######## xor_stream_cipher ########
### config.mk
export PLATFORM = sky130hd
export DESIGN_NAME = xor_stream_cipher
export DESIGN_NICKNAME = d
export VERILOG_FILES = /design/src/rtl/xor_cipher_pkg.sv /design/src/rtl/xor_keystream_gen.sv /design/src/rtl/xor_stream_cipher.sv
export SDC_FILE = /design/constraint.sdc
export NUM_CORES = 1
export LEC_CHECK = 0
export CAP_MARGIN = 20
export CORE_ASPECT_RATIO = 0.7
export CORE_MARGIN = 1
export CORE_UTILIZATION = 58
export DETAILED_ROUTE_END_ITERATION = 10
export GPL_TIMING_DRIVEN = 0
export PLACE_DENSITY = 0.89
export SLEW_MARGIN = 15
export SYNTH_ARGS = -nofsm -noshare
export SYNTH_HDL_FRONTEND = slang
export SYNTH_SLANG_ARGS = --single-unit
### constraint.sdc
create_clock -name clk_i -period 5.6 [get_ports clk_i]
set_input_delay 0.56 -clock clk_i [delete_from_list [all_inputs] [get_ports clk_i]]
set_output_delay 0.56 -clock clk_i [all_outputs]
set_load 0.1 [all_outputs]
### src/rtl/xor_cipher_pkg.sv
`default_nettype none
// ==========================================================================
// xor_cipher_pkg : shared types and constants for the XOR stream cipher
// Revision 1.0
// ==========================================================================
package xor_cipher_pkg;

   typedef enum logic [1:0] {
      ST_IDLE = 2'd0,
      ST_RUN  = 2'd1,
      ST_DONE = 2'd2
   } state_e;

   localparam logic MODE_ROT  = 1'b0;
   localparam logic MODE_LFSR = 1'b1;

   localparam logic [31:0] DEFAULT_LFSR_POLY = 32'h80200003;

endpackage
`default_nettype wire

### src/rtl/xor_keystream_gen.sv
`default_nettype none
// ==========================================================================
// xor_keystream_gen : rotating-key or Galois-LFSR keystream register
// Revision 1.0
// ==========================================================================
module xor_keystream_gen
   import xor_cipher_pkg::*;
#(
   parameter int              KEY_W     = 32,
   parameter int              DATA_W    = 8,
   parameter logic [KEY_W-1:0] LFSR_POLY = KEY_W'(DEFAULT_LFSR_POLY)
) (
   input  logic              clk_i,
   input  logic              reset_i,
   input  logic              load_i,
   input  logic [KEY_W-1:0]  seed_i,
   input  logic              mode_i,
   input  logic              advance_i,
   output logic [DATA_W-1:0] ks_o
);

   logic [KEY_W-1:0] key_q, key_d;
   logic             mode_q, mode_d;

   always_comb begin
      key_d  = key_q;
      mode_d = mode_q;
      if (load_i) begin
         mode_d = mode_i;
         // An all-zero LFSR would never leave zero, so force a non-zero seed
         if (mode_i == MODE_LFSR && seed_i == '0) begin
            key_d = KEY_W'(1);
         end else begin
            key_d = seed_i;
         end
      end else if (advance_i) begin
         if (mode_q == MODE_ROT) begin
            key_d = (key_q >> DATA_W) | (key_q << (KEY_W - DATA_W));
         end else begin
            key_d = (key_q >> 1) ^ (key_q[0] ? LFSR_POLY : '0);
         end
      end
   end

   always_ff @(posedge clk_i or posedge reset_i) begin
      if (reset_i) begin
         key_q  <= '0;
         mode_q <= MODE_ROT;
      end else begin
         key_q  <= key_d;
         mode_q <= mode_d;
      end
   end

   assign ks_o = key_q[DATA_W-1:0];

endmodule
`default_nettype wire

### src/rtl/xor_stream_cipher.sv
`default_nettype none
// ==========================================================================
// xor_stream_cipher : streaming XOR cipher with valid/ready in/out ports
// Revision 1.0
// ==========================================================================
module xor_stream_cipher
   import xor_cipher_pkg::*;
#(
   parameter int               DATA_W    = 8,
   parameter int               KEY_W     = 32,
   parameter int               LEN_W     = 16,
   parameter logic [KEY_W-1:0] LFSR_POLY = KEY_W'(DEFAULT_LFSR_POLY)
) (
   input  logic              clk_i,
   input  logic              reset_i,
   input  logic              start_i,
   input  logic              mode_i,
   input  logic [KEY_W-1:0]  key_i,
   input  logic [LEN_W-1:0]  msg_len_i,
   input  logic              in_valid_i,
   input  logic [DATA_W-1:0] in_data_i,
   output logic              in_ready_o,
   output logic              out_valid_o,
   output logic [DATA_W-1:0] out_data_o,
   input  logic              out_ready_i,
   output logic              done_o
);

   state_e            state_q;
   logic [LEN_W-1:0]  len_q;
   logic [LEN_W-1:0]  count_q;
   logic              out_valid_q;
   logic [DATA_W-1:0] out_data_q;
   logic              done_q;

   logic              load_w;
   logic              in_hs_w;
   logic              out_hs_w;
   logic [DATA_W-1:0] ks_w;

   assign load_w     = (state_q == ST_IDLE) && start_i;
   assign in_ready_o = (state_q == ST_RUN) && (!out_valid_q || out_ready_i) && (count_q < len_q);
   assign in_hs_w    = in_valid_i && in_ready_o;
   assign out_hs_w   = (state_q == ST_RUN) && out_valid_q && out_ready_i;

   xor_keystream_gen #(
      .KEY_W     (KEY_W),
      .DATA_W    (DATA_W),
      .LFSR_POLY (LFSR_POLY)
   ) u_ks (
      .clk_i     (clk_i),
      .reset_i   (reset_i),
      .load_i    (load_w),
      .seed_i    (key_i),
      .mode_i    (mode_i),
      .advance_i (in_hs_w),
      .ks_o      (ks_w)
   );

   always_ff @(posedge clk_i or posedge reset_i) begin
      if (reset_i) begin
         state_q     <= ST_IDLE;
         len_q       <= '0;
         count_q     <= '0;
         out_valid_q <= 1'b0;
         out_data_q  <= '0;
         done_q      <= 1'b0;
      end else begin
         case (state_q)
            ST_IDLE: begin
               done_q <= 1'b0;
               if (start_i) begin
                  len_q       <= msg_len_i;
                  count_q     <= '0;
                  out_valid_q <= 1'b0;
                  state_q     <= ST_RUN;
               end
            end
            ST_RUN: begin
               // A simultaneous input handshake reloads the register so out_valid stays high
               if (in_hs_w) begin
                  out_data_q  <= in_data_i ^ ks_w;
                  out_valid_q <= 1'b1;
                  count_q     <= count_q + 1'b1;
               end else if (out_hs_w) begin
                  out_valid_q <= 1'b0;
               end
               if (count_q == len_q && !out_valid_q) begin
                  state_q <= ST_DONE;
                  done_q  <= 1'b1;
               end
            end
            ST_DONE: begin
               if (!start_i) begin
                  state_q <= ST_IDLE;
                  done_q  <= 1'b0;
               end
            end
            default: state_q <= ST_IDLE;
         endcase
      end
   end

   assign out_valid_o = out_valid_q;
   assign out_data_o  = out_data_q;
   assign done_o      = done_q;

endmodule
`default_nettype wire

Figure 1. M3 wires (xor_stream_cipher).
Drawn at 3 px/um. Cells faint in the background.
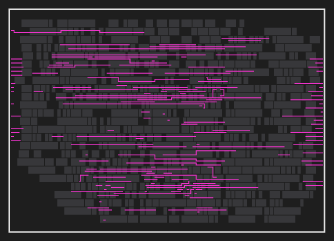
wire length on this layer	1560 um
main direction	horizontal
share of all routed wire	12%
longest straight run	52.0 um
via count: 4213
total routed wirelength: 12700 um
GR Util met3: 0.138

Figure 2. Sequential cells grouped by signal name (xor_stream_cipher).
Drawn at 4 px/um.
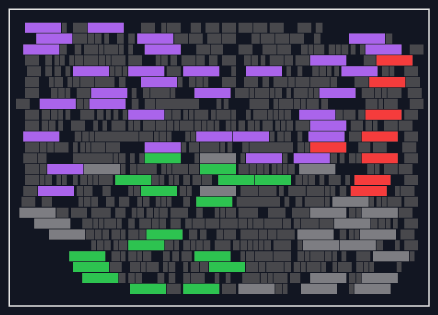
netlist name	color	sequential cells
out_data_o	red	8
count_q	green	16
u_ks.key_q	purple	32
not colored	21
fin util: 0.777
Seq power: 0.936 mW
Storage cell area: 0.00193 mm2
flop share of the area: 0.357

==> results.yml <==
# implementation run metrics
outcome:
  status: "finished clean"
final_layout:
  most-common-layout-cells: "79 x nand2_1, 77 x dfrtp_1, 74 x o21ai_0"
  largest_cell_class: "logic gates"
  top_register: "u_ks.key_q"
setup_path:
  cp-start-kind: "flip-flop"
  cpPeakStageDelay_ps: 1000
  cp-end-kind: "primary output"
worst_hold_path:
  hp-start: "out_data_o[3]"
pwr:
  power.switching_mw: 1.13
  pwr_density_cell_mw_per_mm2: 486
detailed_routing:
  wl_met2_um: 5480
  wl_per_cell_um: 18.6
sta:
  fmax_ghz: 0.252
  slew_violations: 0
placed_design:
  place_ws_ps: 1960
grt:
  grt_usage: 0.348
clock_network:
  cts_root_buf: "clkbuf_8"
floorplan:
  dieHeight_um: 73.8
  core_area_mm2: 0.00694
  ios: 73

######## pipe_perf_counter ########
Figure 3. Routed metal per tile (pipe_perf_counter).
Drawn at 4 px/um. The die is cut into 18 by 18 equal tiles; white is low, dark blue is high, scaled to the fullest tile. Values are wire area over tile area, all layers added.
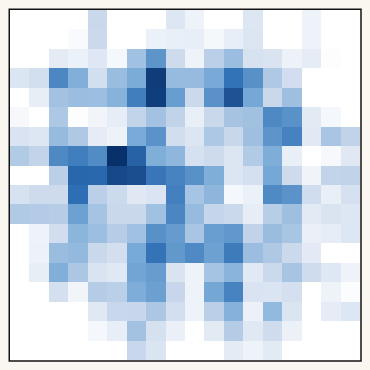
[config.mk]
export PLATFORM = sky130hd
export DESIGN_NAME = pipe_perf_counter
export DESIGN_NICKNAME = d
export VERILOG_FILES = /design/src/rtl/pipe_perf_counter.sv
export SDC_FILE = /design/constraint.sdc
export NUM_CORES = 1
export LEC_CHECK = 0
export ABC_CLOCK_PERIOD_IN_PS = 2100
export CELL_PAD_IN_SITES_DETAIL_PLACEMENT = 1
export CELL_PAD_IN_SITES_GLOBAL_PLACEMENT = 2
export CORE_MARGIN = 5
export CORE_UTILIZATION = 26
export CTS_CLUSTER_DIAMETER = 80
export DETAILED_ROUTE_END_ITERATION = 8
export PLACE_DENSITY_LB_ADDON = 0.05
export SLEW_MARGIN = 20
export SYNTH_ARGS = -nofsm -noshare
export SYNTH_HDL_FRONTEND = slang
export SYNTH_SLANG_ARGS = --single-unit
[constraint.sdc]
create_clock -name clk -period 2.1 [get_ports clk]
set_clock_uncertainty 0.15 [all_clocks]
set_input_delay 0.42 -clock clk [delete_from_list [all_inputs] [get_ports clk]]
set_output_delay 0.42 -clock clk [all_outputs]
set_load 0.02 [all_outputs]
[src/rtl/pipe_perf_counter.sv]
// rtl/pipe_perf_counter.sv - wrapping event counter, cleared by synchronous reset
module pipe_perf_counter #(
   parameter int W = 32
) (
   input  logic         clk,
   input  logic         rst,
   input  logic         inc,
   output logic [W-1:0] count
);

   always_ff @(posedge clk) begin
      if (rst)
         count <= '0;
      else if (inc)
         count <= count + W'(1);
   end

endmodule

==> results.yml <==
# implementation run metrics
detailed_routing:
  vias_per_cell: 4.79
  route.met3.wl_um: 178
  wl_met1_um: 2210
  drc_errors: 0
  drt-pass1-iter-count: 4
pwr:
  seqPwrFrac: 0.488
  pwr-share-comb: 0.043
floorplan:
  die_w_um: 87.6
  nWellTaps: 75
final_layout:
  sh_comb_area: 0.392
  drive_gt1_frac: 0.204
  reg_top3: "count: 32 flops"
  seq-cell-share: 0.293
  n_all_inverters: 4
  final_area_mm2: 0.00221
  logic_gates: 135
sta:
  setup_ws_ps: 53.4
  slew_headroom: 0.803
logic_synthesis:
  synth-seq-cells: 32
  yosys.area_share.adder: 0.00800
  edf_count: 0
  ys.warnings.count: 0
  yosysTopAreaCell: "dfxtp_1"
outcome:
  status: "finished clean"
clock_network:
  post_cts_resized: 2
  postCtsSetupBuffers: 0
setup_path:
  cp-end-kind: "flip-flop"
Notes on Figure 3 above:
densest ninth of the die	center
emptiest ninth of the die	south-west
tiles over half the peak	15%
mean over tiles	0.089
total track usage: 0.120
via count: 1462
total routed wirelength: 4400 um
DR WL/cell: 14.4 um


######## memory_port_arbiter ########
Figure 4. Drive-strength map (memory_port_arbiter).
Drawn at 4 px/um.
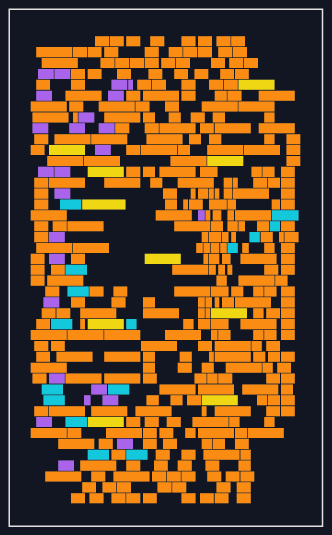
File: config.mk
export PLATFORM = sky130hd
export DESIGN_NAME = memory_port_arbiter
export DESIGN_NICKNAME = d
export VERILOG_FILES = /design/src/rtl/memory_port_arbiter.sv
export SDC_FILE = /design/constraint.sdc
export NUM_CORES = 1
export LEC_CHECK = 0
export CORE_ASPECT_RATIO = 1.75
export CORE_MARGIN = 5
export CORE_UTILIZATION = 40
export CTS_CLUSTER_DIAMETER = 200
export CTS_CLUSTER_SIZE = 25
export DETAILED_ROUTE_END_ITERATION = 7
export PLACE_DENSITY = 0.76
export SLEW_MARGIN = 20
export SYNTH_ARGS = -nofsm -noshare
export SYNTH_HDL_FRONTEND = slang
export SYNTH_SLANG_ARGS = --single-unit
File: constraint.sdc
create_clock -name clk -period 4.7 [get_ports clk]
set_clock_uncertainty 0.2 [all_clocks]
set_input_delay 0.94 -clock clk [delete_from_list [all_inputs] [get_ports clk]]
set_output_delay 0.94 -clock clk [all_outputs]
set_load 0.02 [all_outputs]
File: src/rtl/memory_port_arbiter.sv
// Arbitrates a fetch port and a data port onto one single-port memory with fixed latency.
// Optional: define ARB_ROUND_ROBIN_EN for round-robin contention instead of data-first priority.
module memory_port_arbiter #(
  parameter int unsigned MEM_LAT = 1
) (
  input  logic        clk,
  input  logic        rst,
  input  logic        if_req,
  input  logic [15:0] if_addr,
  output logic [15:0] if_rdata,
  output logic        if_ready,
  input  logic        dm_rd,
  input  logic        dm_wr,
  input  logic [15:0] dm_addr,
  input  logic [15:0] dm_wdata,
  output logic [15:0] dm_rdata,
  output logic        dm_ready,
  output logic        mem_en,
  output logic        mem_we,
  output logic [15:0] mem_addr,
  output logic [15:0] mem_wdata,
  input  logic [15:0] mem_rdata,
  output logic        stall
);

  typedef enum logic [1:0] {IDLE, BUSY_IF, BUSY_DM} state_t;

  localparam logic [3:0] CNT_INIT = 4'(MEM_LAT - 1);

  state_t     state;
  logic [3:0] cnt;
  logic       if_elig, dm_elig, prefer_if, grant_dm, grant_if;

  // A port is not re-granted in the cycle its ready pulse is showing.
  assign if_elig  = if_req & ~if_ready;
  assign dm_elig  = (dm_rd | dm_wr) & ~dm_ready;
  assign grant_dm = dm_elig & (~if_elig | ~prefer_if);
  assign grant_if = if_elig & ~grant_dm;

  assign stall = (if_req & ~if_ready) | ((dm_rd | dm_wr) & ~dm_ready);

`ifdef ARB_ROUND_ROBIN_EN
  logic last_dm;  // set when the data port won the latest grant, so fetch is favoured next

  always_ff @(posedge clk or posedge rst) begin
    if (rst)
      last_dm <= 1'b0;
    else if (state == IDLE && (grant_dm || grant_if))
      last_dm <= grant_dm;
  end

  assign prefer_if = last_dm;
`else
  assign prefer_if = 1'b0;
`endif

  always_ff @(posedge clk or posedge rst) begin
    if (rst) begin
      state     <= IDLE;
      cnt       <= '0;
      if_rdata  <= '0;
      dm_rdata  <= '0;
      if_ready  <= 1'b0;
      dm_ready  <= 1'b0;
      mem_en    <= 1'b0;
      mem_we    <= 1'b0;
      mem_addr  <= '0;
      mem_wdata <= '0;
    end else begin
      if_ready <= 1'b0;
      dm_ready <= 1'b0;
      case (state)
        IDLE: begin
          if (grant_dm) begin
            state     <= BUSY_DM;
            cnt       <= CNT_INIT;
            mem_en    <= 1'b1;
            mem_we    <= dm_wr;  // rd+wr together counts as a write
            mem_addr  <= dm_addr;
            mem_wdata <= dm_wdata;
          end else if (grant_if) begin
            state     <= BUSY_IF;
            cnt       <= CNT_INIT;
            mem_en    <= 1'b1;
            mem_we    <= 1'b0;
            mem_addr  <= if_addr;
            mem_wdata <= '0;
          end
        end
        BUSY_IF, BUSY_DM: begin
          if (cnt == 4'd0) begin
            state     <= IDLE;
            mem_en    <= 1'b0;
            mem_we    <= 1'b0;
            mem_addr  <= '0;
            mem_wdata <= '0;
            if (state == BUSY_IF) begin
              if_rdata <= mem_rdata;
              if_ready <= 1'b1;
            end else begin
              if (!mem_we) dm_rdata <= mem_rdata;
              dm_ready <= 1'b1;
            end
          end else begin
            cnt <= cnt - 4'd1;
          end
        end
        default: state <= IDLE;
      endcase
    end
  end

endmodule

==> results.yml <==
# implementation run metrics
floorplan:
  die_w_um: 77.9
  chipArea_mm2: 0.0100
logic_synthesis:
  mux_share: 0.173
  edf_count: 0
  top_cell_area_share: 0.573
setup_path:
  r2r-end: "dm_rdata[11]"
  path_delay_family: "buffers and inverters"
  reg2regPathDepth: 5
outcome:
  status: "finished clean"
final_layout:
  seq-cell-share: 0.375
  sh_comb_area: 0.257
  flop-count: 74
clock_network:
  numClockSinks: 74
pwr:
  p_sw_frac: 0.373
  finalPower_mw: 3.51
  intPower_mw: 2.20
sta:
  slew_headroom: 0.366
detailed_routing:
  drt_iter0_markers: 107
grt:
  grt_pass1_vias: 2720
## Picture notes: Figure 4
size	color	cells	share
_3 and _4 cells	cyan	15	4.0%
_6 and larger	yellow	10	2.6%
_2 cells	purple	25	6.6%
_0 and _1 cells	orange	328	87%
Non-CTS buffers: 141
final worst setup slack: 1370 ps
Area Growth Syn to Fin: 52.8%
Final Cell Area: 0.00494 mm2


######## reg_file_responder_flat ########
Figure 5. M3 wires (reg_file_responder_flat).
Drawn at 1 px/um. Cells faint in the background.
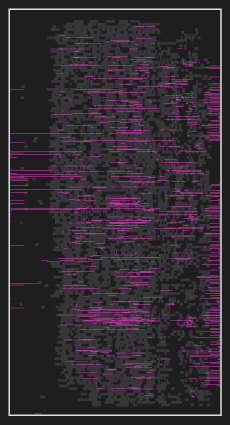
File: src/rtl/reg_file_responder_if.sv
// Register-port bundle between the cycle sequencer (master) and the register-file responder (slave).
// Carries the write/read strobes, branch controls and the registered responses.
interface reg_file_responder_if #(
    parameter int DATA_W = 32
);
    logic [31:0]       regaddrIn;
    logic [DATA_W-1:0] regdataIn;
    logic              regwr;
    logic [31:0]       regaddrOut1;
    logic [31:0]       regaddrOut2;
    logic              regrd1;
    logic              regrd2;
    logic              pc_inc;
    logic              bf;
    logic [DATA_W-1:0] branchimm;
    logic [DATA_W-1:0] regdata1;
    logic [DATA_W-1:0] regdata2;
    logic              rd_valid1;
    logic              rd_valid2;
    logic [DATA_W-1:0] pc;
    logic              addr_err;

    modport master (
        output regaddrIn, regdataIn, regwr, regaddrOut1, regaddrOut2, regrd1, regrd2,
               pc_inc, bf, branchimm,
        input  regdata1, regdata2, rd_valid1, rd_valid2, pc, addr_err
    );

    modport slave (
        input  regaddrIn, regdataIn, regwr, regaddrOut1, regaddrOut2, regrd1, regrd2,
               pc_inc, bf, branchimm,
        output regdata1, regdata2, rd_valid1, rd_valid2, pc, addr_err
    );
endinterface

File: src/rtl/reg_file_responder.sv
// Register file with PC (top index): one write and two read ports, 1-cycle registered reads.
// No backpressure: every strobe is accepted on its edge; all outputs come straight from flops.
module reg_file_responder #(
    parameter int                NUM_REGS = 16,
    parameter int                DATA_W   = 32,
    parameter logic [DATA_W-1:0] PC_RESET = '0
) (
    input logic                  clk,
    input logic                  rst_n,
    reg_file_responder_if.slave  bus
);
    localparam int          IDX_W  = $clog2(NUM_REGS);
    localparam logic [31:0] PC_IDX = 32'(NUM_REGS - 1);
    localparam logic [31:0] LIMIT  = 32'(NUM_REGS);

    logic [DATA_W-1:0] regs_q [NUM_REGS-1];
    logic [DATA_W-1:0] pc_q, pc_d;
    logic [DATA_W-1:0] regdata1_q, regdata1_d;
    logic [DATA_W-1:0] regdata2_q, regdata2_d;
    logic              rd_valid1_q, rd_valid2_q;
    logic              addr_err_q, addr_err_d;

    logic [31:0]       waddr, raddr1, raddr2;
    logic [DATA_W-1:0] wdata;
    logic              wr_gpr, wr_pc, wr_bad, rd1_bad, rd2_bad;

    assign waddr  = bus.regaddrIn;
    assign wdata  = bus.regdataIn;
    assign raddr1 = bus.regaddrOut1;
    assign raddr2 = bus.regaddrOut2;

    assign wr_gpr  = bus.regwr && (waddr < PC_IDX);
    assign wr_pc   = bus.regwr && (waddr == PC_IDX);
    assign wr_bad  = bus.regwr && (waddr >= LIMIT);
    assign rd1_bad = bus.regrd1 && (raddr1 >= LIMIT);
    assign rd2_bad = bus.regrd2 && (raddr2 >= LIMIT);

    // PC reads see the pre-update value; GPR reads forward a same-edge write.
    function automatic logic [DATA_W-1:0] read_word(input logic [31:0] addr);
        logic [DATA_W-1:0] val;
        val = '0;
        if (addr == PC_IDX) begin
            val = pc_q + DATA_W'(8);
        end else if (addr < PC_IDX) begin
            if (wr_gpr && (waddr == addr)) val = wdata;
            else                           val = regs_q[addr[IDX_W-1:0]];
        end
        return val;
    endfunction

    always_comb begin
        regdata1_d = bus.regrd1 ? read_word(raddr1) : regdata1_q;
        regdata2_d = bus.regrd2 ? read_word(raddr2) : regdata2_q;
        addr_err_d = wr_bad | rd1_bad | rd2_bad;
        if (wr_pc)            pc_d = wdata & ~DATA_W'(3);
        else if (bus.bf)      pc_d = pc_q + DATA_W'(8) + bus.branchimm;
        else if (bus.pc_inc)  pc_d = pc_q + DATA_W'(4);
        else                  pc_d = pc_q;
    end

    always_ff @(posedge clk or negedge rst_n) begin
        if (!rst_n) begin
            for (int i = 0; i < NUM_REGS - 1; i++) regs_q[i] <= '0;
            pc_q        <= PC_RESET;
            regdata1_q  <= '0;
            regdata2_q  <= '0;
            rd_valid1_q <= 1'b0;
            rd_valid2_q <= 1'b0;
            addr_err_q  <= 1'b0;
        end else begin
            if (wr_gpr) regs_q[waddr[IDX_W-1:0]] <= wdata;
            pc_q        <= pc_d;
            regdata1_q  <= regdata1_d;
            regdata2_q  <= regdata2_d;
            rd_valid1_q <= bus.regrd1;
            rd_valid2_q <= bus.regrd2;
            addr_err_q  <= addr_err_d;
        end
    end

    assign bus.regdata1  = regdata1_q;
    assign bus.regdata2  = regdata2_q;
    assign bus.rd_valid1 = rd_valid1_q;
    assign bus.rd_valid2 = rd_valid2_q;
    assign bus.pc        = pc_q;
    assign bus.addr_err  = addr_err_q;
endmodule

File: src/flat_wrapper.sv
// flat-port wrapper written by rule: the top's interface ports become plain ports
module reg_file_responder_flat 
#(
    parameter int                NUM_REGS = 16,
    parameter int                DATA_W   = 32,
    parameter logic [DATA_W-1:0] PC_RESET = '0
)
  (clk, rst_n, bus_regaddrIn, bus_regdataIn, bus_regwr, bus_regaddrOut1, bus_regaddrOut2, bus_regrd1, bus_regrd2, bus_pc_inc, bus_bf, bus_branchimm, bus_regdata1, bus_regdata2, bus_rd_valid1, bus_rd_valid2, bus_pc, bus_addr_err);
  reg_file_responder_if #(.DATA_W(DATA_W)) bus_i ();
  input logic clk;
  input logic rst_n;
  input wire logic [$bits(bus_i.regaddrIn)-1:0] bus_regaddrIn;
  input wire logic [$bits(bus_i.regdataIn)-1:0] bus_regdataIn;
  input wire logic [$bits(bus_i.regwr)-1:0] bus_regwr;
  input wire logic [$bits(bus_i.regaddrOut1)-1:0] bus_regaddrOut1;
  input wire logic [$bits(bus_i.regaddrOut2)-1:0] bus_regaddrOut2;
  input wire logic [$bits(bus_i.regrd1)-1:0] bus_regrd1;
  input wire logic [$bits(bus_i.regrd2)-1:0] bus_regrd2;
  input wire logic [$bits(bus_i.pc_inc)-1:0] bus_pc_inc;
  input wire logic [$bits(bus_i.bf)-1:0] bus_bf;
  input wire logic [$bits(bus_i.branchimm)-1:0] bus_branchimm;
  output wire logic [$bits(bus_i.regdata1)-1:0] bus_regdata1;
  output wire logic [$bits(bus_i.regdata2)-1:0] bus_regdata2;
  output wire logic [$bits(bus_i.rd_valid1)-1:0] bus_rd_valid1;
  output wire logic [$bits(bus_i.rd_valid2)-1:0] bus_rd_valid2;
  output wire logic [$bits(bus_i.pc)-1:0] bus_pc;
  output wire logic [$bits(bus_i.addr_err)-1:0] bus_addr_err;
  assign bus_i.regaddrIn = bus_regaddrIn;
  assign bus_i.regdataIn = bus_regdataIn;
  assign bus_i.regwr = bus_regwr;
  assign bus_i.regaddrOut1 = bus_regaddrOut1;
  assign bus_i.regaddrOut2 = bus_regaddrOut2;
  assign bus_i.regrd1 = bus_regrd1;
  assign bus_i.regrd2 = bus_regrd2;
  assign bus_i.pc_inc = bus_pc_inc;
  assign bus_i.bf = bus_bf;
  assign bus_i.branchimm = bus_branchimm;
  assign bus_regdata1 = bus_i.regdata1;
  assign bus_regdata2 = bus_i.regdata2;
  assign bus_rd_valid1 = bus_i.rd_valid1;
  assign bus_rd_valid2 = bus_i.rd_valid2;
  assign bus_pc = bus_i.pc;
  assign bus_addr_err = bus_i.addr_err;
  reg_file_responder #(.NUM_REGS(NUM_REGS), .DATA_W(DATA_W), .PC_RESET(PC_RESET)) u_core (.clk(clk), .rst_n(rst_n), .bus(bus_i));
endmodule
File: config.mk
export PLATFORM = sky130hd
export DESIGN_NAME = reg_file_responder_flat
export DESIGN_NICKNAME = d
export VERILOG_FILES = /design/src/rtl/reg_file_responder_if.sv /design/src/rtl/reg_file_responder.sv /design/src/flat_wrapper.sv
export SDC_FILE = /design/constraint.sdc
export NUM_CORES = 1
export LEC_CHECK = 0
export CAP_MARGIN = 20
export CORE_ASPECT_RATIO = 2
export CORE_MARGIN = 8
export CORE_UTILIZATION = 45
export DETAILED_ROUTE_END_ITERATION = 12
export PLACE_DENSITY = 0.7
export SYNTH_ARGS = -nofsm -noshare
export SYNTH_HDL_FRONTEND = slang
export SYNTH_SLANG_ARGS = --single-unit
File: constraint.sdc
create_clock -name clk -period 5.2 [get_ports clk]
set_clock_uncertainty 0.2 [all_clocks]
set_input_delay 1.04 -clock clk [delete_from_list [all_inputs] [get_ports clk]]
set_output_delay 1.04 -clock clk [all_outputs]
set_load 0.005 [all_outputs]
==> results.yml <==
# implementation run metrics
clock_network:
  ctsHoldBuffers: 0
  post_cts_resized: 0
  numClockSinks: 579
final_layout:
  clk_share: 0.0437
  layout_top_cell: "dfrtp_1"
  n_all_inverters: 14
  nonClkBufAreaFrac: 0.0889
  largest_reg_flops: 480
  logic_gates: 1875
  nNetsFinal: 3092
  n_all_buffers: 366
detailed_routing:
  ant_nets: 0
  drt-pass1-iter-count: 5
  wl_met1_um: 42000
  wl_per_cell_um: 30.1
  wl_met2_um: 59800
floorplan:
  dieHeight_um: 405
  die_w_um: 210
  rows: 142
worst_hold_path:
  min_path_cells: 1
  hold_class: "flip-flop to flip-flop"
pwr:
  finalPower_mw: 12.7
  p_sw_frac: 0.334
setup_path:
  r2r-end: "u_core.bus.pc[31]"
  reg2reg_from: "u_core.bus.pc[4]"
grt:
  use_met2: 0.480
  antenna_found_initial: 3
sta:
  setup_viol: 0
  period_used_share: 0.953
  whs_ps: 279
logic_synthesis:
  synth.cell_area_mm2: 0.0340
  async_reset_ff_frac: 1.00
  mux_share: 0.368
  ys_seq_share: 0.427
  avgSynthCellArea_um2: 12.5
  yosys.area_share.adder: 0.0146
  synth_cell_types: 55
  yosysTopAreaCell: "dfrtp_1"
  synth-seq-cells: 579
outcome:
  status: "finished clean"
placed_design:
  place_congestion: 1.05
job:
  warning_count: 40
## Picture notes: Figure 5
share of all routed wire	7.5%
longest straight run	90.2 um
nets with wire on the layer	490
main direction	horizontal
total routed wirelength: 119000 um
via count: 25189
GR Util met3: 0.0499


######## ppu_vram_port ########
Figure 6. Sequential cells grouped by signal name (ppu_vram_port).
Drawn at 4 px/um.
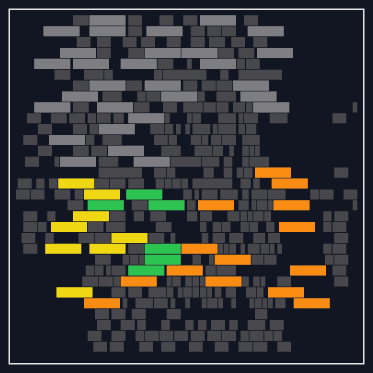
==> config.mk <==
export PLATFORM = sky130hd
export DESIGN_NAME = ppu_vram_port
export DESIGN_NICKNAME = d
export VERILOG_FILES = /design/src/rtl/ppu_vram_port.sv
export SDC_FILE = /design/constraint.sdc
export NUM_CORES = 1
export LEC_CHECK = 0
export CORE_MARGIN = 1
export CORE_UTILIZATION = 40
export CTS_CLUSTER_DIAMETER = 200
export DETAILED_ROUTE_END_ITERATION = 12
export HOLD_SLACK_MARGIN = 0.08
export PLACE_DENSITY = 0.74
export SYNTH_ARGS = -nofsm -noshare
export SYNTH_HDL_FRONTEND = slang
export SYNTH_SLANG_ARGS = --single-unit
==> constraint.sdc <==
create_clock -name i_cpu_clk -period 3.45 [get_ports i_cpu_clk]
set_input_delay 0.69 -clock i_cpu_clk [delete_from_list [all_inputs] [get_ports i_cpu_clk]]
set_output_delay 0.69 -clock i_cpu_clk [all_outputs]
set_load 0.02 [all_outputs]
==> src/rtl/ppu_vram_port.sv <==
// CPU-side PPUADDR/PPUDATA engine: owns the VRAM address v and write toggle w,
// and sequences each PPUDATA access onto the VRAM block's cfg port.
module ppu_vram_port #(
  parameter int ACC_CYCLES = 2
) (
  input  logic        i_cpu_clk,
  input  logic        i_cpu_rst,
  input  logic        i_reg_req,
  input  logic [2:0]  i_reg_addr,
  input  logic        i_reg_we,
  input  logic [7:0]  i_reg_wdata,
  output logic [7:0]  o_reg_rdata,
  output logic        o_reg_ack,
  output logic        o_busy,
  input  logic        i_inc32,
  input  logic        i_w_clr,
  output logic [15:0] o_vram_addr,
  output logic        o_vram_we,
  output logic [7:0]  o_vram_wdata,
  input  logic [7:0]  i_vram_rdata,
  output logic        o_2007_visit,
  output logic [13:0] o_v_addr
);

  typedef enum logic [1:0] {IDLE, ACC, ACC_MIR, ACK} state_t;

  localparam int CW = (ACC_CYCLES > 2) ? $clog2(ACC_CYCLES) : 1;
  localparam logic [CW-1:0] CNT_LAST = CW'(ACC_CYCLES - 1);

  state_t        state_reg, state_next;
  logic [CW-1:0] cnt_reg;
  logic [13:0]   v_reg;
  logic          w_reg;
  logic [5:0]    hi_reg;
  logic [7:0]    buf_reg;
  logic [7:0]    res_reg;
  logic [7:0]    rdata_reg;
  logic          wr_reg;
  logic [7:0]    wdata_reg;

  logic        accept;
  logic        cnt_last;
  logic        pal;
  logic        v_bump;
  logic [13:0] v_step;

  assign accept   = (state_reg == IDLE) && i_reg_req;
  assign cnt_last = (cnt_reg == CNT_LAST);
  assign pal      = (v_reg[13:8] == 6'h3F);
  assign v_step   = i_inc32 ? 14'd32 : 14'd1;
  // v advances when the last access state of a $2007 transfer ends
  assign v_bump   = ((state_reg == ACC) && cnt_last && (wr_reg || !pal)) ||
                    ((state_reg == ACC_MIR) && cnt_last);

  always_ff @(posedge i_cpu_clk or posedge i_cpu_rst) begin
    if (i_cpu_rst) state_reg <= IDLE;
    else           state_reg <= state_next;
  end

  always_comb begin
    state_next = state_reg;
    case (state_reg)
      IDLE:    if (i_reg_req) state_next = (i_reg_addr == 3'd7) ? ACC : ACK;
      ACC:     if (cnt_last)  state_next = (!wr_reg && pal) ? ACC_MIR : ACK;
      ACC_MIR: if (cnt_last)  state_next = ACK;
      ACK:     state_next = IDLE;
      default: state_next = IDLE;
    endcase
  end

  always_comb begin
    o_2007_visit = 1'b0;
    o_vram_addr  = 16'h0000;
    o_vram_we    = 1'b0;
    o_vram_wdata = 8'h00;
    o_reg_ack    = 1'b0;
    case (state_reg)
      ACC: begin
        o_2007_visit = 1'b1;
        o_vram_addr  = {2'b00, v_reg};
        o_vram_we    = wr_reg;
        o_vram_wdata = wr_reg ? wdata_reg : 8'h00;
      end
      ACC_MIR: begin
        o_2007_visit = 1'b1;
        o_vram_addr  = {2'b00, v_reg & 14'h2FFF};
      end
      ACK:     o_reg_ack = 1'b1;
      default: ;
    endcase
  end

  assign o_busy      = (state_reg != IDLE);
  assign o_reg_rdata = rdata_reg;
  assign o_v_addr    = v_reg;

  always_ff @(posedge i_cpu_clk or posedge i_cpu_rst) begin
    if (i_cpu_rst) begin
      cnt_reg   <= '0;
      v_reg     <= 14'h0000;
      w_reg     <= 1'b0;
      hi_reg    <= 6'h00;
      buf_reg   <= 8'h00;
      res_reg   <= 8'h00;
      rdata_reg <= 8'h00;
      wr_reg    <= 1'b0;
      wdata_reg <= 8'h00;
    end else begin
      if (state_next != state_reg)
        cnt_reg <= '0;
      else if ((state_reg == ACC) || (state_reg == ACC_MIR))
        cnt_reg <= cnt_reg + CW'(1);

      // a coincident w clear wins, so the write is treated as a first write
      if (accept && (i_reg_addr == 3'd6) && i_reg_we) begin
        if (w_reg && !i_w_clr) begin
          v_reg <= {hi_reg, i_reg_wdata};
          w_reg <= 1'b0;
        end else begin
          hi_reg <= i_reg_wdata[5:0];
          w_reg  <= 1'b1;
        end
      end else if (i_w_clr) begin
        w_reg <= 1'b0;
      end

      if (accept) begin
        wr_reg    <= i_reg_we;
        wdata_reg <= i_reg_wdata;
        if (i_reg_addr != 3'd7) rdata_reg <= 8'h00;
      end

      if ((state_reg == ACC) && cnt_last) begin
        if (wr_reg) begin
          rdata_reg <= 8'h00;
        end else if (pal) begin
          res_reg <= i_vram_rdata;
        end else begin
          rdata_reg <= buf_reg;
          buf_reg   <= i_vram_rdata;
        end
      end

      // palette data goes out directly; the underlying nametable byte refills the buffer
      if ((state_reg == ACC_MIR) && cnt_last) begin
        buf_reg   <= i_vram_rdata;
        rdata_reg <= res_reg;
      end

      if (v_bump) v_reg <= v_reg + v_step;
    end
  end

endmodule

==> results.yml <==
# implementation run metrics
logic_synthesis:
  synth_top_flop_cell: "dfrtp_1"
  ys_area_mm2: 0.00298
  avgSynthCellArea_um2: 11.0
  ys_top_cells_by_count: "57 x dfrtp_1, 31 x mux2_2, 18 x and3_1, 18 x nand2_1, 17 x and2_1"
  aoi_share: 0.127
  ys_cells: 270
sta:
  setup_ws_ps: 347
  whs_ps: 503
  post-route-min-period_ps: 3100
  setup_viol: 0
final_layout:
  clk_share: 0.0602
  regArea_mm2: 0.00143
  nonClkBufAreaFrac: 0.189
  largest_reg_flops: 14
pwr:
  power.switching_mw: 1.34
floorplan:
  die_w_um: 88.3
  core_area_mm2: 0.00721
setup_path:
  reg2regPathDepth: 8
  cp-end-kind: "primary output"
  reg2reg_from: "state_reg[1]"
  cp.depth: 5
  cp_cell_sequence: "inv_1, ha_1, o21a_1, and2_1, clkdlybuf4s50_1"
  path_delay_family: "buffers and inverters"
grt:
  grt_max_degree: 29
  grt_pass1_vias: 2241
  grt_pass1_wl_um: 11800
clock_network:
  clockBufferDepth: 2
  ctsHoldBuffers: 0
placed_design:
  place_ws_ps: 599
worst_hold_path:
  hp-start: "wdata_reg[6]"
  hold_end: "wdata_reg[6]"
detailed_routing:
  wl_per_cell_um: 16.5
outcome:
  status: "finished clean"
About Figure 6:
netlist name	color	sequential cells
hi_reg	green	6
o_v_addr	orange	14
wdata_reg	yellow	8
flop share of the area: 0.352
fin util: 0.561
Seq power: 1.15 mW


######## data_memory_responder ########
Figure 7. Drive-strength map (data_memory_responder).
Drawn at 3 px/um.
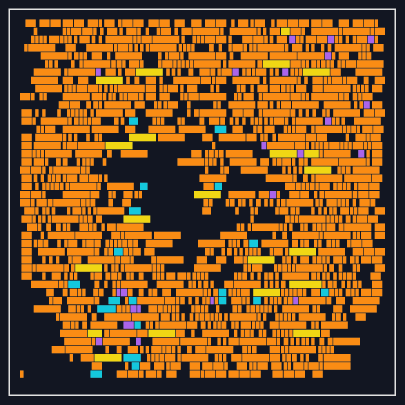
### src/rtl/data_memory_responder_pkg.sv
// data_memory_responder_pkg: shared types and helpers for the data-memory responder.
package data_memory_responder_pkg;
  typedef logic [31:0] regval_t;
  typedef enum logic [1:0] {
    IDLE      = 2'd0,
    BUS_READ  = 2'd1,
    BUS_WRITE = 2'd2
  } memory_state_t;
  localparam int unsigned TIMER_W = 16;
  function automatic regval_t word_address(input regval_t a);
    return {a[31:2], 2'b00};
  endfunction
endpackage

### src/rtl/data_memory_responder_read_buffer.sv
// data_memory_responder_read_buffer: single-word read buffer with hit compare and write coherence.
module data_memory_responder_read_buffer
  import data_memory_responder_pkg::*;
(
  input  logic        clock,
  input  logic        reset,
  input  logic        fill_i,
  input  logic [29:0] fill_tag_i,
  input  regval_t     fill_data_i,
  input  logic        update_i,
  input  logic [29:0] update_tag_i,
  input  regval_t     update_data_i,
  input  logic        lookup_i,
  input  logic [29:0] lookup_tag_i,
  output logic        hit_o,
  output regval_t     data_o
);
  logic [29:0] tag_q, tag_d;
  regval_t     data_q, data_d;
  logic        valid_q, valid_d;
  logic        update_match;
  assign update_match = update_i && valid_q && update_tag_i == tag_q;
  always_comb begin
    valid_d = valid_q || fill_i;
    tag_d   = fill_i ? fill_tag_i : tag_q;
    data_d  = fill_i ? fill_data_i : update_match ? update_data_i : data_q;
  end
  always_ff @(posedge clock or posedge reset) begin
    if (reset) begin
      valid_q <= 1'b0;
      tag_q   <= '0;
      data_q  <= '0;
    end else begin
      valid_q <= valid_d;
      tag_q   <= tag_d;
      data_q  <= data_d;
    end
  end
  assign hit_o  = valid_q && lookup_i && lookup_tag_i == tag_q;
  assign data_o = data_q;
endmodule

### src/rtl/data_memory_responder.sv
// data_memory_responder: arbitrates stage reads and writes onto one word bus with wait states,
// serving held read requests from a coherent single-word buffer.
module data_memory_responder
  import data_memory_responder_pkg::*;
#(
  parameter int unsigned TIMEOUT_CYCLES = 255,
  parameter regval_t     ERROR_DATA     = 32'h0000_0000
) (
  input  logic    clock,
  input  logic    reset,
  input  logic    address_enable,
  input  regval_t address,
  output logic    data_valid,
  output regval_t data,
  input  logic    write_enable,
  input  regval_t write_address,
  input  regval_t write_data,
  output logic    write_done,
  output logic    bus_request,
  output logic    bus_write,
  output regval_t bus_address,
  output regval_t bus_write_data,
  input  logic    bus_ack,
  input  regval_t bus_read_data,
  output logic    bus_error
);
  localparam logic [TIMER_W-1:0] TIMER_LAST = TIMER_W'(TIMEOUT_CYCLES - 1);
  memory_state_t      state_q, state_d;
  logic [TIMER_W-1:0] timer_q, timer_d;
  regval_t            addr_q, addr_d, wdata_q, wdata_d;
  logic               write_done_q, write_done_d, bus_error_q, bus_error_d;
  logic               hit, in_bus, timed_out, finish, start_write, start_read, unused_ok;
  assign unused_ok   = ^{address[1:0], write_address[1:0]};
  assign in_bus      = state_q != IDLE;
  // An ack on the last allowed cycle still wins over the timeout.
  assign timed_out   = in_bus && !bus_ack && timer_q == TIMER_LAST;
  assign finish      = in_bus && (bus_ack || timed_out);
  // The cycle showing write_done still carries the old request, so it is not taken again.
  assign start_write = state_q == IDLE && write_enable && !write_done_q;
  assign start_read  = state_q == IDLE && !start_write && address_enable && !hit;
  always_comb begin
    state_d      = start_write ? BUS_WRITE : start_read ? BUS_READ : finish ? IDLE : state_q;
    timer_d      = (in_bus && !finish) ? timer_q + 1'b1 : '0;
    addr_d       = start_write ? word_address(write_address) :
                   start_read  ? word_address(address) : addr_q;
    wdata_d      = start_write ? write_data : wdata_q;
    write_done_d = state_q == BUS_WRITE && finish;
    bus_error_d  = timed_out;
  end
  always_ff @(posedge clock or posedge reset) begin
    if (reset) begin
      state_q      <= IDLE;
      timer_q      <= '0;
      addr_q       <= '0;
      wdata_q      <= '0;
      write_done_q <= 1'b0;
      bus_error_q  <= 1'b0;
    end else begin
      state_q      <= state_d;
      timer_q      <= timer_d;
      addr_q       <= addr_d;
      wdata_q      <= wdata_d;
      write_done_q <= write_done_d;
      bus_error_q  <= bus_error_d;
    end
  end
  data_memory_responder_read_buffer u_read_buffer (
    .clock         (clock),
    .reset         (reset),
    .fill_i        (state_q == BUS_READ && finish),
    .fill_tag_i    (addr_q[31:2]),
    .fill_data_i   (bus_ack ? bus_read_data : ERROR_DATA),
    .update_i      (state_q == BUS_WRITE && bus_ack),
    .update_tag_i  (addr_q[31:2]),
    .update_data_i (wdata_q),
    .lookup_i      (address_enable),
    .lookup_tag_i  (address[31:2]),
    .hit_o         (hit),
    .data_o        (data)
  );
  assign data_valid     = hit;
  assign write_done     = write_done_q;
  assign bus_request    = in_bus;
  assign bus_write      = state_q == BUS_WRITE;
  assign bus_address    = addr_q;
  assign bus_write_data = wdata_q;
  assign bus_error      = bus_error_q;
endmodule

### config.mk
export PLATFORM = sky130hd
export DESIGN_NAME = data_memory_responder
export DESIGN_NICKNAME = d
export VERILOG_FILES = /design/src/rtl/data_memory_responder_pkg.sv /design/src/rtl/data_memory_responder_read_buffer.sv /design/src/rtl/data_memory_responder.sv
export SDC_FILE = /design/constraint.sdc
export NUM_CORES = 1
export LEC_CHECK = 0
export ABC_AREA = 1
export CAP_MARGIN = 5
export CORE_MARGIN = 3
export CORE_UTILIZATION = 51
export DETAILED_ROUTE_END_ITERATION = 10
export PLACE_DENSITY = 0.9
export REMOVE_ABC_BUFFERS = 1
export SLEW_MARGIN = 10
export SYNTH_ARGS = -nofsm -noshare
export SYNTH_HDL_FRONTEND = slang
export SYNTH_SLANG_ARGS = --single-unit
### constraint.sdc
create_clock -name clock -period 15.2 [get_ports clock]
set_input_delay 3.04 -clock clock [delete_from_list [all_inputs] [get_ports clock]]
set_output_delay 3.04 -clock clock [all_outputs]
set_load 0.02 [all_outputs]
==> results.yml <==
# implementation run metrics
logic_synthesis:
  synth_cell_types: 29
  ys_top_cells_by_count: "481 x nand2_1, 145 x dfrtp_1, 81 x inv_1, 80 x nand3_1, 61 x nor2_1"
  top_cell_area_share: 0.477
  edf_count: 0
worst_hold_path:
  hold_class: "flip-flop to flip-flop"
setup_path:
  crit_required_ps: 12160
  cp-start-kind: "input pin"
  reg2reg_from: "state_q[1]"
  critPathSlowestCell: "clkdlybuf4s50_1"
final_layout:
  logic_gates: 760
  n_all_inverters: 85
  clk_share: 0.0528
  largest_cell_class: "flip-flops and latches"
pwr:
  pwr-share-clk: 0.181
  intPower_mw: 1.24
  p_comb_mw: 1.06
  p_leak_nw: 5.27
sta:
  fmax_ghz: 0.126
  setup_viol: 0
  slew_headroom: 0.302
  skew_ps: 9.86
floorplan:
  nWellTaps: 184
outcome:
  status: "finished clean"
clock_network:
  cts_root_buf: "clkbuf_16"
placed_design:
  place_ws_ps: 7310
Notes on Figure 7 above:
size	color	cells	share
_3 and _4 cells	cyan	19	1.5%
_0 and _1 cells	orange	1194	95%
_2 cells	purple	22	1.8%
_6 and larger	yellow	21	1.7%
Area Growth Syn to Fin: 37.3%
Non-CTS buffers: 234
final worst setup slack: 7290 ps
Final Cell Area: 0.0105 mm2


######## scorehand ########
Figure 8. Routed metal per tile (scorehand).
Drawn at 8 px/um. The die is cut into 10 by 10 equal tiles; white is low, dark blue is high, scaled to the fullest tile. Values are wire area over tile area, all layers added.
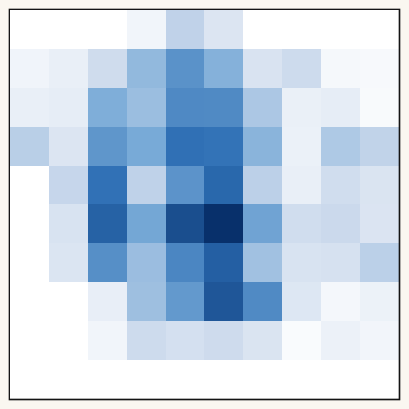
Figure 9. M3 wires (scorehand).
Drawn at 6 px/um. Cells faint in the background.
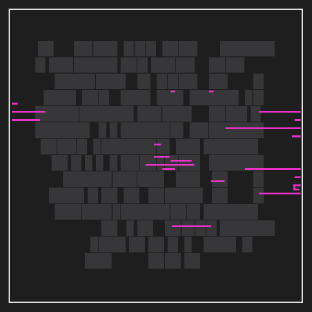
--- src/rtl/scorehand.sv ---
// Baccarat hand scorer: maps up to three card codes to point values and registers
// the mod-10 total, the natural flag and an illegal-code flag with one cycle of latency.
module scorehand (
  input  logic       clk,
  input  logic       reset,
  input  logic [3:0] card1,
  input  logic [3:0] card2,
  input  logic [3:0] card3,
  output logic [3:0] total,
  output logic       natural,
  output logic       bad_card
);

  // Only codes 1-9 carry points; empty, court and illegal codes all count zero.
  function automatic logic [3:0] card_value(input logic [3:0] code);
    if (code >= 4'd1 && code <= 4'd9) begin
      card_value = code;
    end else begin
      card_value = 4'd0;
    end
  endfunction

  function automatic logic is_bad(input logic [3:0] code);
    is_bad = (code[3:1] == 3'b111);
  endfunction

  logic [4:0] sum;
  logic [3:0] score;
  logic       bad;

  always_comb begin
    sum = {1'b0, card_value(card1)} + {1'b0, card_value(card2)} + {1'b0, card_value(card3)};
    // Sum is at most 27, so two conditional subtractions give an exact mod 10.
    if (sum >= 5'd20) begin
      score = 4'(sum - 5'd20);
    end else if (sum >= 5'd10) begin
      score = 4'(sum - 5'd10);
    end else begin
      score = sum[3:0];
    end
    bad = is_bad(card1) | is_bad(card2) | is_bad(card3);
  end

  always_ff @(posedge clk or posedge reset) begin
    if (reset) begin
      total    <= 4'd0;
      natural  <= 1'b0;
      bad_card <= 1'b0;
    end else begin
      total    <= score;
      natural  <= (score >= 4'd8);
      bad_card <= bad;
    end
  end

endmodule

--- config.mk ---
export PLATFORM = sky130hd
export DESIGN_NAME = scorehand
export DESIGN_NICKNAME = d
export VERILOG_FILES = /design/src/rtl/scorehand.sv
export SDC_FILE = /design/constraint.sdc
export NUM_CORES = 1
export LEC_CHECK = 0
export CAP_MARGIN = 10
export CORE_MARGIN = 4
export CORE_UTILIZATION = 40
export DETAILED_ROUTE_END_ITERATION = 12
export PLACE_DENSITY = 0.7
export SYNTH_ARGS = -nofsm -noshare
export SYNTH_HDL_FRONTEND = slang
export SYNTH_SLANG_ARGS = --single-unit
export TNS_END_PERCENT = 5
--- constraint.sdc ---
create_clock -name clk -period 0.9 [get_ports clk]
set_input_delay 0.135 -clock clk [delete_from_list [all_inputs] [get_ports clk]]
set_output_delay 0.135 -clock clk [all_outputs]
set_load 0.02 [all_outputs]
==> results.yml <==
# implementation run metrics
outcome:
  status: "finished, violations left"
  violations: "setup timing"
grt:
  use_met2: 0.287
  antenna_found_initial: 0
setup_path:
  worstPathArrival_ps: 2790
  cp_max_fo: 5
  critPathBufInv: 4
  cp-start-kind: "input pin"
  cp.depth: 13
final_layout:
  largest_reg_flops: 4
  final_area_mm2: 0.00111
  stdcell_count: 124
  logic_gates: 55
  diodes: 0
  largest_cell_class: "logic gates"
  reg_top3: "total: 4 flops, bad_card: 1 flops, natural: 1 flops"
sta:
  post-route-min-period_ps: 2640
  period_used_share: 2.94
  setup_ws_ps: -1740
  whs_ps: 101
  slew_violations: 0
  setup_viol: 5
logic_synthesis:
  area_leaders: "dfrtp_1 23%, fa_1 15%, ha_1 11%, nand2b_1 6.6%, inv_1 5.1%"
  simple_gate_share: 0.262
  logic_family: "adder cells"
  ys_seq_share: 0.228
  async_reset_ff_frac: 1.00
  synth_top_flop_cell: "dfrtp_1"
  synth_cell_types: 29
placed_design:
  io_buffer_count: 19
  place_congestion: 0.753
detailed_routing:
  drc_errors: 0
  ant_nets: 0
pwr:
  ir_drop_mv: 1.13
  finalPower_mw: 1.94
  p_clk_mw: 0.240
  top_power_group: "combinational logic"
  p_comb_mw: 1.33
clock_network:
  clk_pin_slew_worst_paths_ps: 40
  cts_tree: "built"
  ctsHoldBuffers: 0
floorplan:
  dieHeight_um: 48.6
## Picture notes: Figure 8
densest ninth of the die	center
emptiest ninth of the die	south-west
tiles over half the peak	21%
nearly empty tiles	24%
mean over tiles	0.13
fullest tile	0.52
total routed wirelength: 2000 um
via count: 668
DR WL/cell: 16.1 um
total track usage: 0.167

## Picture notes: Figure 9
wire length on this layer	74.5 um
longest straight run	12.2 um
nets with wire on the layer	18
main direction	horizontal
share of all routed wire	3.7%
GR Util met3: 0.0337


######## separable_conv_layer_sequencer ########
Figure 10. Cells colored by class (separable_conv_layer_sequencer).
Drawn at 6 px/um.
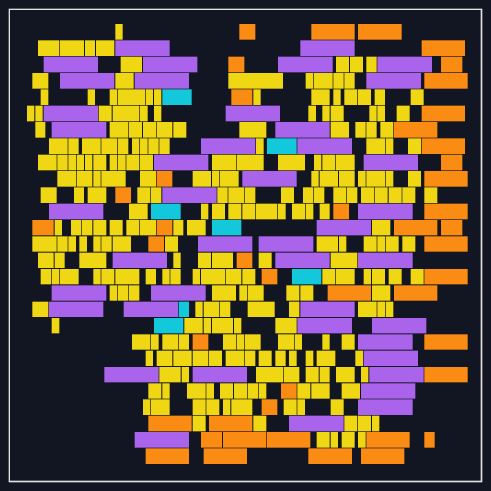
Figure 11. M3 wires (separable_conv_layer_sequencer).
Drawn at 4 px/um. Cells faint in the background.
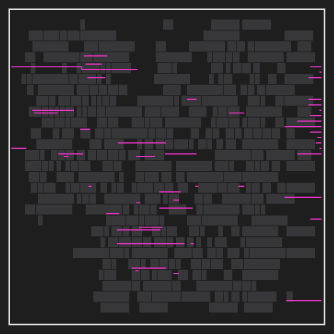
File: src/rtl/separable_conv_layer_sequencer.sv
// Frame sequencer for a separable convolution layer: streams input-buffer reads into the
// datapath, counts returned outputs into the output buffer, and flags overrun / drain timeout.
module separable_conv_layer_sequencer #(
  parameter int unsigned IMG_WIDHT  = 44,
  parameter int unsigned IMG_HEIGHT = 44,
  parameter int unsigned OUT_WIDHT  = 44,
  parameter int unsigned OUT_HEIGHT = 44,
  parameter int unsigned ADDR_W     = 12,
  parameter int unsigned TIMEOUT    = 4096
) (
  input  logic              clk,
  input  logic              rst,
  input  logic              start,
  input  logic              hold,
  input  logic              conv_valid_out,
  output logic              rd_en,
  output logic [ADDR_W-1:0] rd_addr,
  output logic              conv_valid_in,
  output logic              wr_en,
  output logic [ADDR_W-1:0] wr_addr,
  output logic              busy,
  output logic              done,
  output logic              err_overrun,
  output logic              err_timeout
);

  localparam int unsigned CntW  = ADDR_W + 1;
  localparam int unsigned IdleW = $clog2(TIMEOUT + 1);
  localparam logic [ADDR_W-1:0] InLast  = ADDR_W'(IMG_WIDHT * IMG_HEIGHT - 1);
  localparam logic [CntW-1:0]   OutSize = CntW'(OUT_WIDHT * OUT_HEIGHT);
  localparam logic [IdleW-1:0]  IdleMax = IdleW'(TIMEOUT);

  typedef enum logic [1:0] {StIdle, StIssue, StDrain, StDone} state_e;

  state_e            state_q, state_d;
  logic [ADDR_W-1:0] in_cnt_q, in_cnt_d;
  logic [CntW-1:0]   out_cnt_q, out_cnt_d;
  logic [IdleW-1:0]  idle_cnt_q, idle_cnt_d;
  logic              cvi_q, err_overrun_q, err_overrun_d, err_timeout_q, err_timeout_d;
  logic              active;

  always_comb begin
    active  = (state_q == StIssue) || (state_q == StDrain);
    rd_en   = (state_q == StIssue) && !hold;
    rd_addr = rd_en ? in_cnt_q : '0;
    wr_en   = conv_valid_out && active && (out_cnt_q < OutSize);
    wr_addr = wr_en ? out_cnt_q[ADDR_W-1:0] : '0;
    busy    = active;
    done    = (state_q == StDone);
  end

  assign conv_valid_in = cvi_q;
  assign err_overrun   = err_overrun_q;
  assign err_timeout   = err_timeout_q;

  always_comb begin
    state_d       = state_q;
    in_cnt_d      = in_cnt_q;
    out_cnt_d     = out_cnt_q;
    idle_cnt_d    = idle_cnt_q;
    err_overrun_d = err_overrun_q;
    err_timeout_d = err_timeout_q;
    if (wr_en) out_cnt_d = out_cnt_q + 1'b1;
    unique case (state_q)
      StIdle: begin
        if (start) begin
          state_d       = StIssue;
          in_cnt_d      = '0;
          out_cnt_d     = '0;
          idle_cnt_d    = '0;
          err_overrun_d = 1'b0;
          err_timeout_d = 1'b0;
        end
      end
      StIssue: begin
        // The last address holds in_cnt so no out-of-frame address is ever presented.
        if (rd_en) begin
          if (in_cnt_q == InLast) begin
            state_d    = StDrain;
            idle_cnt_d = '0;
          end else begin
            in_cnt_d = in_cnt_q + 1'b1;
          end
        end
      end
      StDrain: begin
        if (out_cnt_d == OutSize) begin
          state_d = StDone;
        end else if (conv_valid_out) begin
          idle_cnt_d = '0;
        end else if (idle_cnt_q + 1'b1 == IdleMax) begin
          state_d       = StIdle;
          idle_cnt_d    = IdleMax;
          err_timeout_d = 1'b1;
        end else begin
          idle_cnt_d = idle_cnt_q + 1'b1;
        end
      end
      StDone:  state_d = StIdle;
      default: state_d = StIdle;
    endcase
    // Any datapath output that cannot be written is an overrun; set wins over the start clear.
    if (conv_valid_out && !wr_en) err_overrun_d = 1'b1;
  end

  always_ff @(posedge clk or negedge rst) begin
    if (!rst) begin
      state_q       <= StIdle;
      in_cnt_q      <= '0;
      out_cnt_q     <= '0;
      idle_cnt_q    <= '0;
      cvi_q         <= 1'b0;
      err_overrun_q <= 1'b0;
      err_timeout_q <= 1'b0;
    end else begin
      state_q       <= state_d;
      in_cnt_q      <= in_cnt_d;
      out_cnt_q     <= out_cnt_d;
      idle_cnt_q    <= idle_cnt_d;
      cvi_q         <= rd_en;
      err_overrun_q <= err_overrun_d;
      err_timeout_q <= err_timeout_d;
    end
  end

endmodule

File: config.mk
export PLATFORM = sky130hd
export DESIGN_NAME = separable_conv_layer_sequencer
export DESIGN_NICKNAME = d
export VERILOG_FILES = /design/src/rtl/separable_conv_layer_sequencer.sv
export SDC_FILE = /design/constraint.sdc
export NUM_CORES = 1
export LEC_CHECK = 0
export CORE_MARGIN = 2
export CORE_UTILIZATION = 50
export DETAILED_ROUTE_END_ITERATION = 8
export GPL_ROUTABILITY_DRIVEN = 0
export PLACE_DENSITY = 0.82
export SYNTH_ARGS = -nofsm -noshare
export SYNTH_HDL_FRONTEND = slang
export SYNTH_SLANG_ARGS = --single-unit
File: constraint.sdc
create_clock -name clk -period 3.75 [get_ports clk]
set_clock_uncertainty 0.15 [all_clocks]
set_input_delay 0.75 -clock clk [delete_from_list [all_inputs] [get_ports clk]]
set_output_delay 0.75 -clock clk [all_outputs]
set_load 0.1 [all_outputs]
==> results.yml <==
# implementation run metrics
pwr:
  power.switching_mw: 0.887
  p_clk_mw: 0.299
  ir_drop_mv: 0.270
  intPower_mw: 0.985
  pwr-share-comb: 0.529
outcome:
  status: "finished clean"
setup_path:
  cpPeakStageDelay_ps: 510
  cp-end-kind: "flip-flop"
  cp-start-kind: "input pin"
  r2r-end: "idle_cnt_q[6]"
  startpoint: "conv_valid_out"
sta:
  setup_viol: 0
  hold_viol: 0
  worstMarginPinSlew_ps: 972
  fmax_ghz: 0.279
  whs_ps: 370
logic_synthesis:
  simple_gate_share: 0.305
  most_common_cell: "dfrtp_1"
  synthXorXnorAreaFrac: 0.0569
  aoi_share: 0.157
  edf_count: 0
  ys.warnings.count: 0
  ys_area_mm2: 0.00277
worst_hold_path:
  hp-start: "idle_cnt_q[12]"
  hold_end: "idle_cnt_q[12]"
  hold_class: "flip-flop to flip-flop"
final_layout:
  largest_cell_class: "logic gates"
detailed_routing:
  wl_met2_um: 3220
  drt-pass1-iter-count: 5
  wl_met1_um: 2760
  route.met3.wl_um: 224
clock_network:
  numClockSinks: 43
  clockBufferDepth: 2
  cts_root_buf: "clkbuf_8"
placed_design:
  io_buffer_count: 34
  dpl_cell_area_mm2: 0.00347
floorplan:
  nWellTaps: 72
grt:
  grt_max_degree: 44
  grt_usage: 0.224
  grt-ovfl-total: 0
  grt_pass1_wl_um: 11100
## Picture notes: Figure 10
class	color	cells	share of their area
flops	purple	43	31%
clock drivers and dummy loads	cyan	7	2.5%
other buffers and delay cells	orange	44	19%
combinational and other logic	yellow	260	48%
fin util: 0.654
FP Rows: 27
area of the core: 0.00544 mm2
flop share of the area: 0.302
Final Cell Area: 0.00356 mm2

## Picture notes: Figure 11
wire length on this layer	224 um
share of all routed wire	3.5%
longest straight run	17.5 um
main direction	horizontal
nets with wire on the layer	37
via count: 2485
GR Util met3: 0.0287
total routed wirelength: 6340 um


######## xadc_multi_avg ########
File: src/rtl/xadc_multi_avg.sv
// Multi-channel XADC DRP reader with per-channel boxcar averaging over 2^AVG_LOG2 rounds.
// Optional hysteresis alarm on each new average is built only when XADC_ALARM_HYST_EN is defined.
module xadc_multi_avg #(
    parameter int                  NUM_CH      = 2,
    parameter logic [7*NUM_CH-1:0] CH_ADDRS    = {7'h16, 7'h00},
    parameter int                  AVG_LOG2    = 4,
    parameter int                  TIMEOUT_CYC = 255
) (
    input  logic                   clk,
    input  logic                   reset,
    input  logic                   eoc,
    output logic [6:0]             drp_daddr,
    output logic                   drp_den,
    output logic                   drp_dwe,
    output logic [15:0]            drp_di,
    input  logic [15:0]            drp_do,
    input  logic                   drp_drdy,
    output logic [12*NUM_CH-1:0]   avg_data,
    output logic                   avg_valid,
    output logic                   busy,
    output logic                   err_timeout,
    output logic [NUM_CH-1:0]      alarm,
    input  logic [11:0]            thresh_hi,
    input  logic [11:0]            thresh_lo
);

    localparam int                CH_W      = (NUM_CH > 1) ? $clog2(NUM_CH) : 1;
    localparam int                RND_W     = (AVG_LOG2 > 0) ? AVG_LOG2 : 1;
    localparam int                ACC_W     = 12 + AVG_LOG2;
    localparam logic [CH_W-1:0]   LAST_CH   = CH_W'(NUM_CH - 1);
    localparam logic [RND_W-1:0]  LAST_RND  = RND_W'((1 << AVG_LOG2) - 1);
    localparam logic [15:0]       LAST_TICK = 16'(TIMEOUT_CYC - 1);

    typedef enum logic [2:0] {S_IDLE, S_REQ, S_WAIT, S_ACC, S_OUT} state_t;

    state_t            state, state_n;
    logic [CH_W-1:0]   ch;
    logic [RND_W-1:0]  round;
    logic [15:0]       tick;
    logic [6:0]        daddr_q;
    logic [6:0]        cur_addr;
    logic              expired;
    logic [11:0]       sample [NUM_CH];
    logic [ACC_W-1:0]  acc    [NUM_CH];

    assign cur_addr  = CH_ADDRS[7*ch +: 7];
    assign expired   = (tick == LAST_TICK);
    assign drp_den   = (state == S_REQ);
    // The address is presented live in REQ and then held so it stays stable until the next request.
    assign drp_daddr = (state == S_REQ) ? cur_addr : daddr_q;
    assign drp_dwe   = 1'b0;
    assign drp_di    = 16'h0000;
    assign busy      = (state != S_IDLE);

    always_comb begin
        state_n = state;
        case (state)
            S_IDLE: if (eoc) state_n = S_REQ;
            S_REQ:  state_n = S_WAIT;
            S_WAIT: begin
                if (drp_drdy)     state_n = (ch == LAST_CH) ? S_ACC : S_REQ;
                else if (expired) state_n = S_IDLE;
            end
            S_ACC:  state_n = (round == LAST_RND) ? S_OUT : S_IDLE;
            S_OUT:  state_n = S_IDLE;
            default: state_n = S_IDLE;
        endcase
    end

    always_ff @(posedge clk) begin
        if (reset) begin
            state       <= S_IDLE;
            ch          <= '0;
            round       <= '0;
            tick        <= '0;
            daddr_q     <= '0;
            avg_data    <= '0;
            avg_valid   <= 1'b0;
            err_timeout <= 1'b0;
            for (int i = 0; i < NUM_CH; i++) begin
                sample[i] <= '0;
                acc[i]    <= '0;
            end
        end else begin
            state     <= state_n;
            avg_valid <= (state == S_OUT);
            case (state)
                S_REQ: begin
                    tick    <= '0;
                    daddr_q <= cur_addr;
                end
                S_WAIT: begin
                    // A drdy landing on the expiry cycle still counts as a good read.
                    if (drp_drdy) begin
                        sample[ch] <= drp_do[15:4];
                        ch         <= (ch == LAST_CH) ? '0 : ch + 1'b1;
                    end else if (expired) begin
                        err_timeout <= 1'b1;
                        ch          <= '0;
                    end else begin
                        tick <= tick + 16'd1;
                    end
                end
                S_ACC: begin
                    for (int i = 0; i < NUM_CH; i++)
                        acc[i] <= acc[i] + ACC_W'(sample[i]);
                    round <= (round == LAST_RND) ? '0 : round + 1'b1;
                end
                S_OUT: begin
                    for (int i = 0; i < NUM_CH; i++) begin
                        avg_data[12*i +: 12] <= acc[i][AVG_LOG2 +: 12];
                        acc[i]               <= '0;
                    end
                end
                default: ;
            endcase
        end
    end

`ifdef XADC_ALARM_HYST_EN
    // Set wins over clear so an inverted threshold pair still raises the alarm.
    always_ff @(posedge clk) begin
        if (reset) begin
            alarm <= '0;
        end else if (state == S_OUT) begin
            for (int i = 0; i < NUM_CH; i++) begin
                if (acc[i][AVG_LOG2 +: 12] > thresh_hi)
                    alarm[i] <= 1'b1;
                else if (acc[i][AVG_LOG2 +: 12] < thresh_lo)
                    alarm[i] <= 1'b0;
            end
        end
    end

    logic unused_bits;
    assign unused_bits = ^drp_do[3:0];
`else
    assign alarm = '0;

    logic unused_bits;
    assign unused_bits = ^{drp_do[3:0], thresh_hi, thresh_lo};
`endif

endmodule

File: config.mk
export PLATFORM = sky130hd
export DESIGN_NAME = xadc_multi_avg
export DESIGN_NICKNAME = d
export VERILOG_FILES = /design/src/rtl/xadc_multi_avg.sv
export SDC_FILE = /design/constraint.sdc
export NUM_CORES = 1
export LEC_CHECK = 0
export CAP_MARGIN = 5
export CELL_PAD_IN_SITES_DETAIL_PLACEMENT = 0
export CELL_PAD_IN_SITES_GLOBAL_PLACEMENT = 2
export CORE_MARGIN = 2
export CORE_UTILIZATION = 33
export CTS_CLUSTER_DIAMETER = 200
export DETAILED_ROUTE_END_ITERATION = 8
export PLACE_DENSITY_LB_ADDON = 0.3
export SYNTH_ARGS = -nofsm -noshare
export SYNTH_HDL_FRONTEND = slang
export SYNTH_SLANG_ARGS = --single-unit
File: constraint.sdc
create_clock -name clk -period 3 [get_ports clk]
set_clock_uncertainty 0.15 [all_clocks]
set_input_delay 0.45 -clock clk [delete_from_list [all_inputs] [get_ports clk]]
set_output_delay 0.45 -clock clk [all_outputs]
set_load 0.05 [all_outputs]
==> results.yml <==
# implementation run metrics
logic_synthesis:
  area_leaders: "edfxtp_1 29%, dfxtp_1 20%, ha_1 5.8%, nand2_1 5.5%, a21oi_1 5.1%"
  ys_top_cells_by_count: "85 x nand2_1, 59 x a21oi_1, 57 x dfxtp_1, 56 x edfxtp_1, 37 x nor2_1"
  top_cell_area_share: 0.288
  logic_family: "simple AND/OR/NAND/NOR gates"
  avgSynthCellArea_um2: 9.62
final_layout:
  sh_comb_area: 0.394
  stdcell_count: 905
  largest_reg_flops: 32
  top_register: "acc"
  nonClkBufAreaFrac: 0.0893
floorplan:
  nWellTaps: 225
sta:
  slew_headroom: 0.486
  period_used_share: 0.939
grt:
  grt-ovfl-total: 0
placed_design:
  hpwl_um: 10000
pwr:
  pwr-share-comb: 0.087
outcome:
  status: "finished clean"
detailed_routing:
  vias_per_cell: 5.11
  route.met3.wl_um: 646
Figure 12. Cells colored by class (xadc_multi_avg).
Drawn at 3 px/um.
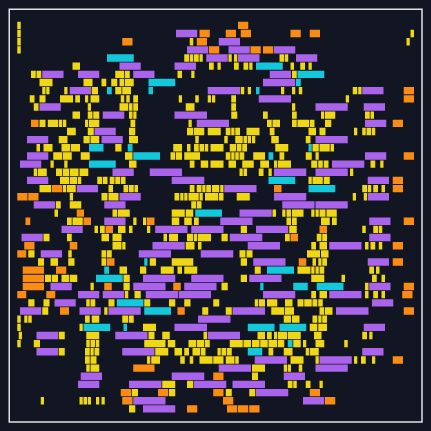
class	color	cells	share of their area
flops	purple	113	41%
other buffers and delay cells	orange	64	9.3%
combinational and other logic	yellow	471	42%
clock drivers and dummy loads	cyan	32	7.6%
flop share of the area: 0.397
area of the core: 0.0173 mm2

Figure 13. Sequential cells grouped by signal name (xadc_multi_avg).
Drawn at 3 px/um.
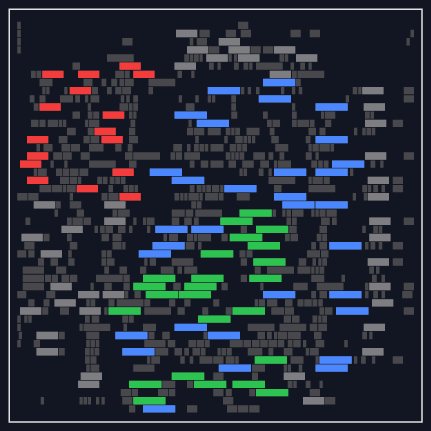
netlist name	color	sequential cells
acc	blue	32
sample	green	24
tick	red	16
fin util: 0.411
Seq power: 1.68 mW

Figure 14. Drive-strength map (xadc_multi_avg).
Drawn at 3 px/um.
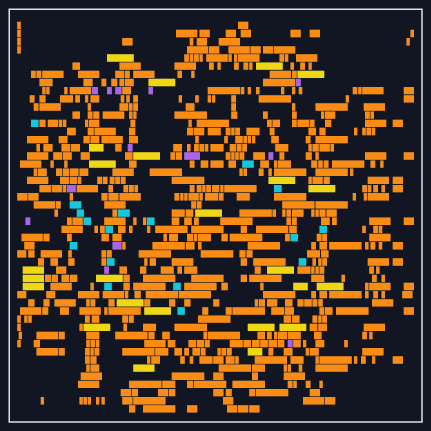
size	color	cells	share
_0 and _1 cells	orange	626	92%
_2 cells	purple	13	1.9%
_3 and _4 cells	cyan	17	2.5%
_6 and larger	yellow	24	3.5%
Final Cell Area: 0.00712 mm2
Non-CTS buffers: 64
final worst setup slack: 183 ps
Area Growth Syn to Fin: 21.8%


######## bcd_to_bin_flat ########
<file path="src/rtl/pkg_system_mdr.sv">
// Shared MDR datapath types and constants for the BCD-to-binary converter.
package pkg_system_mdr;

    localparam int unsigned MDR_DIGITS = 4;
    localparam int unsigned MDR_BIN_W  = 14;

    localparam logic [3:0] MDR_SUB_CONST  = 4'd3;
    localparam logic [3:0] MDR_SUB_THRESH = 4'd8;
    localparam logic [3:0] MDR_DIGIT_MAX  = 4'd9;

    typedef enum logic [1:0] {
        IDLE  = 2'd0,
        SHIFT = 2'd1,
        DONE  = 2'd2
    } mdr_state_e;

    // Working register: BCD digits on top shift down into the binary part.
    typedef struct packed {
        logic [4*MDR_DIGITS-1:0] bcd_part;
        logic [MDR_BIN_W-1:0]    bin_part;
    } mdr_work_t;

endpackage

</file>
<file path="src/rtl/bcd_to_bin_if.sv">
// Start/done request bus between a requester and the BCD-to-binary converter.
interface bcd_to_bin_if
    import pkg_system_mdr::*;
#(
    parameter int unsigned DIGITS = MDR_DIGITS,
    parameter int unsigned BIN_W  = MDR_BIN_W
) ();

    logic                  i_start;
    logic [4*DIGITS-1:0]   i_bcd;
    logic [BIN_W-1:0]      o_bin;
    logic                  o_done;
    logic                  o_busy;
    logic                  o_err;

    modport master (
        output i_start, i_bcd,
        input  o_bin, o_done, o_busy, o_err
    );

    modport slave (
        input  i_start, i_bcd,
        output o_bin, o_done, o_busy, o_err
    );

endinterface

</file>
<file path="src/rtl/sub_con.sv">
// Per-digit correction for reverse double-dabble: subtract 3 from digits >= 8.
module sub_con
    import pkg_system_mdr::*;
(
    input  logic [3:0] digit_i,
    output logic [3:0] digit_o
);

    always_comb begin
        digit_o = digit_i;
        if (digit_i >= MDR_SUB_THRESH) begin
            digit_o = digit_i - MDR_SUB_CONST;
        end
    end

endmodule

</file>
<file path="src/rtl/bcd_to_bin.sv">
// Sequential BCD-to-binary converter (reverse double-dabble), fixed latency of
// BIN_W shift cycles plus one completion cycle.
module bcd_to_bin
    import pkg_system_mdr::*;
#(
    parameter int unsigned DIGITS = MDR_DIGITS,
    parameter int unsigned BIN_W  = MDR_BIN_W
) (
    input  logic         i_clk,
    input  logic         i_rst,
    bcd_to_bin_if.slave  bus
);

    localparam int unsigned CNT_W  = $clog2(BIN_W + 1);
    localparam int unsigned WORK_W = $bits(mdr_work_t);

    mdr_state_e          state_q;
    mdr_work_t           work_q;
    logic [CNT_W-1:0]    cnt_q;
    logic                err_q;
    logic [BIN_W-1:0]    bin_q;
    logic                done_q;
    logic                busy_q;
    logic                err_out_q;

    mdr_work_t           shifted_c;
    mdr_work_t           work_d;
    logic [4*DIGITS-1:0] corr_c;
    logic                bad_digit_c;
    logic                accept_c;

    // Shift first; the correction then sees the digits that just moved down.
    assign shifted_c = mdr_work_t'({1'b0, work_q[WORK_W-1:1]});

    for (genvar g = 0; g < DIGITS; g++) begin : g_digit
        sub_con u_sub_con (
            .digit_i (shifted_c.bcd_part[4*g +: 4]),
            .digit_o (corr_c[4*g +: 4])
        );
    end

    always_comb begin
        work_d          = shifted_c;
        work_d.bcd_part = corr_c;
    end

    always_comb begin
        bad_digit_c = 1'b0;
        for (int i = 0; i < int'(DIGITS); i++) begin
            if (bus.i_bcd[4*i +: 4] > MDR_DIGIT_MAX) begin
                bad_digit_c = 1'b1;
            end
        end
    end

    assign accept_c = bus.i_start && ((state_q == IDLE) || (state_q == DONE));

    always_ff @(posedge i_clk) begin
        if (i_rst) begin
            state_q   <= IDLE;
            work_q    <= '0;
            cnt_q     <= '0;
            err_q     <= 1'b0;
            bin_q     <= '0;
            done_q    <= 1'b0;
            busy_q    <= 1'b0;
            err_out_q <= 1'b0;
        end else begin
            done_q <= 1'b0;
            case (state_q)
                IDLE: ;
                SHIFT: begin
                    work_q <= work_d;
                    cnt_q  <= cnt_q + CNT_W'(1);
                    if (cnt_q == CNT_W'(BIN_W - 1)) begin
                        state_q <= DONE;
                        busy_q  <= 1'b0;
                    end
                end
                DONE: begin
                    bin_q     <= err_q ? '0 : work_q.bin_part;
                    err_out_q <= err_q;
                    done_q    <= 1'b1;
                    state_q   <= IDLE;
                end
                default: state_q <= IDLE;
            endcase
            // A new request (from IDLE or the DONE cycle) overrides the state update.
            if (accept_c) begin
                work_q  <= '{bcd_part: bus.i_bcd, bin_part: '0};
                cnt_q   <= '0;
                err_q   <= bad_digit_c;
                busy_q  <= 1'b1;
                state_q <= SHIFT;
            end
        end
    end

    assign bus.o_bin  = bin_q;
    assign bus.o_done = done_q;
    assign bus.o_busy = busy_q;
    assign bus.o_err  = err_out_q;

endmodule
</file>
<file path="src/flat_wrapper.sv">
// flat-port wrapper written by rule: the top's interface ports become plain ports
module bcd_to_bin_flat import pkg_system_mdr::*;
#(
    parameter int unsigned DIGITS = MDR_DIGITS,
    parameter int unsigned BIN_W  = MDR_BIN_W
)
  (i_clk, i_rst, bus_i_start, bus_i_bcd, bus_o_bin, bus_o_done, bus_o_busy, bus_o_err);
  bcd_to_bin_if #(.DIGITS(DIGITS), .BIN_W(BIN_W)) bus_i ();
  input  logic i_clk;
  input  logic i_rst;
  input wire logic [$bits(bus_i.i_start)-1:0] bus_i_start;
  input wire logic [$bits(bus_i.i_bcd)-1:0] bus_i_bcd;
  output wire logic [$bits(bus_i.o_bin)-1:0] bus_o_bin;
  output wire logic [$bits(bus_i.o_done)-1:0] bus_o_done;
  output wire logic [$bits(bus_i.o_busy)-1:0] bus_o_busy;
  output wire logic [$bits(bus_i.o_err)-1:0] bus_o_err;
  assign bus_i.i_start = bus_i_start;
  assign bus_i.i_bcd = bus_i_bcd;
  assign bus_o_bin = bus_i.o_bin;
  assign bus_o_done = bus_i.o_done;
  assign bus_o_busy = bus_i.o_busy;
  assign bus_o_err = bus_i.o_err;
  bcd_to_bin #(.DIGITS(DIGITS), .BIN_W(BIN_W)) u_core (.i_clk(i_clk), .i_rst(i_rst), .bus(bus_i));
endmodule
</file>
<file path="config.mk">
export PLATFORM = sky130hd
export DESIGN_NAME = bcd_to_bin_flat
export DESIGN_NICKNAME = d
export VERILOG_FILES = /design/src/rtl/pkg_system_mdr.sv /design/src/rtl/bcd_to_bin_if.sv /design/src/rtl/sub_con.sv /design/src/rtl/bcd_to_bin.sv /design/src/flat_wrapper.sv
export SDC_FILE = /design/constraint.sdc
export NUM_CORES = 1
export LEC_CHECK = 0
export CAP_MARGIN = 10
export CORE_ASPECT_RATIO = 2
export CORE_MARGIN = 4
export CORE_UTILIZATION = 35
export DETAILED_ROUTE_END_ITERATION = 8
export HOLD_SLACK_MARGIN = 0.02
export PLACE_DENSITY_LB_ADDON = 0.08
export SYNTH_ARGS = -nofsm -noshare
export SYNTH_HDL_FRONTEND = slang
export SYNTH_SLANG_ARGS = --single-unit
</file>
<file path="constraint.sdc">
create_clock -name i_clk -period 2.29 [get_ports i_clk]
set_input_delay 0.458 -clock i_clk [delete_from_list [all_inputs] [get_ports i_clk]]
set_output_delay 0.458 -clock i_clk [all_outputs]
set_load 0.02 [all_outputs]
</file>
Figure 15. M3 wires (bcd_to_bin_flat).
Drawn at 3 px/um. Cells faint in the background.
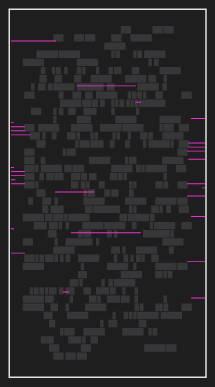
wire length on this layer	162 um
longest straight run	23.0 um
main direction	horizontal
share of all routed wire	3.3%
GR Util met3: 0.0304
total routed wirelength: 4940 um
via count: 1852

==> results.yml <==
# implementation run metrics
placed_design:
  dpl_cell_area_mm2: 0.00271
  placed_cells: 377
setup_path:
  reg2reg_from: "u_core.shifted_c[14]"
  critPathBufInv: 1
  crit_type: "flip-flop to primary output"
  critPathSlowestCell: "clkdlybuf4s50_1"
logic_synthesis:
  mux_share: 0.0175
  edf_count: 0
sta:
  period_used_share: 0.737
  fmax_ghz: 0.592
worst_hold_path:
  hp-start: "u_core.work_q[0]"
  hold_class: "flip-flop to flip-flop"
pwr:
  pwr-share-comb: 0.102
final_layout:
  sh_comb_area: 0.379
  fillCellCount: 661
  syn_to_final_growth_pct: 25.0
  stdcell_count: 385
outcome:
  status: "finished clean"
clock_network:
  cts_tree: "built"
grt:
  grt_max_degree: 31
  grt_use_met1: 0.155

######## prog_sequencer ########
Figure 16. Drive-strength map (prog_sequencer).
Drawn at 8 px/um.
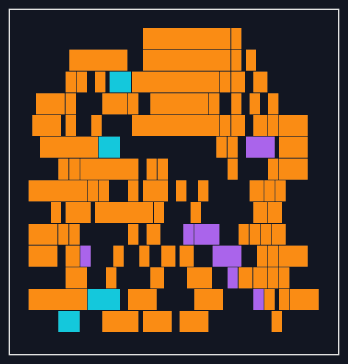
Figure 17. Sequential cells grouped by signal name (prog_sequencer).
Drawn at 8 px/um.
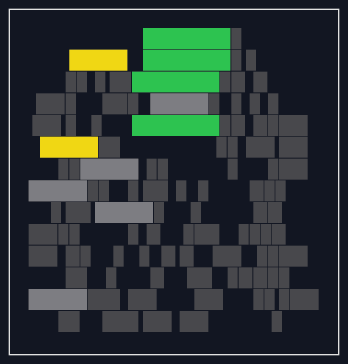
[src/rtl/seq_pkg.sv]
// Shared flow-op and state encodings for prog_sequencer and its return stack.
package seq_pkg;

  localparam int ADDR_W_DEFAULT = 2;

  typedef enum logic [2:0] {
    OP_NEXT = 3'd0,
    OP_JMP  = 3'd1,
    OP_JZ   = 3'd2,
    OP_JNZ  = 3'd3,
    OP_CALL = 3'd4,
    OP_RET  = 3'd5,
    OP_HALT = 3'd6
  } op_e;

  typedef enum logic [1:0] {
    ST_IDLE  = 2'd0,
    ST_RUN   = 2'd1,
    ST_HALT  = 2'd2,
    ST_FAULT = 2'd3
  } st_e;

endpackage

[src/rtl/ret_stack.sv]
// Return-address LIFO. With SEQ_STACK_GUARD_EN, pushes when full and pops when empty
// are ignored; without it the write pointer wraps, overwriting the oldest entry.
module ret_stack
  import seq_pkg::*;
#(
  parameter int N     = ADDR_W_DEFAULT,
  parameter int DEPTH = 2,
  localparam int DW   = $clog2(DEPTH + 1)
) (
  input  logic          clk,
  input  logic          rst,
  input  logic          push,
  input  logic          pop,
  input  logic [N-1:0]  din,
  output logic [N-1:0]  top,
  output logic [DW-1:0] depth
);

  localparam int IW = (DEPTH > 1) ? $clog2(DEPTH) : 1;

  logic [N-1:0]  mem_q [DEPTH];
  logic [IW-1:0] wp_q, wp_d, wp_inc, wp_dec;
  logic [DW-1:0] cnt_q, cnt_d;
  logic          full, empty, push_ok, pop_ok;

  assign full   = (cnt_q == DW'(DEPTH));
  assign empty  = (cnt_q == '0);
  assign wp_inc = (wp_q == IW'(DEPTH - 1)) ? '0 : wp_q + 1'b1;
  assign wp_dec = (wp_q == '0) ? IW'(DEPTH - 1) : wp_q - 1'b1;

`ifdef SEQ_STACK_GUARD_EN
  assign push_ok = push && !full;
`else
  assign push_ok = push;
`endif
  assign pop_ok  = pop && !empty;

  // An empty stack presents entry 0, which is what an unguarded underflow returns.
  assign top   = empty ? mem_q[0] : mem_q[wp_dec];
  assign depth = cnt_q;

  always_comb begin
    wp_d  = wp_q;
    cnt_d = cnt_q;
    if (push_ok) begin
      wp_d  = wp_inc;
      cnt_d = full ? cnt_q : cnt_q + 1'b1;
    end else if (pop_ok) begin
      wp_d  = wp_dec;
      cnt_d = cnt_q - 1'b1;
    end
  end

  always_ff @(posedge clk) begin
    if (!rst) begin
      wp_q  <= '0;
      cnt_q <= '0;
    end else begin
      wp_q  <= wp_d;
      cnt_q <= cnt_d;
    end
  end

  always_ff @(posedge clk) begin
    if (push_ok) mem_q[wp_q] <= din;
  end

endmodule

[src/rtl/prog_sequencer.sv]
// Program-flow controller: holds the ROM address and applies one flow op per cycle.
// SEQ_STACK_GUARD_EN turns stack overflow/underflow into a sticky FAULT state.
//   state    | meaning
//   ST_IDLE  | after reset, addr=0, waiting for go
//   ST_RUN   | executing one op per cycle
//   ST_HALT  | addr frozen, go resumes at the same address
//   ST_FAULT | stack error, frozen until reset
module prog_sequencer
  import seq_pkg::*;
#(
  parameter int N     = ADDR_W_DEFAULT,
  parameter int DEPTH = 2,
  localparam int DW   = $clog2(DEPTH + 1)
) (
  input  logic          clk,
  input  logic          rst,
  input  logic          go,
  input  logic [2:0]    op,
  input  logic [N-1:0]  target,
  input  logic          zed,
  output logic [N-1:0]  addr,
  output logic          running,
  output logic          halted,
  output logic          fault,
  output logic [DW-1:0] depth
);

  st_e          state_q, state_d;
  logic [N-1:0] addr_q, addr_d, addr_inc;
  logic         push, pop;
  logic [N-1:0] stk_top;
  logic [DW-1:0] stk_depth;

  ret_stack #(.N(N), .DEPTH(DEPTH)) u_stack (
    .clk   (clk),
    .rst   (rst),
    .push  (push),
    .pop   (pop),
    .din   (addr_inc),
    .top   (stk_top),
    .depth (stk_depth)
  );

  assign addr_inc = addr_q + 1'b1;

  always_comb begin
    state_d = state_q;
    addr_d  = addr_q;
    push    = 1'b0;
    pop     = 1'b0;
    unique case (state_q)
      ST_IDLE: begin
        addr_d = '0;
        if (go) state_d = ST_RUN;
      end
      ST_RUN: begin
        case (op)
          OP_JMP:  addr_d = target;
          OP_JZ:   addr_d = zed ? target : addr_inc;
          OP_JNZ:  addr_d = zed ? addr_inc : target;
          OP_CALL: begin
`ifdef SEQ_STACK_GUARD_EN
            if (stk_depth == DW'(DEPTH)) begin
              state_d = ST_FAULT;
            end else begin
              push   = 1'b1;
              addr_d = target;
            end
`else
            push   = 1'b1;
            addr_d = target;
`endif
          end
          OP_RET: begin
`ifdef SEQ_STACK_GUARD_EN
            if (stk_depth == '0) begin
              state_d = ST_FAULT;
            end else begin
              pop    = 1'b1;
              addr_d = stk_top;
            end
`else
            pop    = 1'b1;
            addr_d = stk_top;
`endif
          end
          OP_HALT: state_d = ST_HALT;
          default: addr_d = addr_inc;
        endcase
      end
      ST_HALT: if (go) state_d = ST_RUN;
      default: ;
    endcase
  end

  always_ff @(posedge clk) begin
    if (!rst) begin
      state_q <= ST_IDLE;
      addr_q  <= '0;
    end else begin
      state_q <= state_d;
      addr_q  <= addr_d;
    end
  end

  assign addr    = addr_q;
  assign running = (state_q == ST_RUN);
  assign halted  = (state_q == ST_HALT);
`ifdef SEQ_STACK_GUARD_EN
  assign fault   = (state_q == ST_FAULT);
`else
  assign fault   = 1'b0;
`endif
  assign depth   = stk_depth;

endmodule

[config.mk]
export PLATFORM = sky130hd
export DESIGN_NAME = prog_sequencer
export DESIGN_NICKNAME = d
export VERILOG_FILES = /design/src/rtl/seq_pkg.sv /design/src/rtl/ret_stack.sv /design/src/rtl/prog_sequencer.sv
export SDC_FILE = /design/constraint.sdc
export NUM_CORES = 1
export LEC_CHECK = 0
export ABC_AREA = 1
export CORE_AREA = 2 2 39 41
export DETAILED_ROUTE_END_ITERATION = 6
export DIE_AREA = 0 0 41 43
export PLACE_DENSITY_LB_ADDON = 0.08
export SYNTH_ARGS = -nofsm -noshare
export SYNTH_HDL_FRONTEND = slang
export SYNTH_SLANG_ARGS = --single-unit
[constraint.sdc]
create_clock -name clk -period 2.4 [get_ports clk]
set_clock_uncertainty 0.2 [all_clocks]
set_input_delay 0.48 -clock clk [delete_from_list [all_inputs] [get_ports clk]]
set_output_delay 0.48 -clock clk [all_outputs]
set_load 0.05 [all_outputs]
==> results.yml <==
# implementation run metrics
outcome:
  status: "finished clean"
logic_synthesis:
  ys_top_cells_by_count: "25 x nand2_1, 12 x inv_1, 12 x nor2_1, 9 x nand3_1, 7 x dfxtp_1"
  syn_inst: 90
  ys.warnings.count: 0
  yosys.area_share.adder: 0
  synth_nets: 99
  logic_family: "simple AND/OR/NAND/NOR gates"
  synth_top_flop_cell: "dfxtp_1"
  most_common_cell: "nand2_1"
setup_path:
  startpoint: "state_q[1]"
  reg2reg_from: "state_q[0]"
  crit_required_ps: 1720
final_layout:
  logic_gates: 62
  nonClkBufAreaFrac: 0.176
  syn_to_final_growth_pct: 28.9
worst_hold_path:
  hold_class: "flip-flop to flip-flop"
placed_design:
  place_congestion: 0.754
  place_ws_ps: 347
grt:
  grt_max_degree: 8
detailed_routing:
  wl_met2_um: 619
job:
  warning_count: 26
pwr:
  ir_drop_mv: 0.392
  pwr-share-clk: 0.288
Notes on Figure 16 above:
size	color	cells	share
_3 and _4 cells	cyan	4	3.7%
_0 and _1 cells	orange	96	90%
_2 cells	purple	7	6.5%
Final Cell Area: 810 um2
Non-CTS buffers: 14

Notes on Figure 17 above:
netlist name	color	sequential cells
u_stack.mem_q	green	4
addr	yellow	2
not colored	5
Seq power: 0.206 mW
Storage cell area: 260 um2
flop share of the area: 0.321
fin util: 0.585


######## program_executor ########
Figure 18. Cells colored by class (program_executor).
Drawn at 3 px/um.
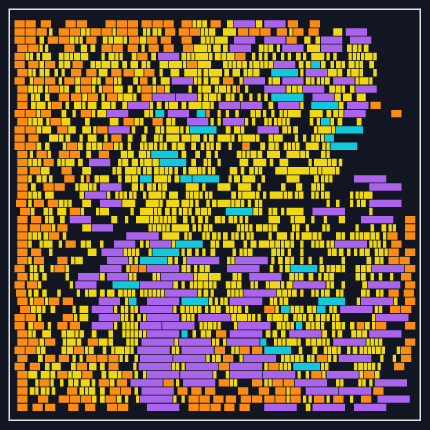
Figure 19. Drive-strength map (program_executor).
Drawn at 3 px/um.
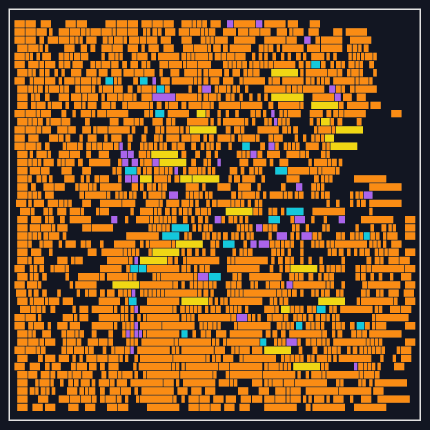
File: src/rtl/program_executor.sv
`default_nettype none
// ----------------------------------------------------------------------------
// program_executor: runs an 18-bit program on an 8 x 8-bit register file, one
// instruction per FETCH/EXEC pair, started by the execute button. Rev 1.0
// ----------------------------------------------------------------------------
module program_executor #(
  parameter int NUM_INSTR = 10,
  parameter int MAX_STEPS = 255
) (
  input  logic                    clock,
  input  logic                    reset,
  input  logic                    exec_btn_n,
  input  logic [18*NUM_INSTR-1:0] instr_flat,
  input  logic [3:0]              instr_count,
  output logic [63:0]             regs_flat,
  output logic [3:0]              pc,
  output logic                    busy,
  output logic                    done,
  output logic                    err,
  output logic                    zero_flag,
  output logic                    carry_flag,
  output logic [7:0]              disp_value
);

  localparam int                c_step_w    = $clog2(MAX_STEPS + 1);
  localparam logic [3:0]        c_num_instr = 4'(NUM_INSTR);
  localparam logic [c_step_w-1:0] c_max_steps = c_step_w'(MAX_STEPS);

  typedef enum logic [1:0] {S_IDLE, S_FETCH, S_EXEC, S_DONE} state_t;

  typedef enum logic [3:0] {
    OP_ADD, OP_SUB, OP_AND, OP_OR, OP_XOR, OP_NOT, OP_SHL, OP_SHR,
    OP_LDI, OP_ADDI, OP_MOV, OP_DISP, OP_JZ, OP_JMP, OP_NOP, OP_HALT
  } opcode_t;

  state_t                r_state;
  logic                  r_btn_meta;
  logic                  r_btn_sync;
  logic                  r_btn_prev;
  logic [17:0]           r_ir;
  logic [c_step_w-1:0]   r_step;
  logic [7:0]            r_regs [8];

  logic                  w_start;
  logic [3:0]            w_n;
  logic [17:0]           w_slot [16];
  opcode_t               w_op;
  logic [2:0]            w_id1;
  logic [2:0]            w_id2;
  logic [7:0]            w_imm;
  logic [7:0]            w_a;
  logic [7:0]            w_b;
  logic [8:0]            w_res;
  logic                  w_wr;
  logic                  w_upd_z;
  logic                  w_upd_c;
  logic                  w_disp;
  logic                  w_jump;
  logic                  w_halt;
  logic [4:0]            w_pc_inc;
  logic [3:0]            w_next_pc;
  logic                  w_bad_target;
  logic                  w_end;
  logic [c_step_w-1:0]   w_step_next;

  // Slots past NUM_INSTR read as zero so pc can index the array directly.
  for (genvar k = 0; k < 16; k++) begin : g_slot
    if (k < NUM_INSTR) begin : g_used
      assign w_slot[k] = instr_flat[18*k +: 18];
    end else begin : g_unused
      assign w_slot[k] = '0;
    end
  end

  for (genvar k = 0; k < 8; k++) begin : g_regs_flat
    assign regs_flat[8*k +: 8] = r_regs[k];
  end

  assign w_start     = r_btn_prev & ~r_btn_sync;
  assign w_n         = (instr_count > c_num_instr) ? c_num_instr : instr_count;
  assign w_op        = opcode_t'(r_ir[17:14]);
  assign w_id1       = r_ir[13:11];
  assign w_id2       = r_ir[10:8];
  assign w_imm       = r_ir[7:0];
  assign w_a         = r_regs[w_id1];
  assign w_b         = r_regs[w_id2];
  assign w_step_next = r_step + 1'b1;
  assign w_pc_inc    = {1'b0, pc} + 5'd1;

  always_comb begin
    w_res   = '0;
    w_wr    = 1'b0;
    w_upd_z = 1'b0;
    w_upd_c = 1'b0;
    w_disp  = 1'b0;
    w_jump  = 1'b0;
    w_halt  = 1'b0;
    case (w_op)
      OP_ADD:  begin w_res = {1'b0, w_a} + {1'b0, w_b}; w_upd_c = 1'b1; end
      // Bit 8 of the 9-bit difference is the borrow.
      OP_SUB:  begin w_res = {1'b0, w_a} - {1'b0, w_b}; w_upd_c = 1'b1; end
      OP_AND:  w_res = {1'b0, w_a & w_b};
      OP_OR:   w_res = {1'b0, w_a | w_b};
      OP_XOR:  w_res = {1'b0, w_a ^ w_b};
      OP_NOT:  w_res = {1'b0, ~w_b};
      OP_SHL:  begin w_res = {w_b, 1'b0}; w_upd_c = 1'b1; end
      OP_SHR:  w_res = {2'b00, w_b[7:1]};
      OP_LDI:  w_res = {1'b0, w_imm};
      OP_ADDI: begin w_res = {1'b0, w_a} + {1'b0, w_imm}; w_upd_c = 1'b1; end
      OP_MOV:  w_res = {1'b0, w_b};
      OP_DISP: w_disp = 1'b1;
      OP_JZ:   w_jump = zero_flag;
      OP_JMP:  w_jump = 1'b1;
      OP_NOP:  ;
      default: w_halt = 1'b1;
    endcase
    w_wr    = (r_ir[17:14] <= 4'hA);
    w_upd_z = w_wr;
  end

  assign w_next_pc    = w_jump ? w_imm[3:0] : w_pc_inc[3:0];
  assign w_bad_target = w_jump & (w_imm[3:0] >= w_n);
  assign w_end        = w_halt | (w_jump ? w_bad_target : (w_pc_inc >= {1'b0, w_n}));

  always_ff @(posedge clock) begin
    if (reset) begin
      r_state    <= S_IDLE;
      r_btn_meta <= 1'b1;
      r_btn_sync <= 1'b1;
      r_btn_prev <= 1'b1;
      r_ir       <= '0;
      r_step     <= '0;
      pc         <= '0;
      busy       <= 1'b0;
      done       <= 1'b0;
      err        <= 1'b0;
      zero_flag  <= 1'b0;
      carry_flag <= 1'b0;
      disp_value <= '0;
      for (int i = 0; i < 8; i++) r_regs[i] <= '0;
    end else begin
      r_btn_meta <= exec_btn_n;
      r_btn_sync <= r_btn_meta;
      r_btn_prev <= r_btn_sync;
      done       <= 1'b0;
      case (r_state)
        S_IDLE: begin
          if (w_start) begin
            pc     <= '0;
            r_step <= '0;
            err    <= 1'b0;
            if (w_n == 4'd0) begin
              done    <= 1'b1;
              r_state <= S_DONE;
            end else begin
              busy    <= 1'b1;
              r_state <= S_FETCH;
            end
          end
        end
        S_FETCH: begin
          r_ir    <= w_slot[pc];
          r_state <= S_EXEC;
        end
        S_EXEC: begin
          if (w_wr) r_regs[w_id1] <= w_res[7:0];
          if (w_upd_z) zero_flag <= (w_res[7:0] == 8'd0);
          if (w_upd_c) carry_flag <= w_res[8];
          if (w_disp) disp_value <= w_a;
          pc     <= w_next_pc;
          r_step <= w_step_next;
          if (w_end) begin
            err     <= w_bad_target;
            busy    <= 1'b0;
            done    <= 1'b1;
            r_state <= S_DONE;
          end else if (w_step_next == c_max_steps) begin
            err     <= 1'b1;
            busy    <= 1'b0;
            done    <= 1'b1;
            r_state <= S_DONE;
          end else begin
            r_state <= S_FETCH;
          end
        end
        S_DONE:  r_state <= S_IDLE;
        default: r_state <= S_IDLE;
      endcase
    end
  end

endmodule
`default_nettype wire
File: config.mk
export PLATFORM = sky130hd
export DESIGN_NAME = program_executor
export DESIGN_NICKNAME = d
export VERILOG_FILES = /design/src/rtl/program_executor.sv
export SDC_FILE = /design/constraint.sdc
export NUM_CORES = 1
export LEC_CHECK = 0
export ABC_AREA = 1
export CAP_MARGIN = 20
export CORE_UTILIZATION = 50
export DETAILED_ROUTE_END_ITERATION = 10
export HOLD_SLACK_MARGIN = 0.15
export PLACE_DENSITY = 0.95
export RECOVER_POWER = 50
export SLEW_MARGIN = 20
export SYNTH_ARGS = -nofsm -noshare
export SYNTH_HDL_FRONTEND = slang
export SYNTH_SLANG_ARGS = --single-unit
File: constraint.sdc
create_clock -name clock -period 6.1 [get_ports clock]
set_input_delay 1.22 -clock clock [delete_from_list [all_inputs] [get_ports clock]]
set_output_delay 1.22 -clock clock [all_outputs]
set_load 0.05 [all_outputs]
==> results.yml <==
# implementation run metrics
logic_synthesis:
  top_cell_area_share: 0.212
  synth_cell_types: 45
  synthXorXnorAreaFrac: 0.00871
  aoi_share: 0.206
  ys_cells: 1350
  area_leaders: "edfxtp_1 21%, dfxtp_1 12%, nand2_1 11%, nor2_1 9.8%, o21ai_0 7.4%"
setup_path:
  path_delay_family: "buffers and inverters"
  cp-start-kind: "flip-flop"
  cp_cell_sequence: "clkbuf_1, inv_1, clkbuf_1, nor3_1, xor2_1, ha_1, inv_1, nor2_1, o21ai_0, nand3_1, nand2_1, nand3b_1, nand2_1, nor2_1"
  r2r_setup_slack_ps: 1460
  crit_end: "err"
job:
  warning_count: 38
  maxCapViolations: 1
sta:
  skew_ps: 7.53
  worstMarginPinSlew_ps: 1660
  slew_violations: 41
floorplan:
  nWellTaps: 225
  fp_util: 0.518
final_layout:
  n_clock_buffer: 19
  stdcell_count: 1819
  nonClkBufAreaFrac: 0.221
  top_register: "r_regs"
placed_design:
  placed_cells: 1786
  dpl_cell_area_mm2: 0.0118
outcome:
  status: "finished, violations left"
  violations: "capacitance limit, slew limit"
detailed_routing:
  drt_iter0_markers: 1281
worst_hold_path:
  hold_end: "r_btn_sync"
## Picture notes: Figure 18
class	color	cells	share of their area
combinational and other logic	yellow	1166	48%
other buffers and delay cells	orange	277	23%
flops	purple	118	25%
clock drivers and dummy loads	cyan	32	4.9%
flop share of the area: 0.243
Final Cell Area: 0.0124 mm2
FP Rows: 48
fin util: 0.707

## Picture notes: Figure 19
size	color	cells	share
_0 and _1 cells	orange	1498	94%
_3 and _4 cells	cyan	23	1.4%
_6 and larger	yellow	25	1.6%
_2 cells	purple	47	3.0%
Non-CTS buffers: 277
final worst setup slack: 1460 ps
Area Growth Syn to Fin: 36.6%


######## matrix_elementwise_unit ########
Figure 20. Cells colored by class (matrix_elementwise_unit).
Drawn at 2 px/um.
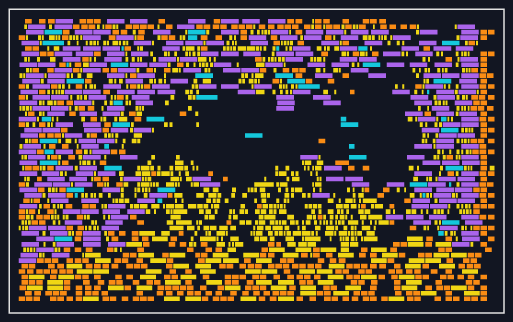
Figure 21. Cell placement (matrix_elementwise_unit).
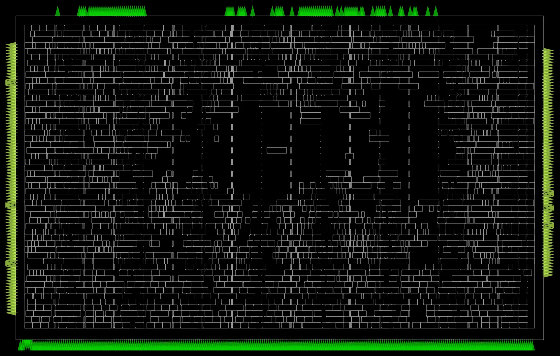
`config.mk`:
```
export PLATFORM = sky130hd
export DESIGN_NAME = matrix_elementwise_unit
export DESIGN_NICKNAME = d
export VERILOG_FILES = /design/src/rtl/matrix_ew_pkg.sv /design/src/rtl/matrix_ew_lane.sv /design/src/rtl/matrix_elementwise_unit.sv
export SDC_FILE = /design/constraint.sdc
export NUM_CORES = 1
export LEC_CHECK = 0
export CORE_ASPECT_RATIO = 0.6
export CORE_MARGIN = 4
export CORE_UTILIZATION = 40
export DETAILED_ROUTE_END_ITERATION = 12
export PLACE_DENSITY = 0.78
export SYNTH_ARGS = -nofsm -noshare
export SYNTH_HDL_FRONTEND = slang
export SYNTH_SLANG_ARGS = --single-unit
```
`constraint.sdc`:
```
create_clock -name clk -period 7.8 [get_ports clk]
set_clock_uncertainty 0.1 [all_clocks]
set_input_delay 0.78 -clock clk [delete_from_list [all_inputs] [get_ports clk]]
set_output_delay 0.78 -clock clk [all_outputs]
set_load 0.02 [all_outputs]
```
`src/rtl/matrix_ew_pkg.sv`:
```
// Shared types and the accumulate saturation helper for matrix_elementwise_unit.
// The helper is only referenced when MATRIX_EW_ACC_EN is defined.
package matrix_ew_pkg;

  typedef enum logic [1:0] {
    EW_ADD     = 2'b00,
    EW_SUB     = 2'b01,
    EW_RSUB    = 2'b10,
    EW_ABSDIFF = 2'b11
  } ew_mode_e;

  typedef enum logic [1:0] {
    IDLE = 2'b00,
    RUN  = 2'b01,
    DONE = 2'b10
  } ew_state_e;

  localparam int EW_MAX_W = 64;

  // sum is a sign-extended two's complement value; clamp to the w-bit range.
  function automatic logic [EW_MAX_W-1:0] ew_sat(input logic [EW_MAX_W-1:0] sum,
                                                 input int unsigned w,
                                                 input logic is_signed);
    logic signed [EW_MAX_W-1:0] s;
    logic signed [EW_MAX_W-1:0] lo;
    logic signed [EW_MAX_W-1:0] hi;
    s  = $signed(sum);
    lo = is_signed ? -(64'sd1 <<< (w - 1)) : 64'sd0;
    hi = is_signed ? ((64'sd1 <<< (w - 1)) - 64'sd1) : ((64'sd1 <<< w) - 64'sd1);
    if (s < lo) begin
      ew_sat = lo;
    end else if (s > hi) begin
      ew_sat = hi;
    end else begin
      ew_sat = s;
    end
  endfunction

endpackage

```
`src/rtl/matrix_ew_lane.sv`:
```
// Combinational per-element ALU: extend, add/sub/rsub/absdiff, and under
// MATRIX_EW_ACC_EN an optional saturating accumulate into the current c value.
module matrix_ew_lane
  import matrix_ew_pkg::*;
#(
  parameter int IN_W  = 8,
  parameter int OUT_W = 16
) (
  input  logic [IN_W-1:0]  a_i,
  input  logic [IN_W-1:0]  b_i,
  input  logic [OUT_W-1:0] c_i,
  input  ew_mode_e         mode_i,
  input  logic             signed_i,
  input  logic             acc_i,
  output logic [OUT_W-1:0] res_o
);

  logic [OUT_W-1:0] a_x;
  logic [OUT_W-1:0] b_x;
  logic [OUT_W-1:0] op;
  logic             a_lt_b;

  always_comb begin
    a_x = signed_i ? {{(OUT_W-IN_W){a_i[IN_W-1]}}, a_i} : {{(OUT_W-IN_W){1'b0}}, a_i};
    b_x = signed_i ? {{(OUT_W-IN_W){b_i[IN_W-1]}}, b_i} : {{(OUT_W-IN_W){1'b0}}, b_i};
    a_lt_b = signed_i ? ($signed(a_x) < $signed(b_x)) : (a_x < b_x);
    op = '0;
    case (mode_i)
      EW_ADD:  op = a_x + b_x;
      EW_SUB:  op = a_x - b_x;
      EW_RSUB: op = b_x - a_x;
      default: op = a_lt_b ? (b_x - a_x) : (a_x - b_x);
    endcase
  end

`ifdef MATRIX_EW_ACC_EN
  // Two guard bits so an unsigned subtraction that drops below zero is still visible.
  localparam int XW = OUT_W + 2;

  logic [XW-1:0]       c_x;
  logic [XW-1:0]       op_x;
  logic [XW-1:0]       sum_x;
  logic                op_sext;
  logic [EW_MAX_W-1:0] sat_full;
  logic                unused_sat_hi;

  always_comb begin
    op_sext  = signed_i || (mode_i == EW_SUB) || (mode_i == EW_RSUB);
    c_x      = signed_i ? {{2{c_i[OUT_W-1]}}, c_i} : {2'b00, c_i};
    op_x     = op_sext ? {{2{op[OUT_W-1]}}, op} : {2'b00, op};
    sum_x    = c_x + op_x;
    sat_full = ew_sat({{(EW_MAX_W-XW){sum_x[XW-1]}}, sum_x}, OUT_W, signed_i);
    res_o    = acc_i ? sat_full[OUT_W-1:0] : op;
  end

  assign unused_sat_hi = ^sat_full[EW_MAX_W-1:OUT_W];
`else
  logic unused_acc;
  assign unused_acc = ^{c_i, acc_i};
  assign res_o      = op;
`endif

endmodule

```
`src/rtl/matrix_elementwise_unit.sv`:
```
// Element-wise matrix ALU over a ROWS x COLS tile, LANES elements per cycle,
// start/busy/done handshake. Optional accumulate mode: MATRIX_EW_ACC_EN.
module matrix_elementwise_unit
  import matrix_ew_pkg::*;
#(
  parameter int ROWS  = 4,
  parameter int COLS  = 4,
  parameter int IN_W  = 8,
  parameter int OUT_W = 16,
  parameter int LANES = 1
) (
  input  logic                                 clk,
  input  logic                                 rst,
  input  logic                                 start,
  input  logic [1:0]                           mode,
  input  logic                                 signed_en,
  input  logic                                 acc_en,
  input  logic [ROWS-1:0][COLS-1:0][IN_W-1:0]  a,
  input  logic [ROWS-1:0][COLS-1:0][IN_W-1:0]  b,
  output logic [ROWS-1:0][COLS-1:0][OUT_W-1:0] c,
  output logic                                 busy,
  output logic                                 done,
  output ew_state_e                            state_dbg
);

  if ((LANES < 1) || (COLS % LANES != 0)) begin : g_bad_lanes
    $error("matrix_elementwise_unit: COLS must be a positive multiple of LANES");
  end
  if (OUT_W < IN_W + 1) begin : g_bad_width
    $error("matrix_elementwise_unit: OUT_W must be at least IN_W+1");
  end

  localparam int ROW_W = (ROWS > 1) ? $clog2(ROWS) : 1;
  localparam int COL_W = (COLS > 1) ? $clog2(COLS) : 1;
  localparam logic [ROW_W-1:0] ROW_LAST = ROW_W'(ROWS - 1);
  localparam logic [COL_W-1:0] COL_LAST = COL_W'(COLS - LANES);

  ew_state_e                            state_q, state_d;
  logic [ROW_W-1:0]                     row_q, row_d;
  logic [COL_W-1:0]                     col_q, col_d;
  ew_mode_e                             mode_q, mode_d;
  logic                                 signed_q, signed_d;
  logic                                 acc_q, acc_d;
  logic [ROWS-1:0][COLS-1:0][OUT_W-1:0] c_q, c_d;
  logic [LANES-1:0][OUT_W-1:0]          lane_res;
  logic [LANES-1:0][COL_W-1:0]          lane_col;
  logic                                 last_grp;
  logic                                 capture;

  for (genvar k = 0; k < LANES; k++) begin : g_lane
    assign lane_col[k] = col_q + COL_W'(k);
    matrix_ew_lane #(
      .IN_W (IN_W),
      .OUT_W(OUT_W)
    ) u_lane (
      .a_i     (a[row_q][lane_col[k]]),
      .b_i     (b[row_q][lane_col[k]]),
      .c_i     (c_q[row_q][lane_col[k]]),
      .mode_i  (mode_q),
      .signed_i(signed_q),
      .acc_i   (acc_q),
      .res_o   (lane_res[k])
    );
  end

  always_comb begin
    state_d  = state_q;
    row_d    = row_q;
    col_d    = col_q;
    mode_d   = mode_q;
    signed_d = signed_q;
    acc_d    = acc_q;
    c_d      = c_q;
    busy     = 1'b0;
    done     = 1'b0;
    capture  = 1'b0;
    last_grp = (row_q == ROW_LAST) && (col_q == COL_LAST);
    case (state_q)
      IDLE: begin
        if (start) capture = 1'b1;
      end
      RUN: begin
        busy = 1'b1;
        for (int k = 0; k < LANES; k++) begin
          c_d[row_q][lane_col[k]] = lane_res[k];
        end
        if (col_q == COL_LAST) begin
          col_d = '0;
          row_d = last_grp ? '0 : row_q + ROW_W'(1);
        end else begin
          col_d = col_q + COL_W'(LANES);
        end
        if (last_grp) state_d = DONE;
      end
      DONE: begin
        done = 1'b1;
        // A start seen during the done pulse chains straight into the next run.
        if (start) capture = 1'b1;
        else       state_d = IDLE;
      end
      default: state_d = IDLE;
    endcase
    if (capture) begin
      state_d  = RUN;
      row_d    = '0;
      col_d    = '0;
      mode_d   = ew_mode_e'(mode);
      signed_d = signed_en;
      acc_d    = acc_en;
    end
  end

  always_ff @(posedge clk or posedge rst) begin
    if (rst) begin
      state_q  <= IDLE;
      row_q    <= '0;
      col_q    <= '0;
      mode_q   <= EW_ADD;
      signed_q <= 1'b0;
      acc_q    <= 1'b0;
      c_q      <= '0;
    end else begin
      state_q  <= state_d;
      row_q    <= row_d;
      col_q    <= col_d;
      mode_q   <= mode_d;
      signed_q <= signed_d;
      acc_q    <= acc_d;
      c_q      <= c_d;
    end
  end

  assign c         = c_q;
  assign state_dbg = state_q;

endmodule

```
==> results.yml <==
# implementation run metrics
outcome:
  status: "finished clean"
placed_design:
  hpwl_um: 39500
logic_synthesis:
  ys_cells: 1300
  yosysTopAreaCell: "dfrtp_1"
  avgSynthCellArea_um2: 10.5
  synth_cell_types: 67
  synth_top_flop_cell: "dfrtp_1"
  aoi_share: 0.140
  ys_top_cells_by_count: "265 x dfrtp_1, 180 x nor2_1, 117 x nand2_1, 95 x o21ai_0, 92 x a21oi_1"
  top_cell_area_share: 0.485
  simple_gate_share: 0.146
final_layout:
  nNetsFinal: 2062
  n_all_buffers: 538
  clk_share: 0.0432
  sh_comb_area: 0.321
  largest_cell_class: "flip-flops and latches"
  syn_to_final_growth_pct: 46.5
clock_network:
  cts_max_level: 1
  post_cts_resized: 0
  cts_tree: "built"
  numClockSinks: 265
  clk_pin_slew_worst_paths_ps: 80
sta:
  hold_viol: 0
  slew_headroom: 0.231
setup_path:
  cp-start-kind: "flip-flop"
  cp.depth: 13
detailed_routing:
  ant_nets: 0
  top_layer_used: "met4"
  drt-pass1-iter-count: 6
worst_hold_path:
  min_path_cells: 2
grt:
  grt_max_degree: 126
## Picture notes: Figure 20
class	color	cells	share of their area
other buffers and delay cells	orange	538	28%
clock drivers and dummy loads	cyan	46	4.4%
flops	purple	265	34%
combinational and other logic	yellow	929	34%
flop share of the area: 0.332
area of the core: 0.0337 mm2
fin util: 0.594
Final Cell Area: 0.0200 mm2
FP Rows: 52

## Picture notes: Figure 21
fill count: 2819
num sequential: 265


######## gpio_pad_conditioner ########
==> src/rtl/gpio_pad_conditioner.sv <==
// gpio_pad_conditioner
//   Per-pin GPIO pad conditioner that sits between the IO buffer primitives
//   and the GPIO register block.
//   Inbound path:  2-flop synchronizer -> optional debounce -> edge detect
//                  -> masked interrupt-pending latch.
//   Outbound path: registered drive value and tristate control, with
//                  push-pull or open-drain behaviour per pin.
//
//   Build option: define GPIO_PAD_DEBOUNCE_EN to include the per-pin debounce
//   counters. Without it, value follows the synchronizer directly and the
//   DEBOUNCE parameter has no effect.
//
// Parameters
//   WIDTH     number of pins
//   DEBOUNCE  consecutive stable synchronized samples needed to accept a new
//             level (1..65535)
//
// Ports
//   clk          single clock, rising edge
//   reset        synchronous, active-high
//   pad_in       raw pad level (asynchronous to clk)
//   pad_out      drive level to buffer I
//   pad_oe_n     tristate control to buffer T (1 = high-Z)
//   out_value    requested drive level
//   out_enable   1 = pin is an output
//   open_drain   1 = open-drain mode
//   value        conditioned input level
//   rise, fall   one-cycle edge pulses on value
//   mask_rise    1 = rising edge sets pending
//   mask_fall    1 = falling edge sets pending
//   irq_clear    write-1-to-clear pending
//   irq_pending  latched edge events
//   irq          OR of irq_pending
module gpio_pad_conditioner #(
  parameter int WIDTH    = 8,
  parameter int DEBOUNCE = 16
) (
  input  logic             clk,
  input  logic             reset,
  input  logic [WIDTH-1:0] pad_in,
  output logic [WIDTH-1:0] pad_out,
  output logic [WIDTH-1:0] pad_oe_n,
  input  logic [WIDTH-1:0] out_value,
  input  logic [WIDTH-1:0] out_enable,
  input  logic [WIDTH-1:0] open_drain,
  output logic [WIDTH-1:0] value,
  output logic [WIDTH-1:0] rise,
  output logic [WIDTH-1:0] fall,
  input  logic [WIDTH-1:0] mask_rise,
  input  logic [WIDTH-1:0] mask_fall,
  input  logic [WIDTH-1:0] irq_clear,
  output logic [WIDTH-1:0] irq_pending,
  output logic             irq
);

  logic [WIDTH-1:0] s1_p0;
  logic [WIDTH-1:0] s2_p1;
  logic [WIDTH-1:0] value_nxt;

  // Stage p0/p1: two-flop synchronizer; pad_in is used nowhere else
  always_ff @(posedge clk) begin
    if (reset) begin
      s1_p0 <= '0;
      s2_p1 <= '0;
    end else begin
      s1_p0 <= pad_in;
      s2_p1 <= s1_p0;
    end
  end

`ifdef GPIO_PAD_DEBOUNCE_EN
  localparam int CW = $clog2(DEBOUNCE + 1);
  localparam logic [CW-1:0] CNT_LAST = CW'(DEBOUNCE - 1);

  logic [CW-1:0] cnt_p2 [WIDTH];

  // Stage p2: count consecutive samples that disagree with value. Any
  // agreeing sample restarts the count, so short glitches never land.
  // The count is cleared when it reaches CNT_LAST, so it never wraps.
  always_ff @(posedge clk) begin
    if (reset) begin
      for (int i = 0; i < WIDTH; i++) cnt_p2[i] <= '0;
    end else begin
      for (int i = 0; i < WIDTH; i++) begin
        if (s2_p1[i] == value[i])       cnt_p2[i] <= '0;
        else if (cnt_p2[i] == CNT_LAST) cnt_p2[i] <= '0;
        else                            cnt_p2[i] <= cnt_p2[i] + 1'b1;
      end
    end
  end

  always_comb begin
    value_nxt = value;
    for (int i = 0; i < WIDTH; i++) begin
      if ((s2_p1[i] != value[i]) && (cnt_p2[i] == CNT_LAST)) value_nxt[i] = s2_p1[i];
    end
  end
`else
  // DEBOUNCE has no effect in this build; value tracks the synchronizer.
  localparam int unused_debounce = DEBOUNCE;

  always_comb begin
    value_nxt = s2_p1;
  end
`endif

  // Stage p2: conditioned level and edge pulses, registered together so
  // rise/fall are high on exactly the cycle value shows the new level
  always_ff @(posedge clk) begin
    if (reset) begin
      value <= '0;
      rise  <= '0;
      fall  <= '0;
    end else begin
      value <= value_nxt;
      rise  <= value_nxt & ~value;
      fall  <= ~value_nxt & value;
    end
  end

  // Stage p3: pending latch; a set in the same cycle as a clear wins
  always_ff @(posedge clk) begin
    if (reset) begin
      irq_pending <= '0;
    end else begin
      irq_pending <= (irq_pending & ~irq_clear) | (rise & mask_rise) | (fall & mask_fall);
    end
  end

  assign irq = |irq_pending;

  // Output stage: open-drain pins never drive high; they enable the driver
  // only to pull low and release to high-Z otherwise
  always_ff @(posedge clk) begin
    if (reset) begin
      pad_out  <= '0;
      pad_oe_n <= '1;
    end else begin
      pad_out  <= out_value & ~open_drain;
      pad_oe_n <= ~(out_enable & (~open_drain | ~out_value));
    end
  end

endmodule

==> config.mk <==
export PLATFORM = sky130hd
export DESIGN_NAME = gpio_pad_conditioner
export DESIGN_NICKNAME = d
export VERILOG_FILES = /design/src/rtl/gpio_pad_conditioner.sv
export SDC_FILE = /design/constraint.sdc
export NUM_CORES = 1
export LEC_CHECK = 0
export CAP_MARGIN = 10
export CORE_MARGIN = 2
export CORE_UTILIZATION = 35
export CTS_BUF_LIST = sky130_fd_sc_hd__clkbuf_2
export DETAILED_ROUTE_END_ITERATION = 8
export MAX_ROUTING_LAYER = met4
export PLACE_DENSITY = 0.73
export SYNTH_ARGS = -nofsm -noshare
export SYNTH_HDL_FRONTEND = slang
export SYNTH_SLANG_ARGS = --single-unit
==> constraint.sdc <==
create_clock -name clk -period 2.8 [get_ports clk]
set_clock_uncertainty 0.15 [all_clocks]
set_input_delay 0.56 -clock clk [delete_from_list [all_inputs] [get_ports clk]]
set_output_delay 0.56 -clock clk [all_outputs]
set_load 0.02 [all_outputs]
Figure 22. M3 wires (gpio_pad_conditioner).
Drawn at 3 px/um. Cells faint in the background.
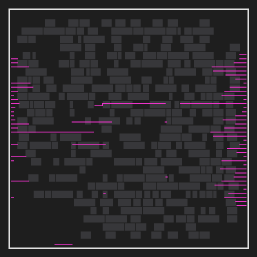
wire length on this layer	344 um
longest straight run	27.4 um
main direction	horizontal
nets with wire on the layer	61
share of all routed wire	8.6%
total routed wirelength: 3980 um
GR Util met3: 0.0386
via count: 1507

Figure 23. Cells colored by class (gpio_pad_conditioner).
Drawn at 6 px/um.
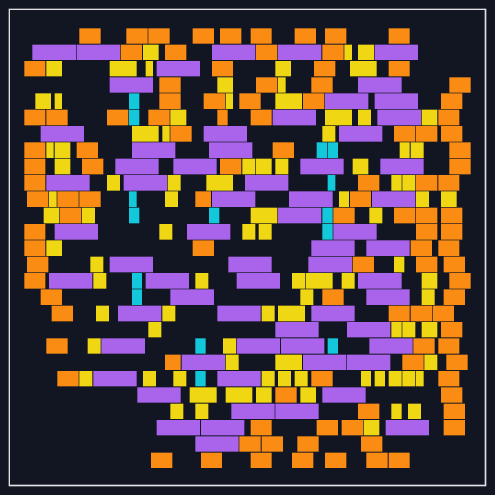
class	color	cells	share of their area
other buffers and delay cells	orange	108	35%
clock drivers and dummy loads	cyan	15	2.4%
combinational and other logic	yellow	91	21%
flops	purple	64	42%
FP Rows: 27
flop share of the area: 0.407

==> results.yml <==
# implementation run metrics
sta:
  slew_violations: 0
  slew_headroom: 0.574
setup_path:
  cp-end-kind: "primary output"
  reg2regPathDepth: 2
  cpPeakStageDelay_ps: 550
  cp_max_fo: 3
grt:
  grt_max_degree: 34
  top_usage_layer: "met2"
pwr:
  p_sw_frac: 0.235
  pwr-share-comb: 0.131
final_layout:
  n_clock_buffer: 13
  logic_area_um2: 637
logic_synthesis:
  synth.cell_area_mm2: 0.00198
  ys.warnings.count: 0
  ys_area_mm2: 0.00198
detailed_routing:
  route.met3.wl_um: 343
  drt_iter0_markers: 47
  drc_errors: 0
outcome:
  status: "finished clean"
clock_network:
  cts_root_buf: "clkbuf_2"
job:
  warning_count: 26

######## decoder38_pulse ########
===== config.mk =====
export PLATFORM = sky130hd
export DESIGN_NAME = decoder38_pulse
export DESIGN_NICKNAME = d
export VERILOG_FILES = /design/src/rtl/decoder38_pkg.sv /design/src/rtl/decoder38_fifo.sv /design/src/rtl/decoder38_pulse.sv
export SDC_FILE = /design/constraint.sdc
export NUM_CORES = 1
export LEC_CHECK = 0
export CAP_MARGIN = 20
export CORE_MARGIN = 10
export CORE_UTILIZATION = 49
export DETAILED_ROUTE_END_ITERATION = 8
export GPL_ROUTABILITY_DRIVEN = 1
export GPL_TIMING_DRIVEN = 0
export PLACE_DENSITY = 0.8
export SLEW_MARGIN = 0
export SYNTH_ARGS = -nofsm -noshare
export SYNTH_HDL_FRONTEND = slang
export SYNTH_SLANG_ARGS = --single-unit
export TNS_END_PERCENT = 5

===== constraint.sdc =====
create_clock -name iClk -period 3.6 [get_ports iClk]
set_input_delay 0.36 -clock iClk [delete_from_list [all_inputs] [get_ports iClk]]
set_output_delay 0.36 -clock iClk [all_outputs]
set_load 0.005 [all_outputs]

===== src/rtl/decoder38_pkg.sv =====
// decoder38_pkg: shared types and helpers for the sequenced 3-to-8 decoder.
//   stateT       - FSM state encoding (IDLE, HOLD, GAP), 2 bits
//   ALL_OFF      - all decoded lines inactive (active-low, so all ones)
//   decode3to8() - active-low one-cold vector for a 3-bit code
package decoder38_pkg;

   typedef enum logic [1:0] {
      IDLE = 2'd0,
      HOLD = 2'd1,
      GAP  = 2'd2
   } stateT;

   localparam logic [7:0] ALL_OFF = 8'hFF;

   function automatic logic [7:0] decode3to8(input logic [2:0] code);
      return ~(8'b1 << code);
   endfunction

endpackage


===== src/rtl/decoder38_fifo.sv =====
// decoder38_fifo: synchronous FIFO holding pending 3-bit codes.
// Ports:
//   iClk, iRst      - clock, asynchronous active-high reset (empties FIFO)
//   iPush, iData    - write a code; ignored when full
//   iPop            - drop the head entry; ignored when empty
//   oData           - head entry (valid while oEmpty is 0)
//   oFull, oEmpty   - occupancy flags
// DEPTH must be a power of two, 2 or more.
module decoder38_fifo #(
   parameter int DEPTH = 4
) (
   input  logic       iClk,
   input  logic       iRst,
   input  logic       iPush,
   input  logic [2:0] iData,
   input  logic       iPop,
   output logic [2:0] oData,
   output logic       oFull,
   output logic       oEmpty
);

   localparam int AW = $clog2(DEPTH);

   logic [2:0]  mem [DEPTH];
   logic [AW:0] wrPtr;
   logic [AW:0] rdPtr;
   logic        doPush;
   logic        doPop;

   // Pointers carry one extra wrap bit so full and empty can be told apart.
   assign oEmpty = (wrPtr == rdPtr);
   assign oFull  = (wrPtr[AW] != rdPtr[AW]) && (wrPtr[AW-1:0] == rdPtr[AW-1:0]);
   assign doPush = iPush && !oFull;
   assign doPop  = iPop && !oEmpty;
   assign oData  = mem[rdPtr[AW-1:0]];

   always_ff @(posedge iClk or posedge iRst) begin
      if (iRst) begin
         wrPtr <= '0;
         rdPtr <= '0;
      end else begin
         if (doPush) wrPtr <= wrPtr + 1'b1;
         if (doPop)  rdPtr <= rdPtr + 1'b1;
      end
   end

   always_ff @(posedge iClk) begin
      if (doPush) mem[wrPtr[AW-1:0]] <= iData;
   end

endmodule


===== src/rtl/decoder38_pulse.sv =====
// decoder38_pulse: sequenced 3-to-8 decoder with active-low outputs.
// Each accepted code drives one line of oData low for HOLD_CYCLES cycles,
// followed by a single all-high gap cycle.
// Ports:
//   iClk, iRst      - clock, asynchronous active-high reset
//   iData, iValid   - code to decode and its valid strobe
//   oReady          - code accepted when iValid and oReady are both 1
//   iEI             - active-low enable; 1 freezes the sequence and blanks oData
//   oData           - registered active-low decoded lines
//   oEO             - active-low idle flag (enabled, idle, nothing queued)
// Build option: define DECODER38_PULSE_FIFO_EN to add a FIFO_DEPTH-entry input
// FIFO (decoder38_fifo) so codes can stream back-to-back; without it a single
// code register is loaded only in IDLE.
//
// state | meaning
// IDLE  | no pulse in progress, oData all high, waiting for a code
// HOLD  | selected line low, cnt counts remaining hold cycles down to 0
// GAP   | one all-high cycle separating consecutive pulses
module decoder38_pulse
   import decoder38_pkg::*;
#(
   parameter int HOLD_CYCLES = 4,
   parameter int FIFO_DEPTH  = 4
) (
   input  logic       iClk,
   input  logic       iRst,
   input  logic [2:0] iData,
   input  logic       iValid,
   output logic       oReady,
   input  logic       iEI,
   output logic [7:0] oData,
   output logic       oEO
);

   localparam int CNT_W = (HOLD_CYCLES > 1) ? $clog2(HOLD_CYCLES) : 1;
   localparam logic [CNT_W-1:0] CNT_LOAD = CNT_W'(HOLD_CYCLES - 1);

   stateT            state;
   logic [CNT_W-1:0] cnt;
   logic [2:0]       code;
   logic             pending;
   logic [2:0]       nextCode;
   logic             slotFree;
   logic             loadNext;

   // A new code may only start from IDLE or straight out of GAP.
   assign slotFree = (state == IDLE) || (state == GAP);

`ifdef DECODER38_PULSE_FIFO_EN
   logic       fifoFull;
   logic       fifoEmpty;
   logic       fifoPush;
   logic [2:0] fifoData;

   assign oReady   = !iRst && !iEI && !fifoFull;
   assign fifoPush = iValid && oReady;
   assign pending  = !fifoEmpty;
   assign nextCode = fifoData;
   // Popping is tied to loading, so a disabled block never drains the FIFO.
   assign loadNext = !iEI && pending && slotFree;

   decoder38_fifo #(
      .DEPTH (FIFO_DEPTH)
   ) uFifo (
      .iClk   (iClk),
      .iRst   (iRst),
      .iPush  (fifoPush),
      .iData  (iData),
      .iPop   (loadNext),
      .oData  (fifoData),
      .oFull  (fifoFull),
      .oEmpty (fifoEmpty)
   );
`else
   logic unusedFifoDepth;
   assign unusedFifoDepth = (FIFO_DEPTH != 0);

   assign oReady   = !iRst && !iEI && (state == IDLE);
   // The only pending code is the one being accepted this cycle.
   assign pending  = iValid && oReady;
   assign nextCode = iData;
   assign loadNext = pending && slotFree;
`endif

   assign oEO = iRst || iEI || (state != IDLE) || pending;

   // oData reflects the state of the previous cycle, so a pulse appears one
   // edge after the FSM enters HOLD and the gap one edge after GAP.
   always_ff @(posedge iClk or posedge iRst) begin
      if (iRst) begin
         state <= IDLE;
         cnt   <= '0;
         code  <= '0;
         oData <= ALL_OFF;
      end else if (iEI) begin
         oData <= ALL_OFF;
      end else begin
         oData <= (state == HOLD) ? decode3to8(code) : ALL_OFF;
         case (state)
            IDLE, GAP: begin
               if (loadNext) begin
                  code  <= nextCode;
                  cnt   <= CNT_LOAD;
                  state <= HOLD;
               end else begin
                  state <= IDLE;
               end
            end
            HOLD: begin
               if (cnt == '0) state <= GAP;
               else           cnt   <= cnt - 1'b1;
            end
            default: state <= IDLE;
         endcase
      end
   end

endmodule


Figure 24. Cells colored by class (decoder38_pulse).
Drawn at 8 px/um.
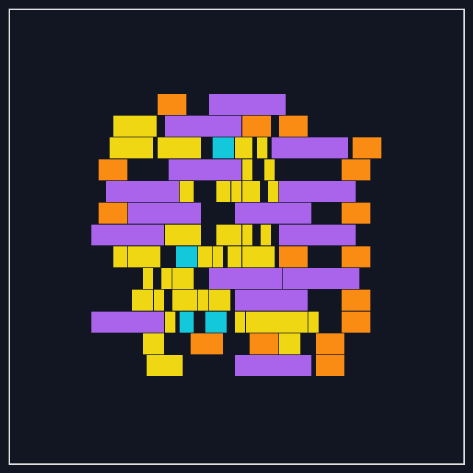
class	color	cells	share of their area
combinational and other logic	yellow	37	31%
clock drivers and dummy loads	cyan	4	3.3%
other buffers and delay cells	orange	16	19%
flops	purple	15	46%
area of the core: 0.00128 mm2
fin util: 0.666
Final Cell Area: 856 um2

Figure 25. Sequential cells grouped by signal name (decoder38_pulse).
Drawn at 6 px/um.
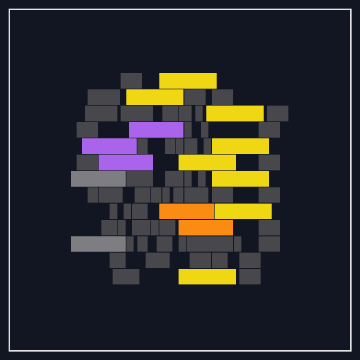
netlist name	color	sequential cells
state	orange	2
code	purple	3
oData	yellow	8
Storage cell area: 385 um2
flop share of the area: 0.450
Seq power: 0.266 mW

==> results.yml <==
# implementation run metrics
outcome:
  status: "finished clean"
sta:
  setup_ws_ps: 1410
  whs_ps: 312
  slew_violations: 0
  worstMarginPinSlew_ps: 652
detailed_routing:
  drt-pass1-iter-count: 4
  ant_nets: 0
clock_network:
  ctsHoldBuffers: 0
setup_path:
  cp-start-kind: "flip-flop"
  reg2reg_from: "cnt[0]"
  cp.depth: 3
  crit_end: "oEO"
  cpPeakStageDelay_ps: 470
final_layout:
  fillCellCount: 121
  layout_top_cell: "clkdlybuf4s50_1"
  most-common-layout-cells: "15 x clkdlybuf4s50_1, 8 x nand2_1, 8 x dfstp_2"
  stdcell_count: 87
  n_clock_buffer: 3
  flop-count: 15
grt:
  top_usage_layer: "met2"
  grt_use_met1: 0.0754
placed_design:
  dpl_cell_area_um2: 828
floorplan:
  die_w_um: 56.7
  dieHeight_um: 56.7
logic_synthesis:
  synth.cell_area_um2: 659
  aoi_share: 0.0455


==> layout pictures side by side <==
Cells colored by class.
Plate I
Drawn at 4 px/um.
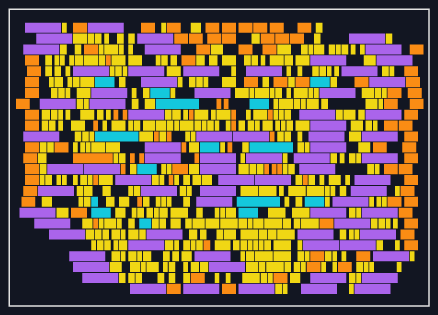
Plate II
Drawn at 4 px/um.
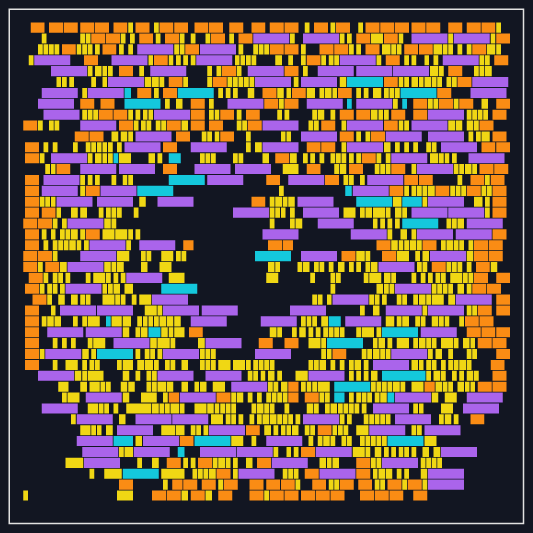
Plate III
Drawn at 12 px/um.
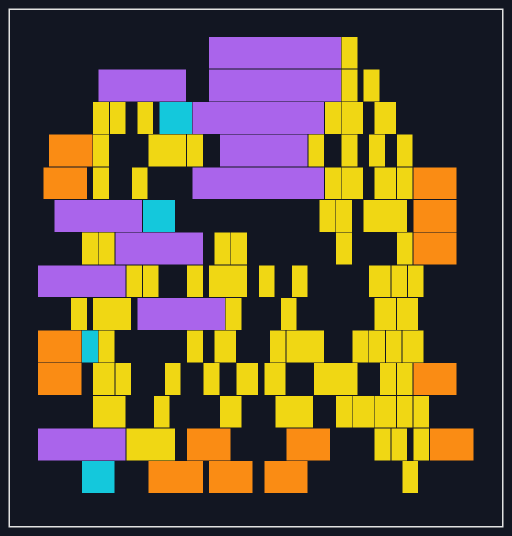
Plate IV
Drawn at 6 px/um.
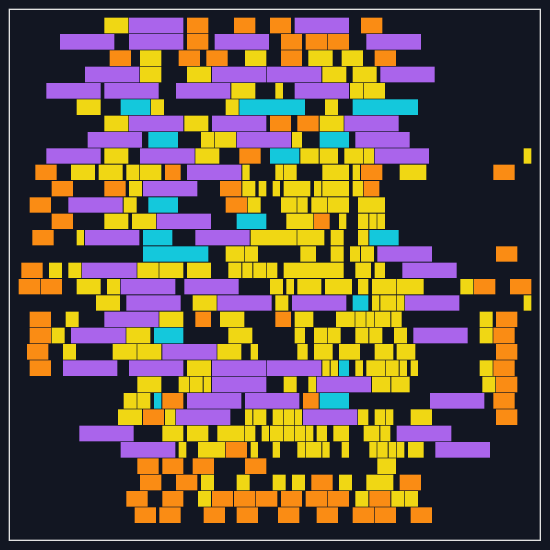
Plate V
Drawn at 1.5 px/um.
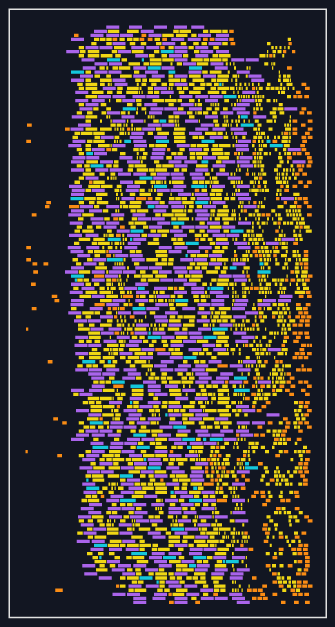
Plate VI
Drawn at 4 px/um.
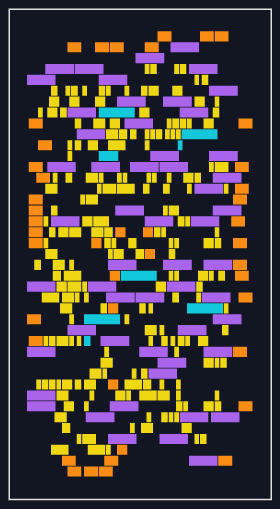
- Plate I = xor_stream_cipher
- Plate VI = bcd_to_bin_flat
- Plate IV = ppu_vram_port
- Plate II = data_memory_responder
- Plate V = reg_file_responder_flat
- Plate III = prog_sequencer
The one with the lowest utilization is Plate VI.
The one with the smallest die is Plate III.


## Gallery

Sequential cells grouped by signal name.
image #1
Drawn at 1 px/um.
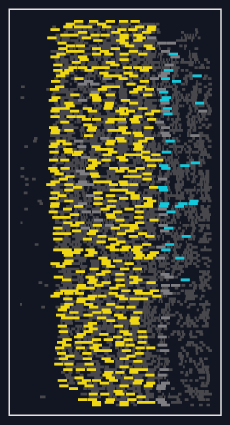
image #2
Drawn at 2 px/um.
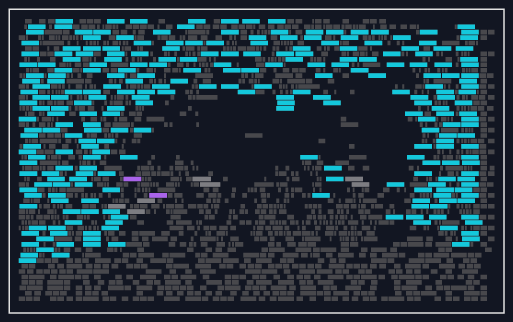
image #3
Drawn at 4 px/um.
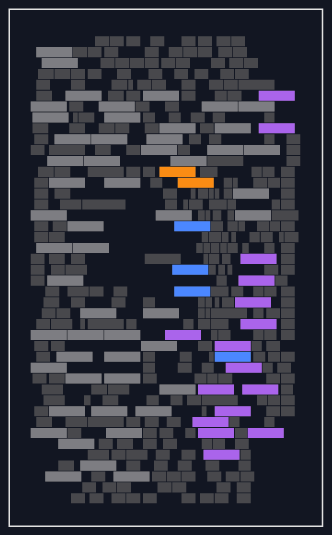
image #4
Drawn at 4 px/um.
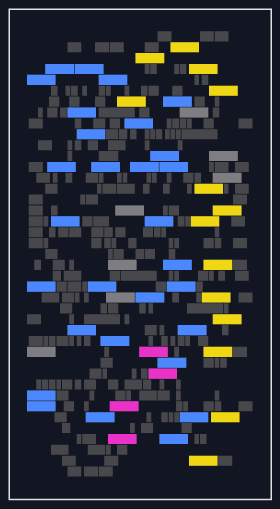
image #5
Drawn at 3 px/um.
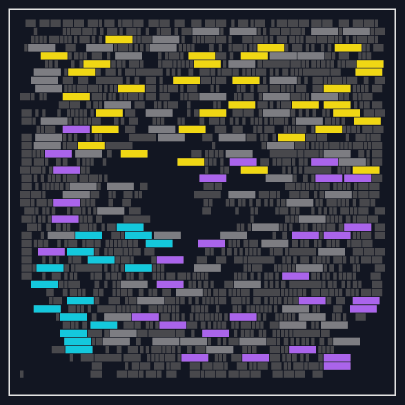
image #6
Drawn at 3 px/um.
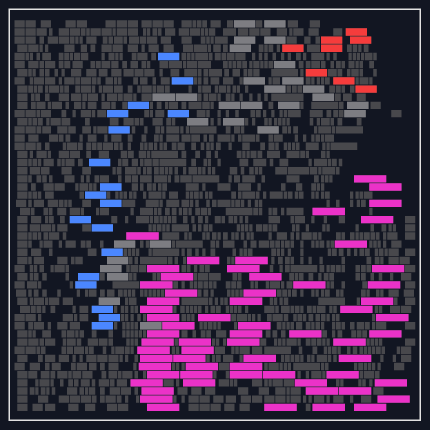
Image #2 comes from matrix_elementwise_unit.
Image #3 comes from memory_port_arbiter.
Image #4 comes from bcd_to_bin_flat.
Image #5 comes from data_memory_responder.
Image #1 comes from reg_file_responder_flat.
Image #6 comes from program_executor.
Of these, most sequential cells: image #1
Of these, fewest cells: image #4

Key to image #6:
netlist name	color	sequential cells
r_regs	magenta	64
r_step	red	8
r_ir	blue	18
not colored	28

No activity file was given, so power comes from the tool's default toggle rates.
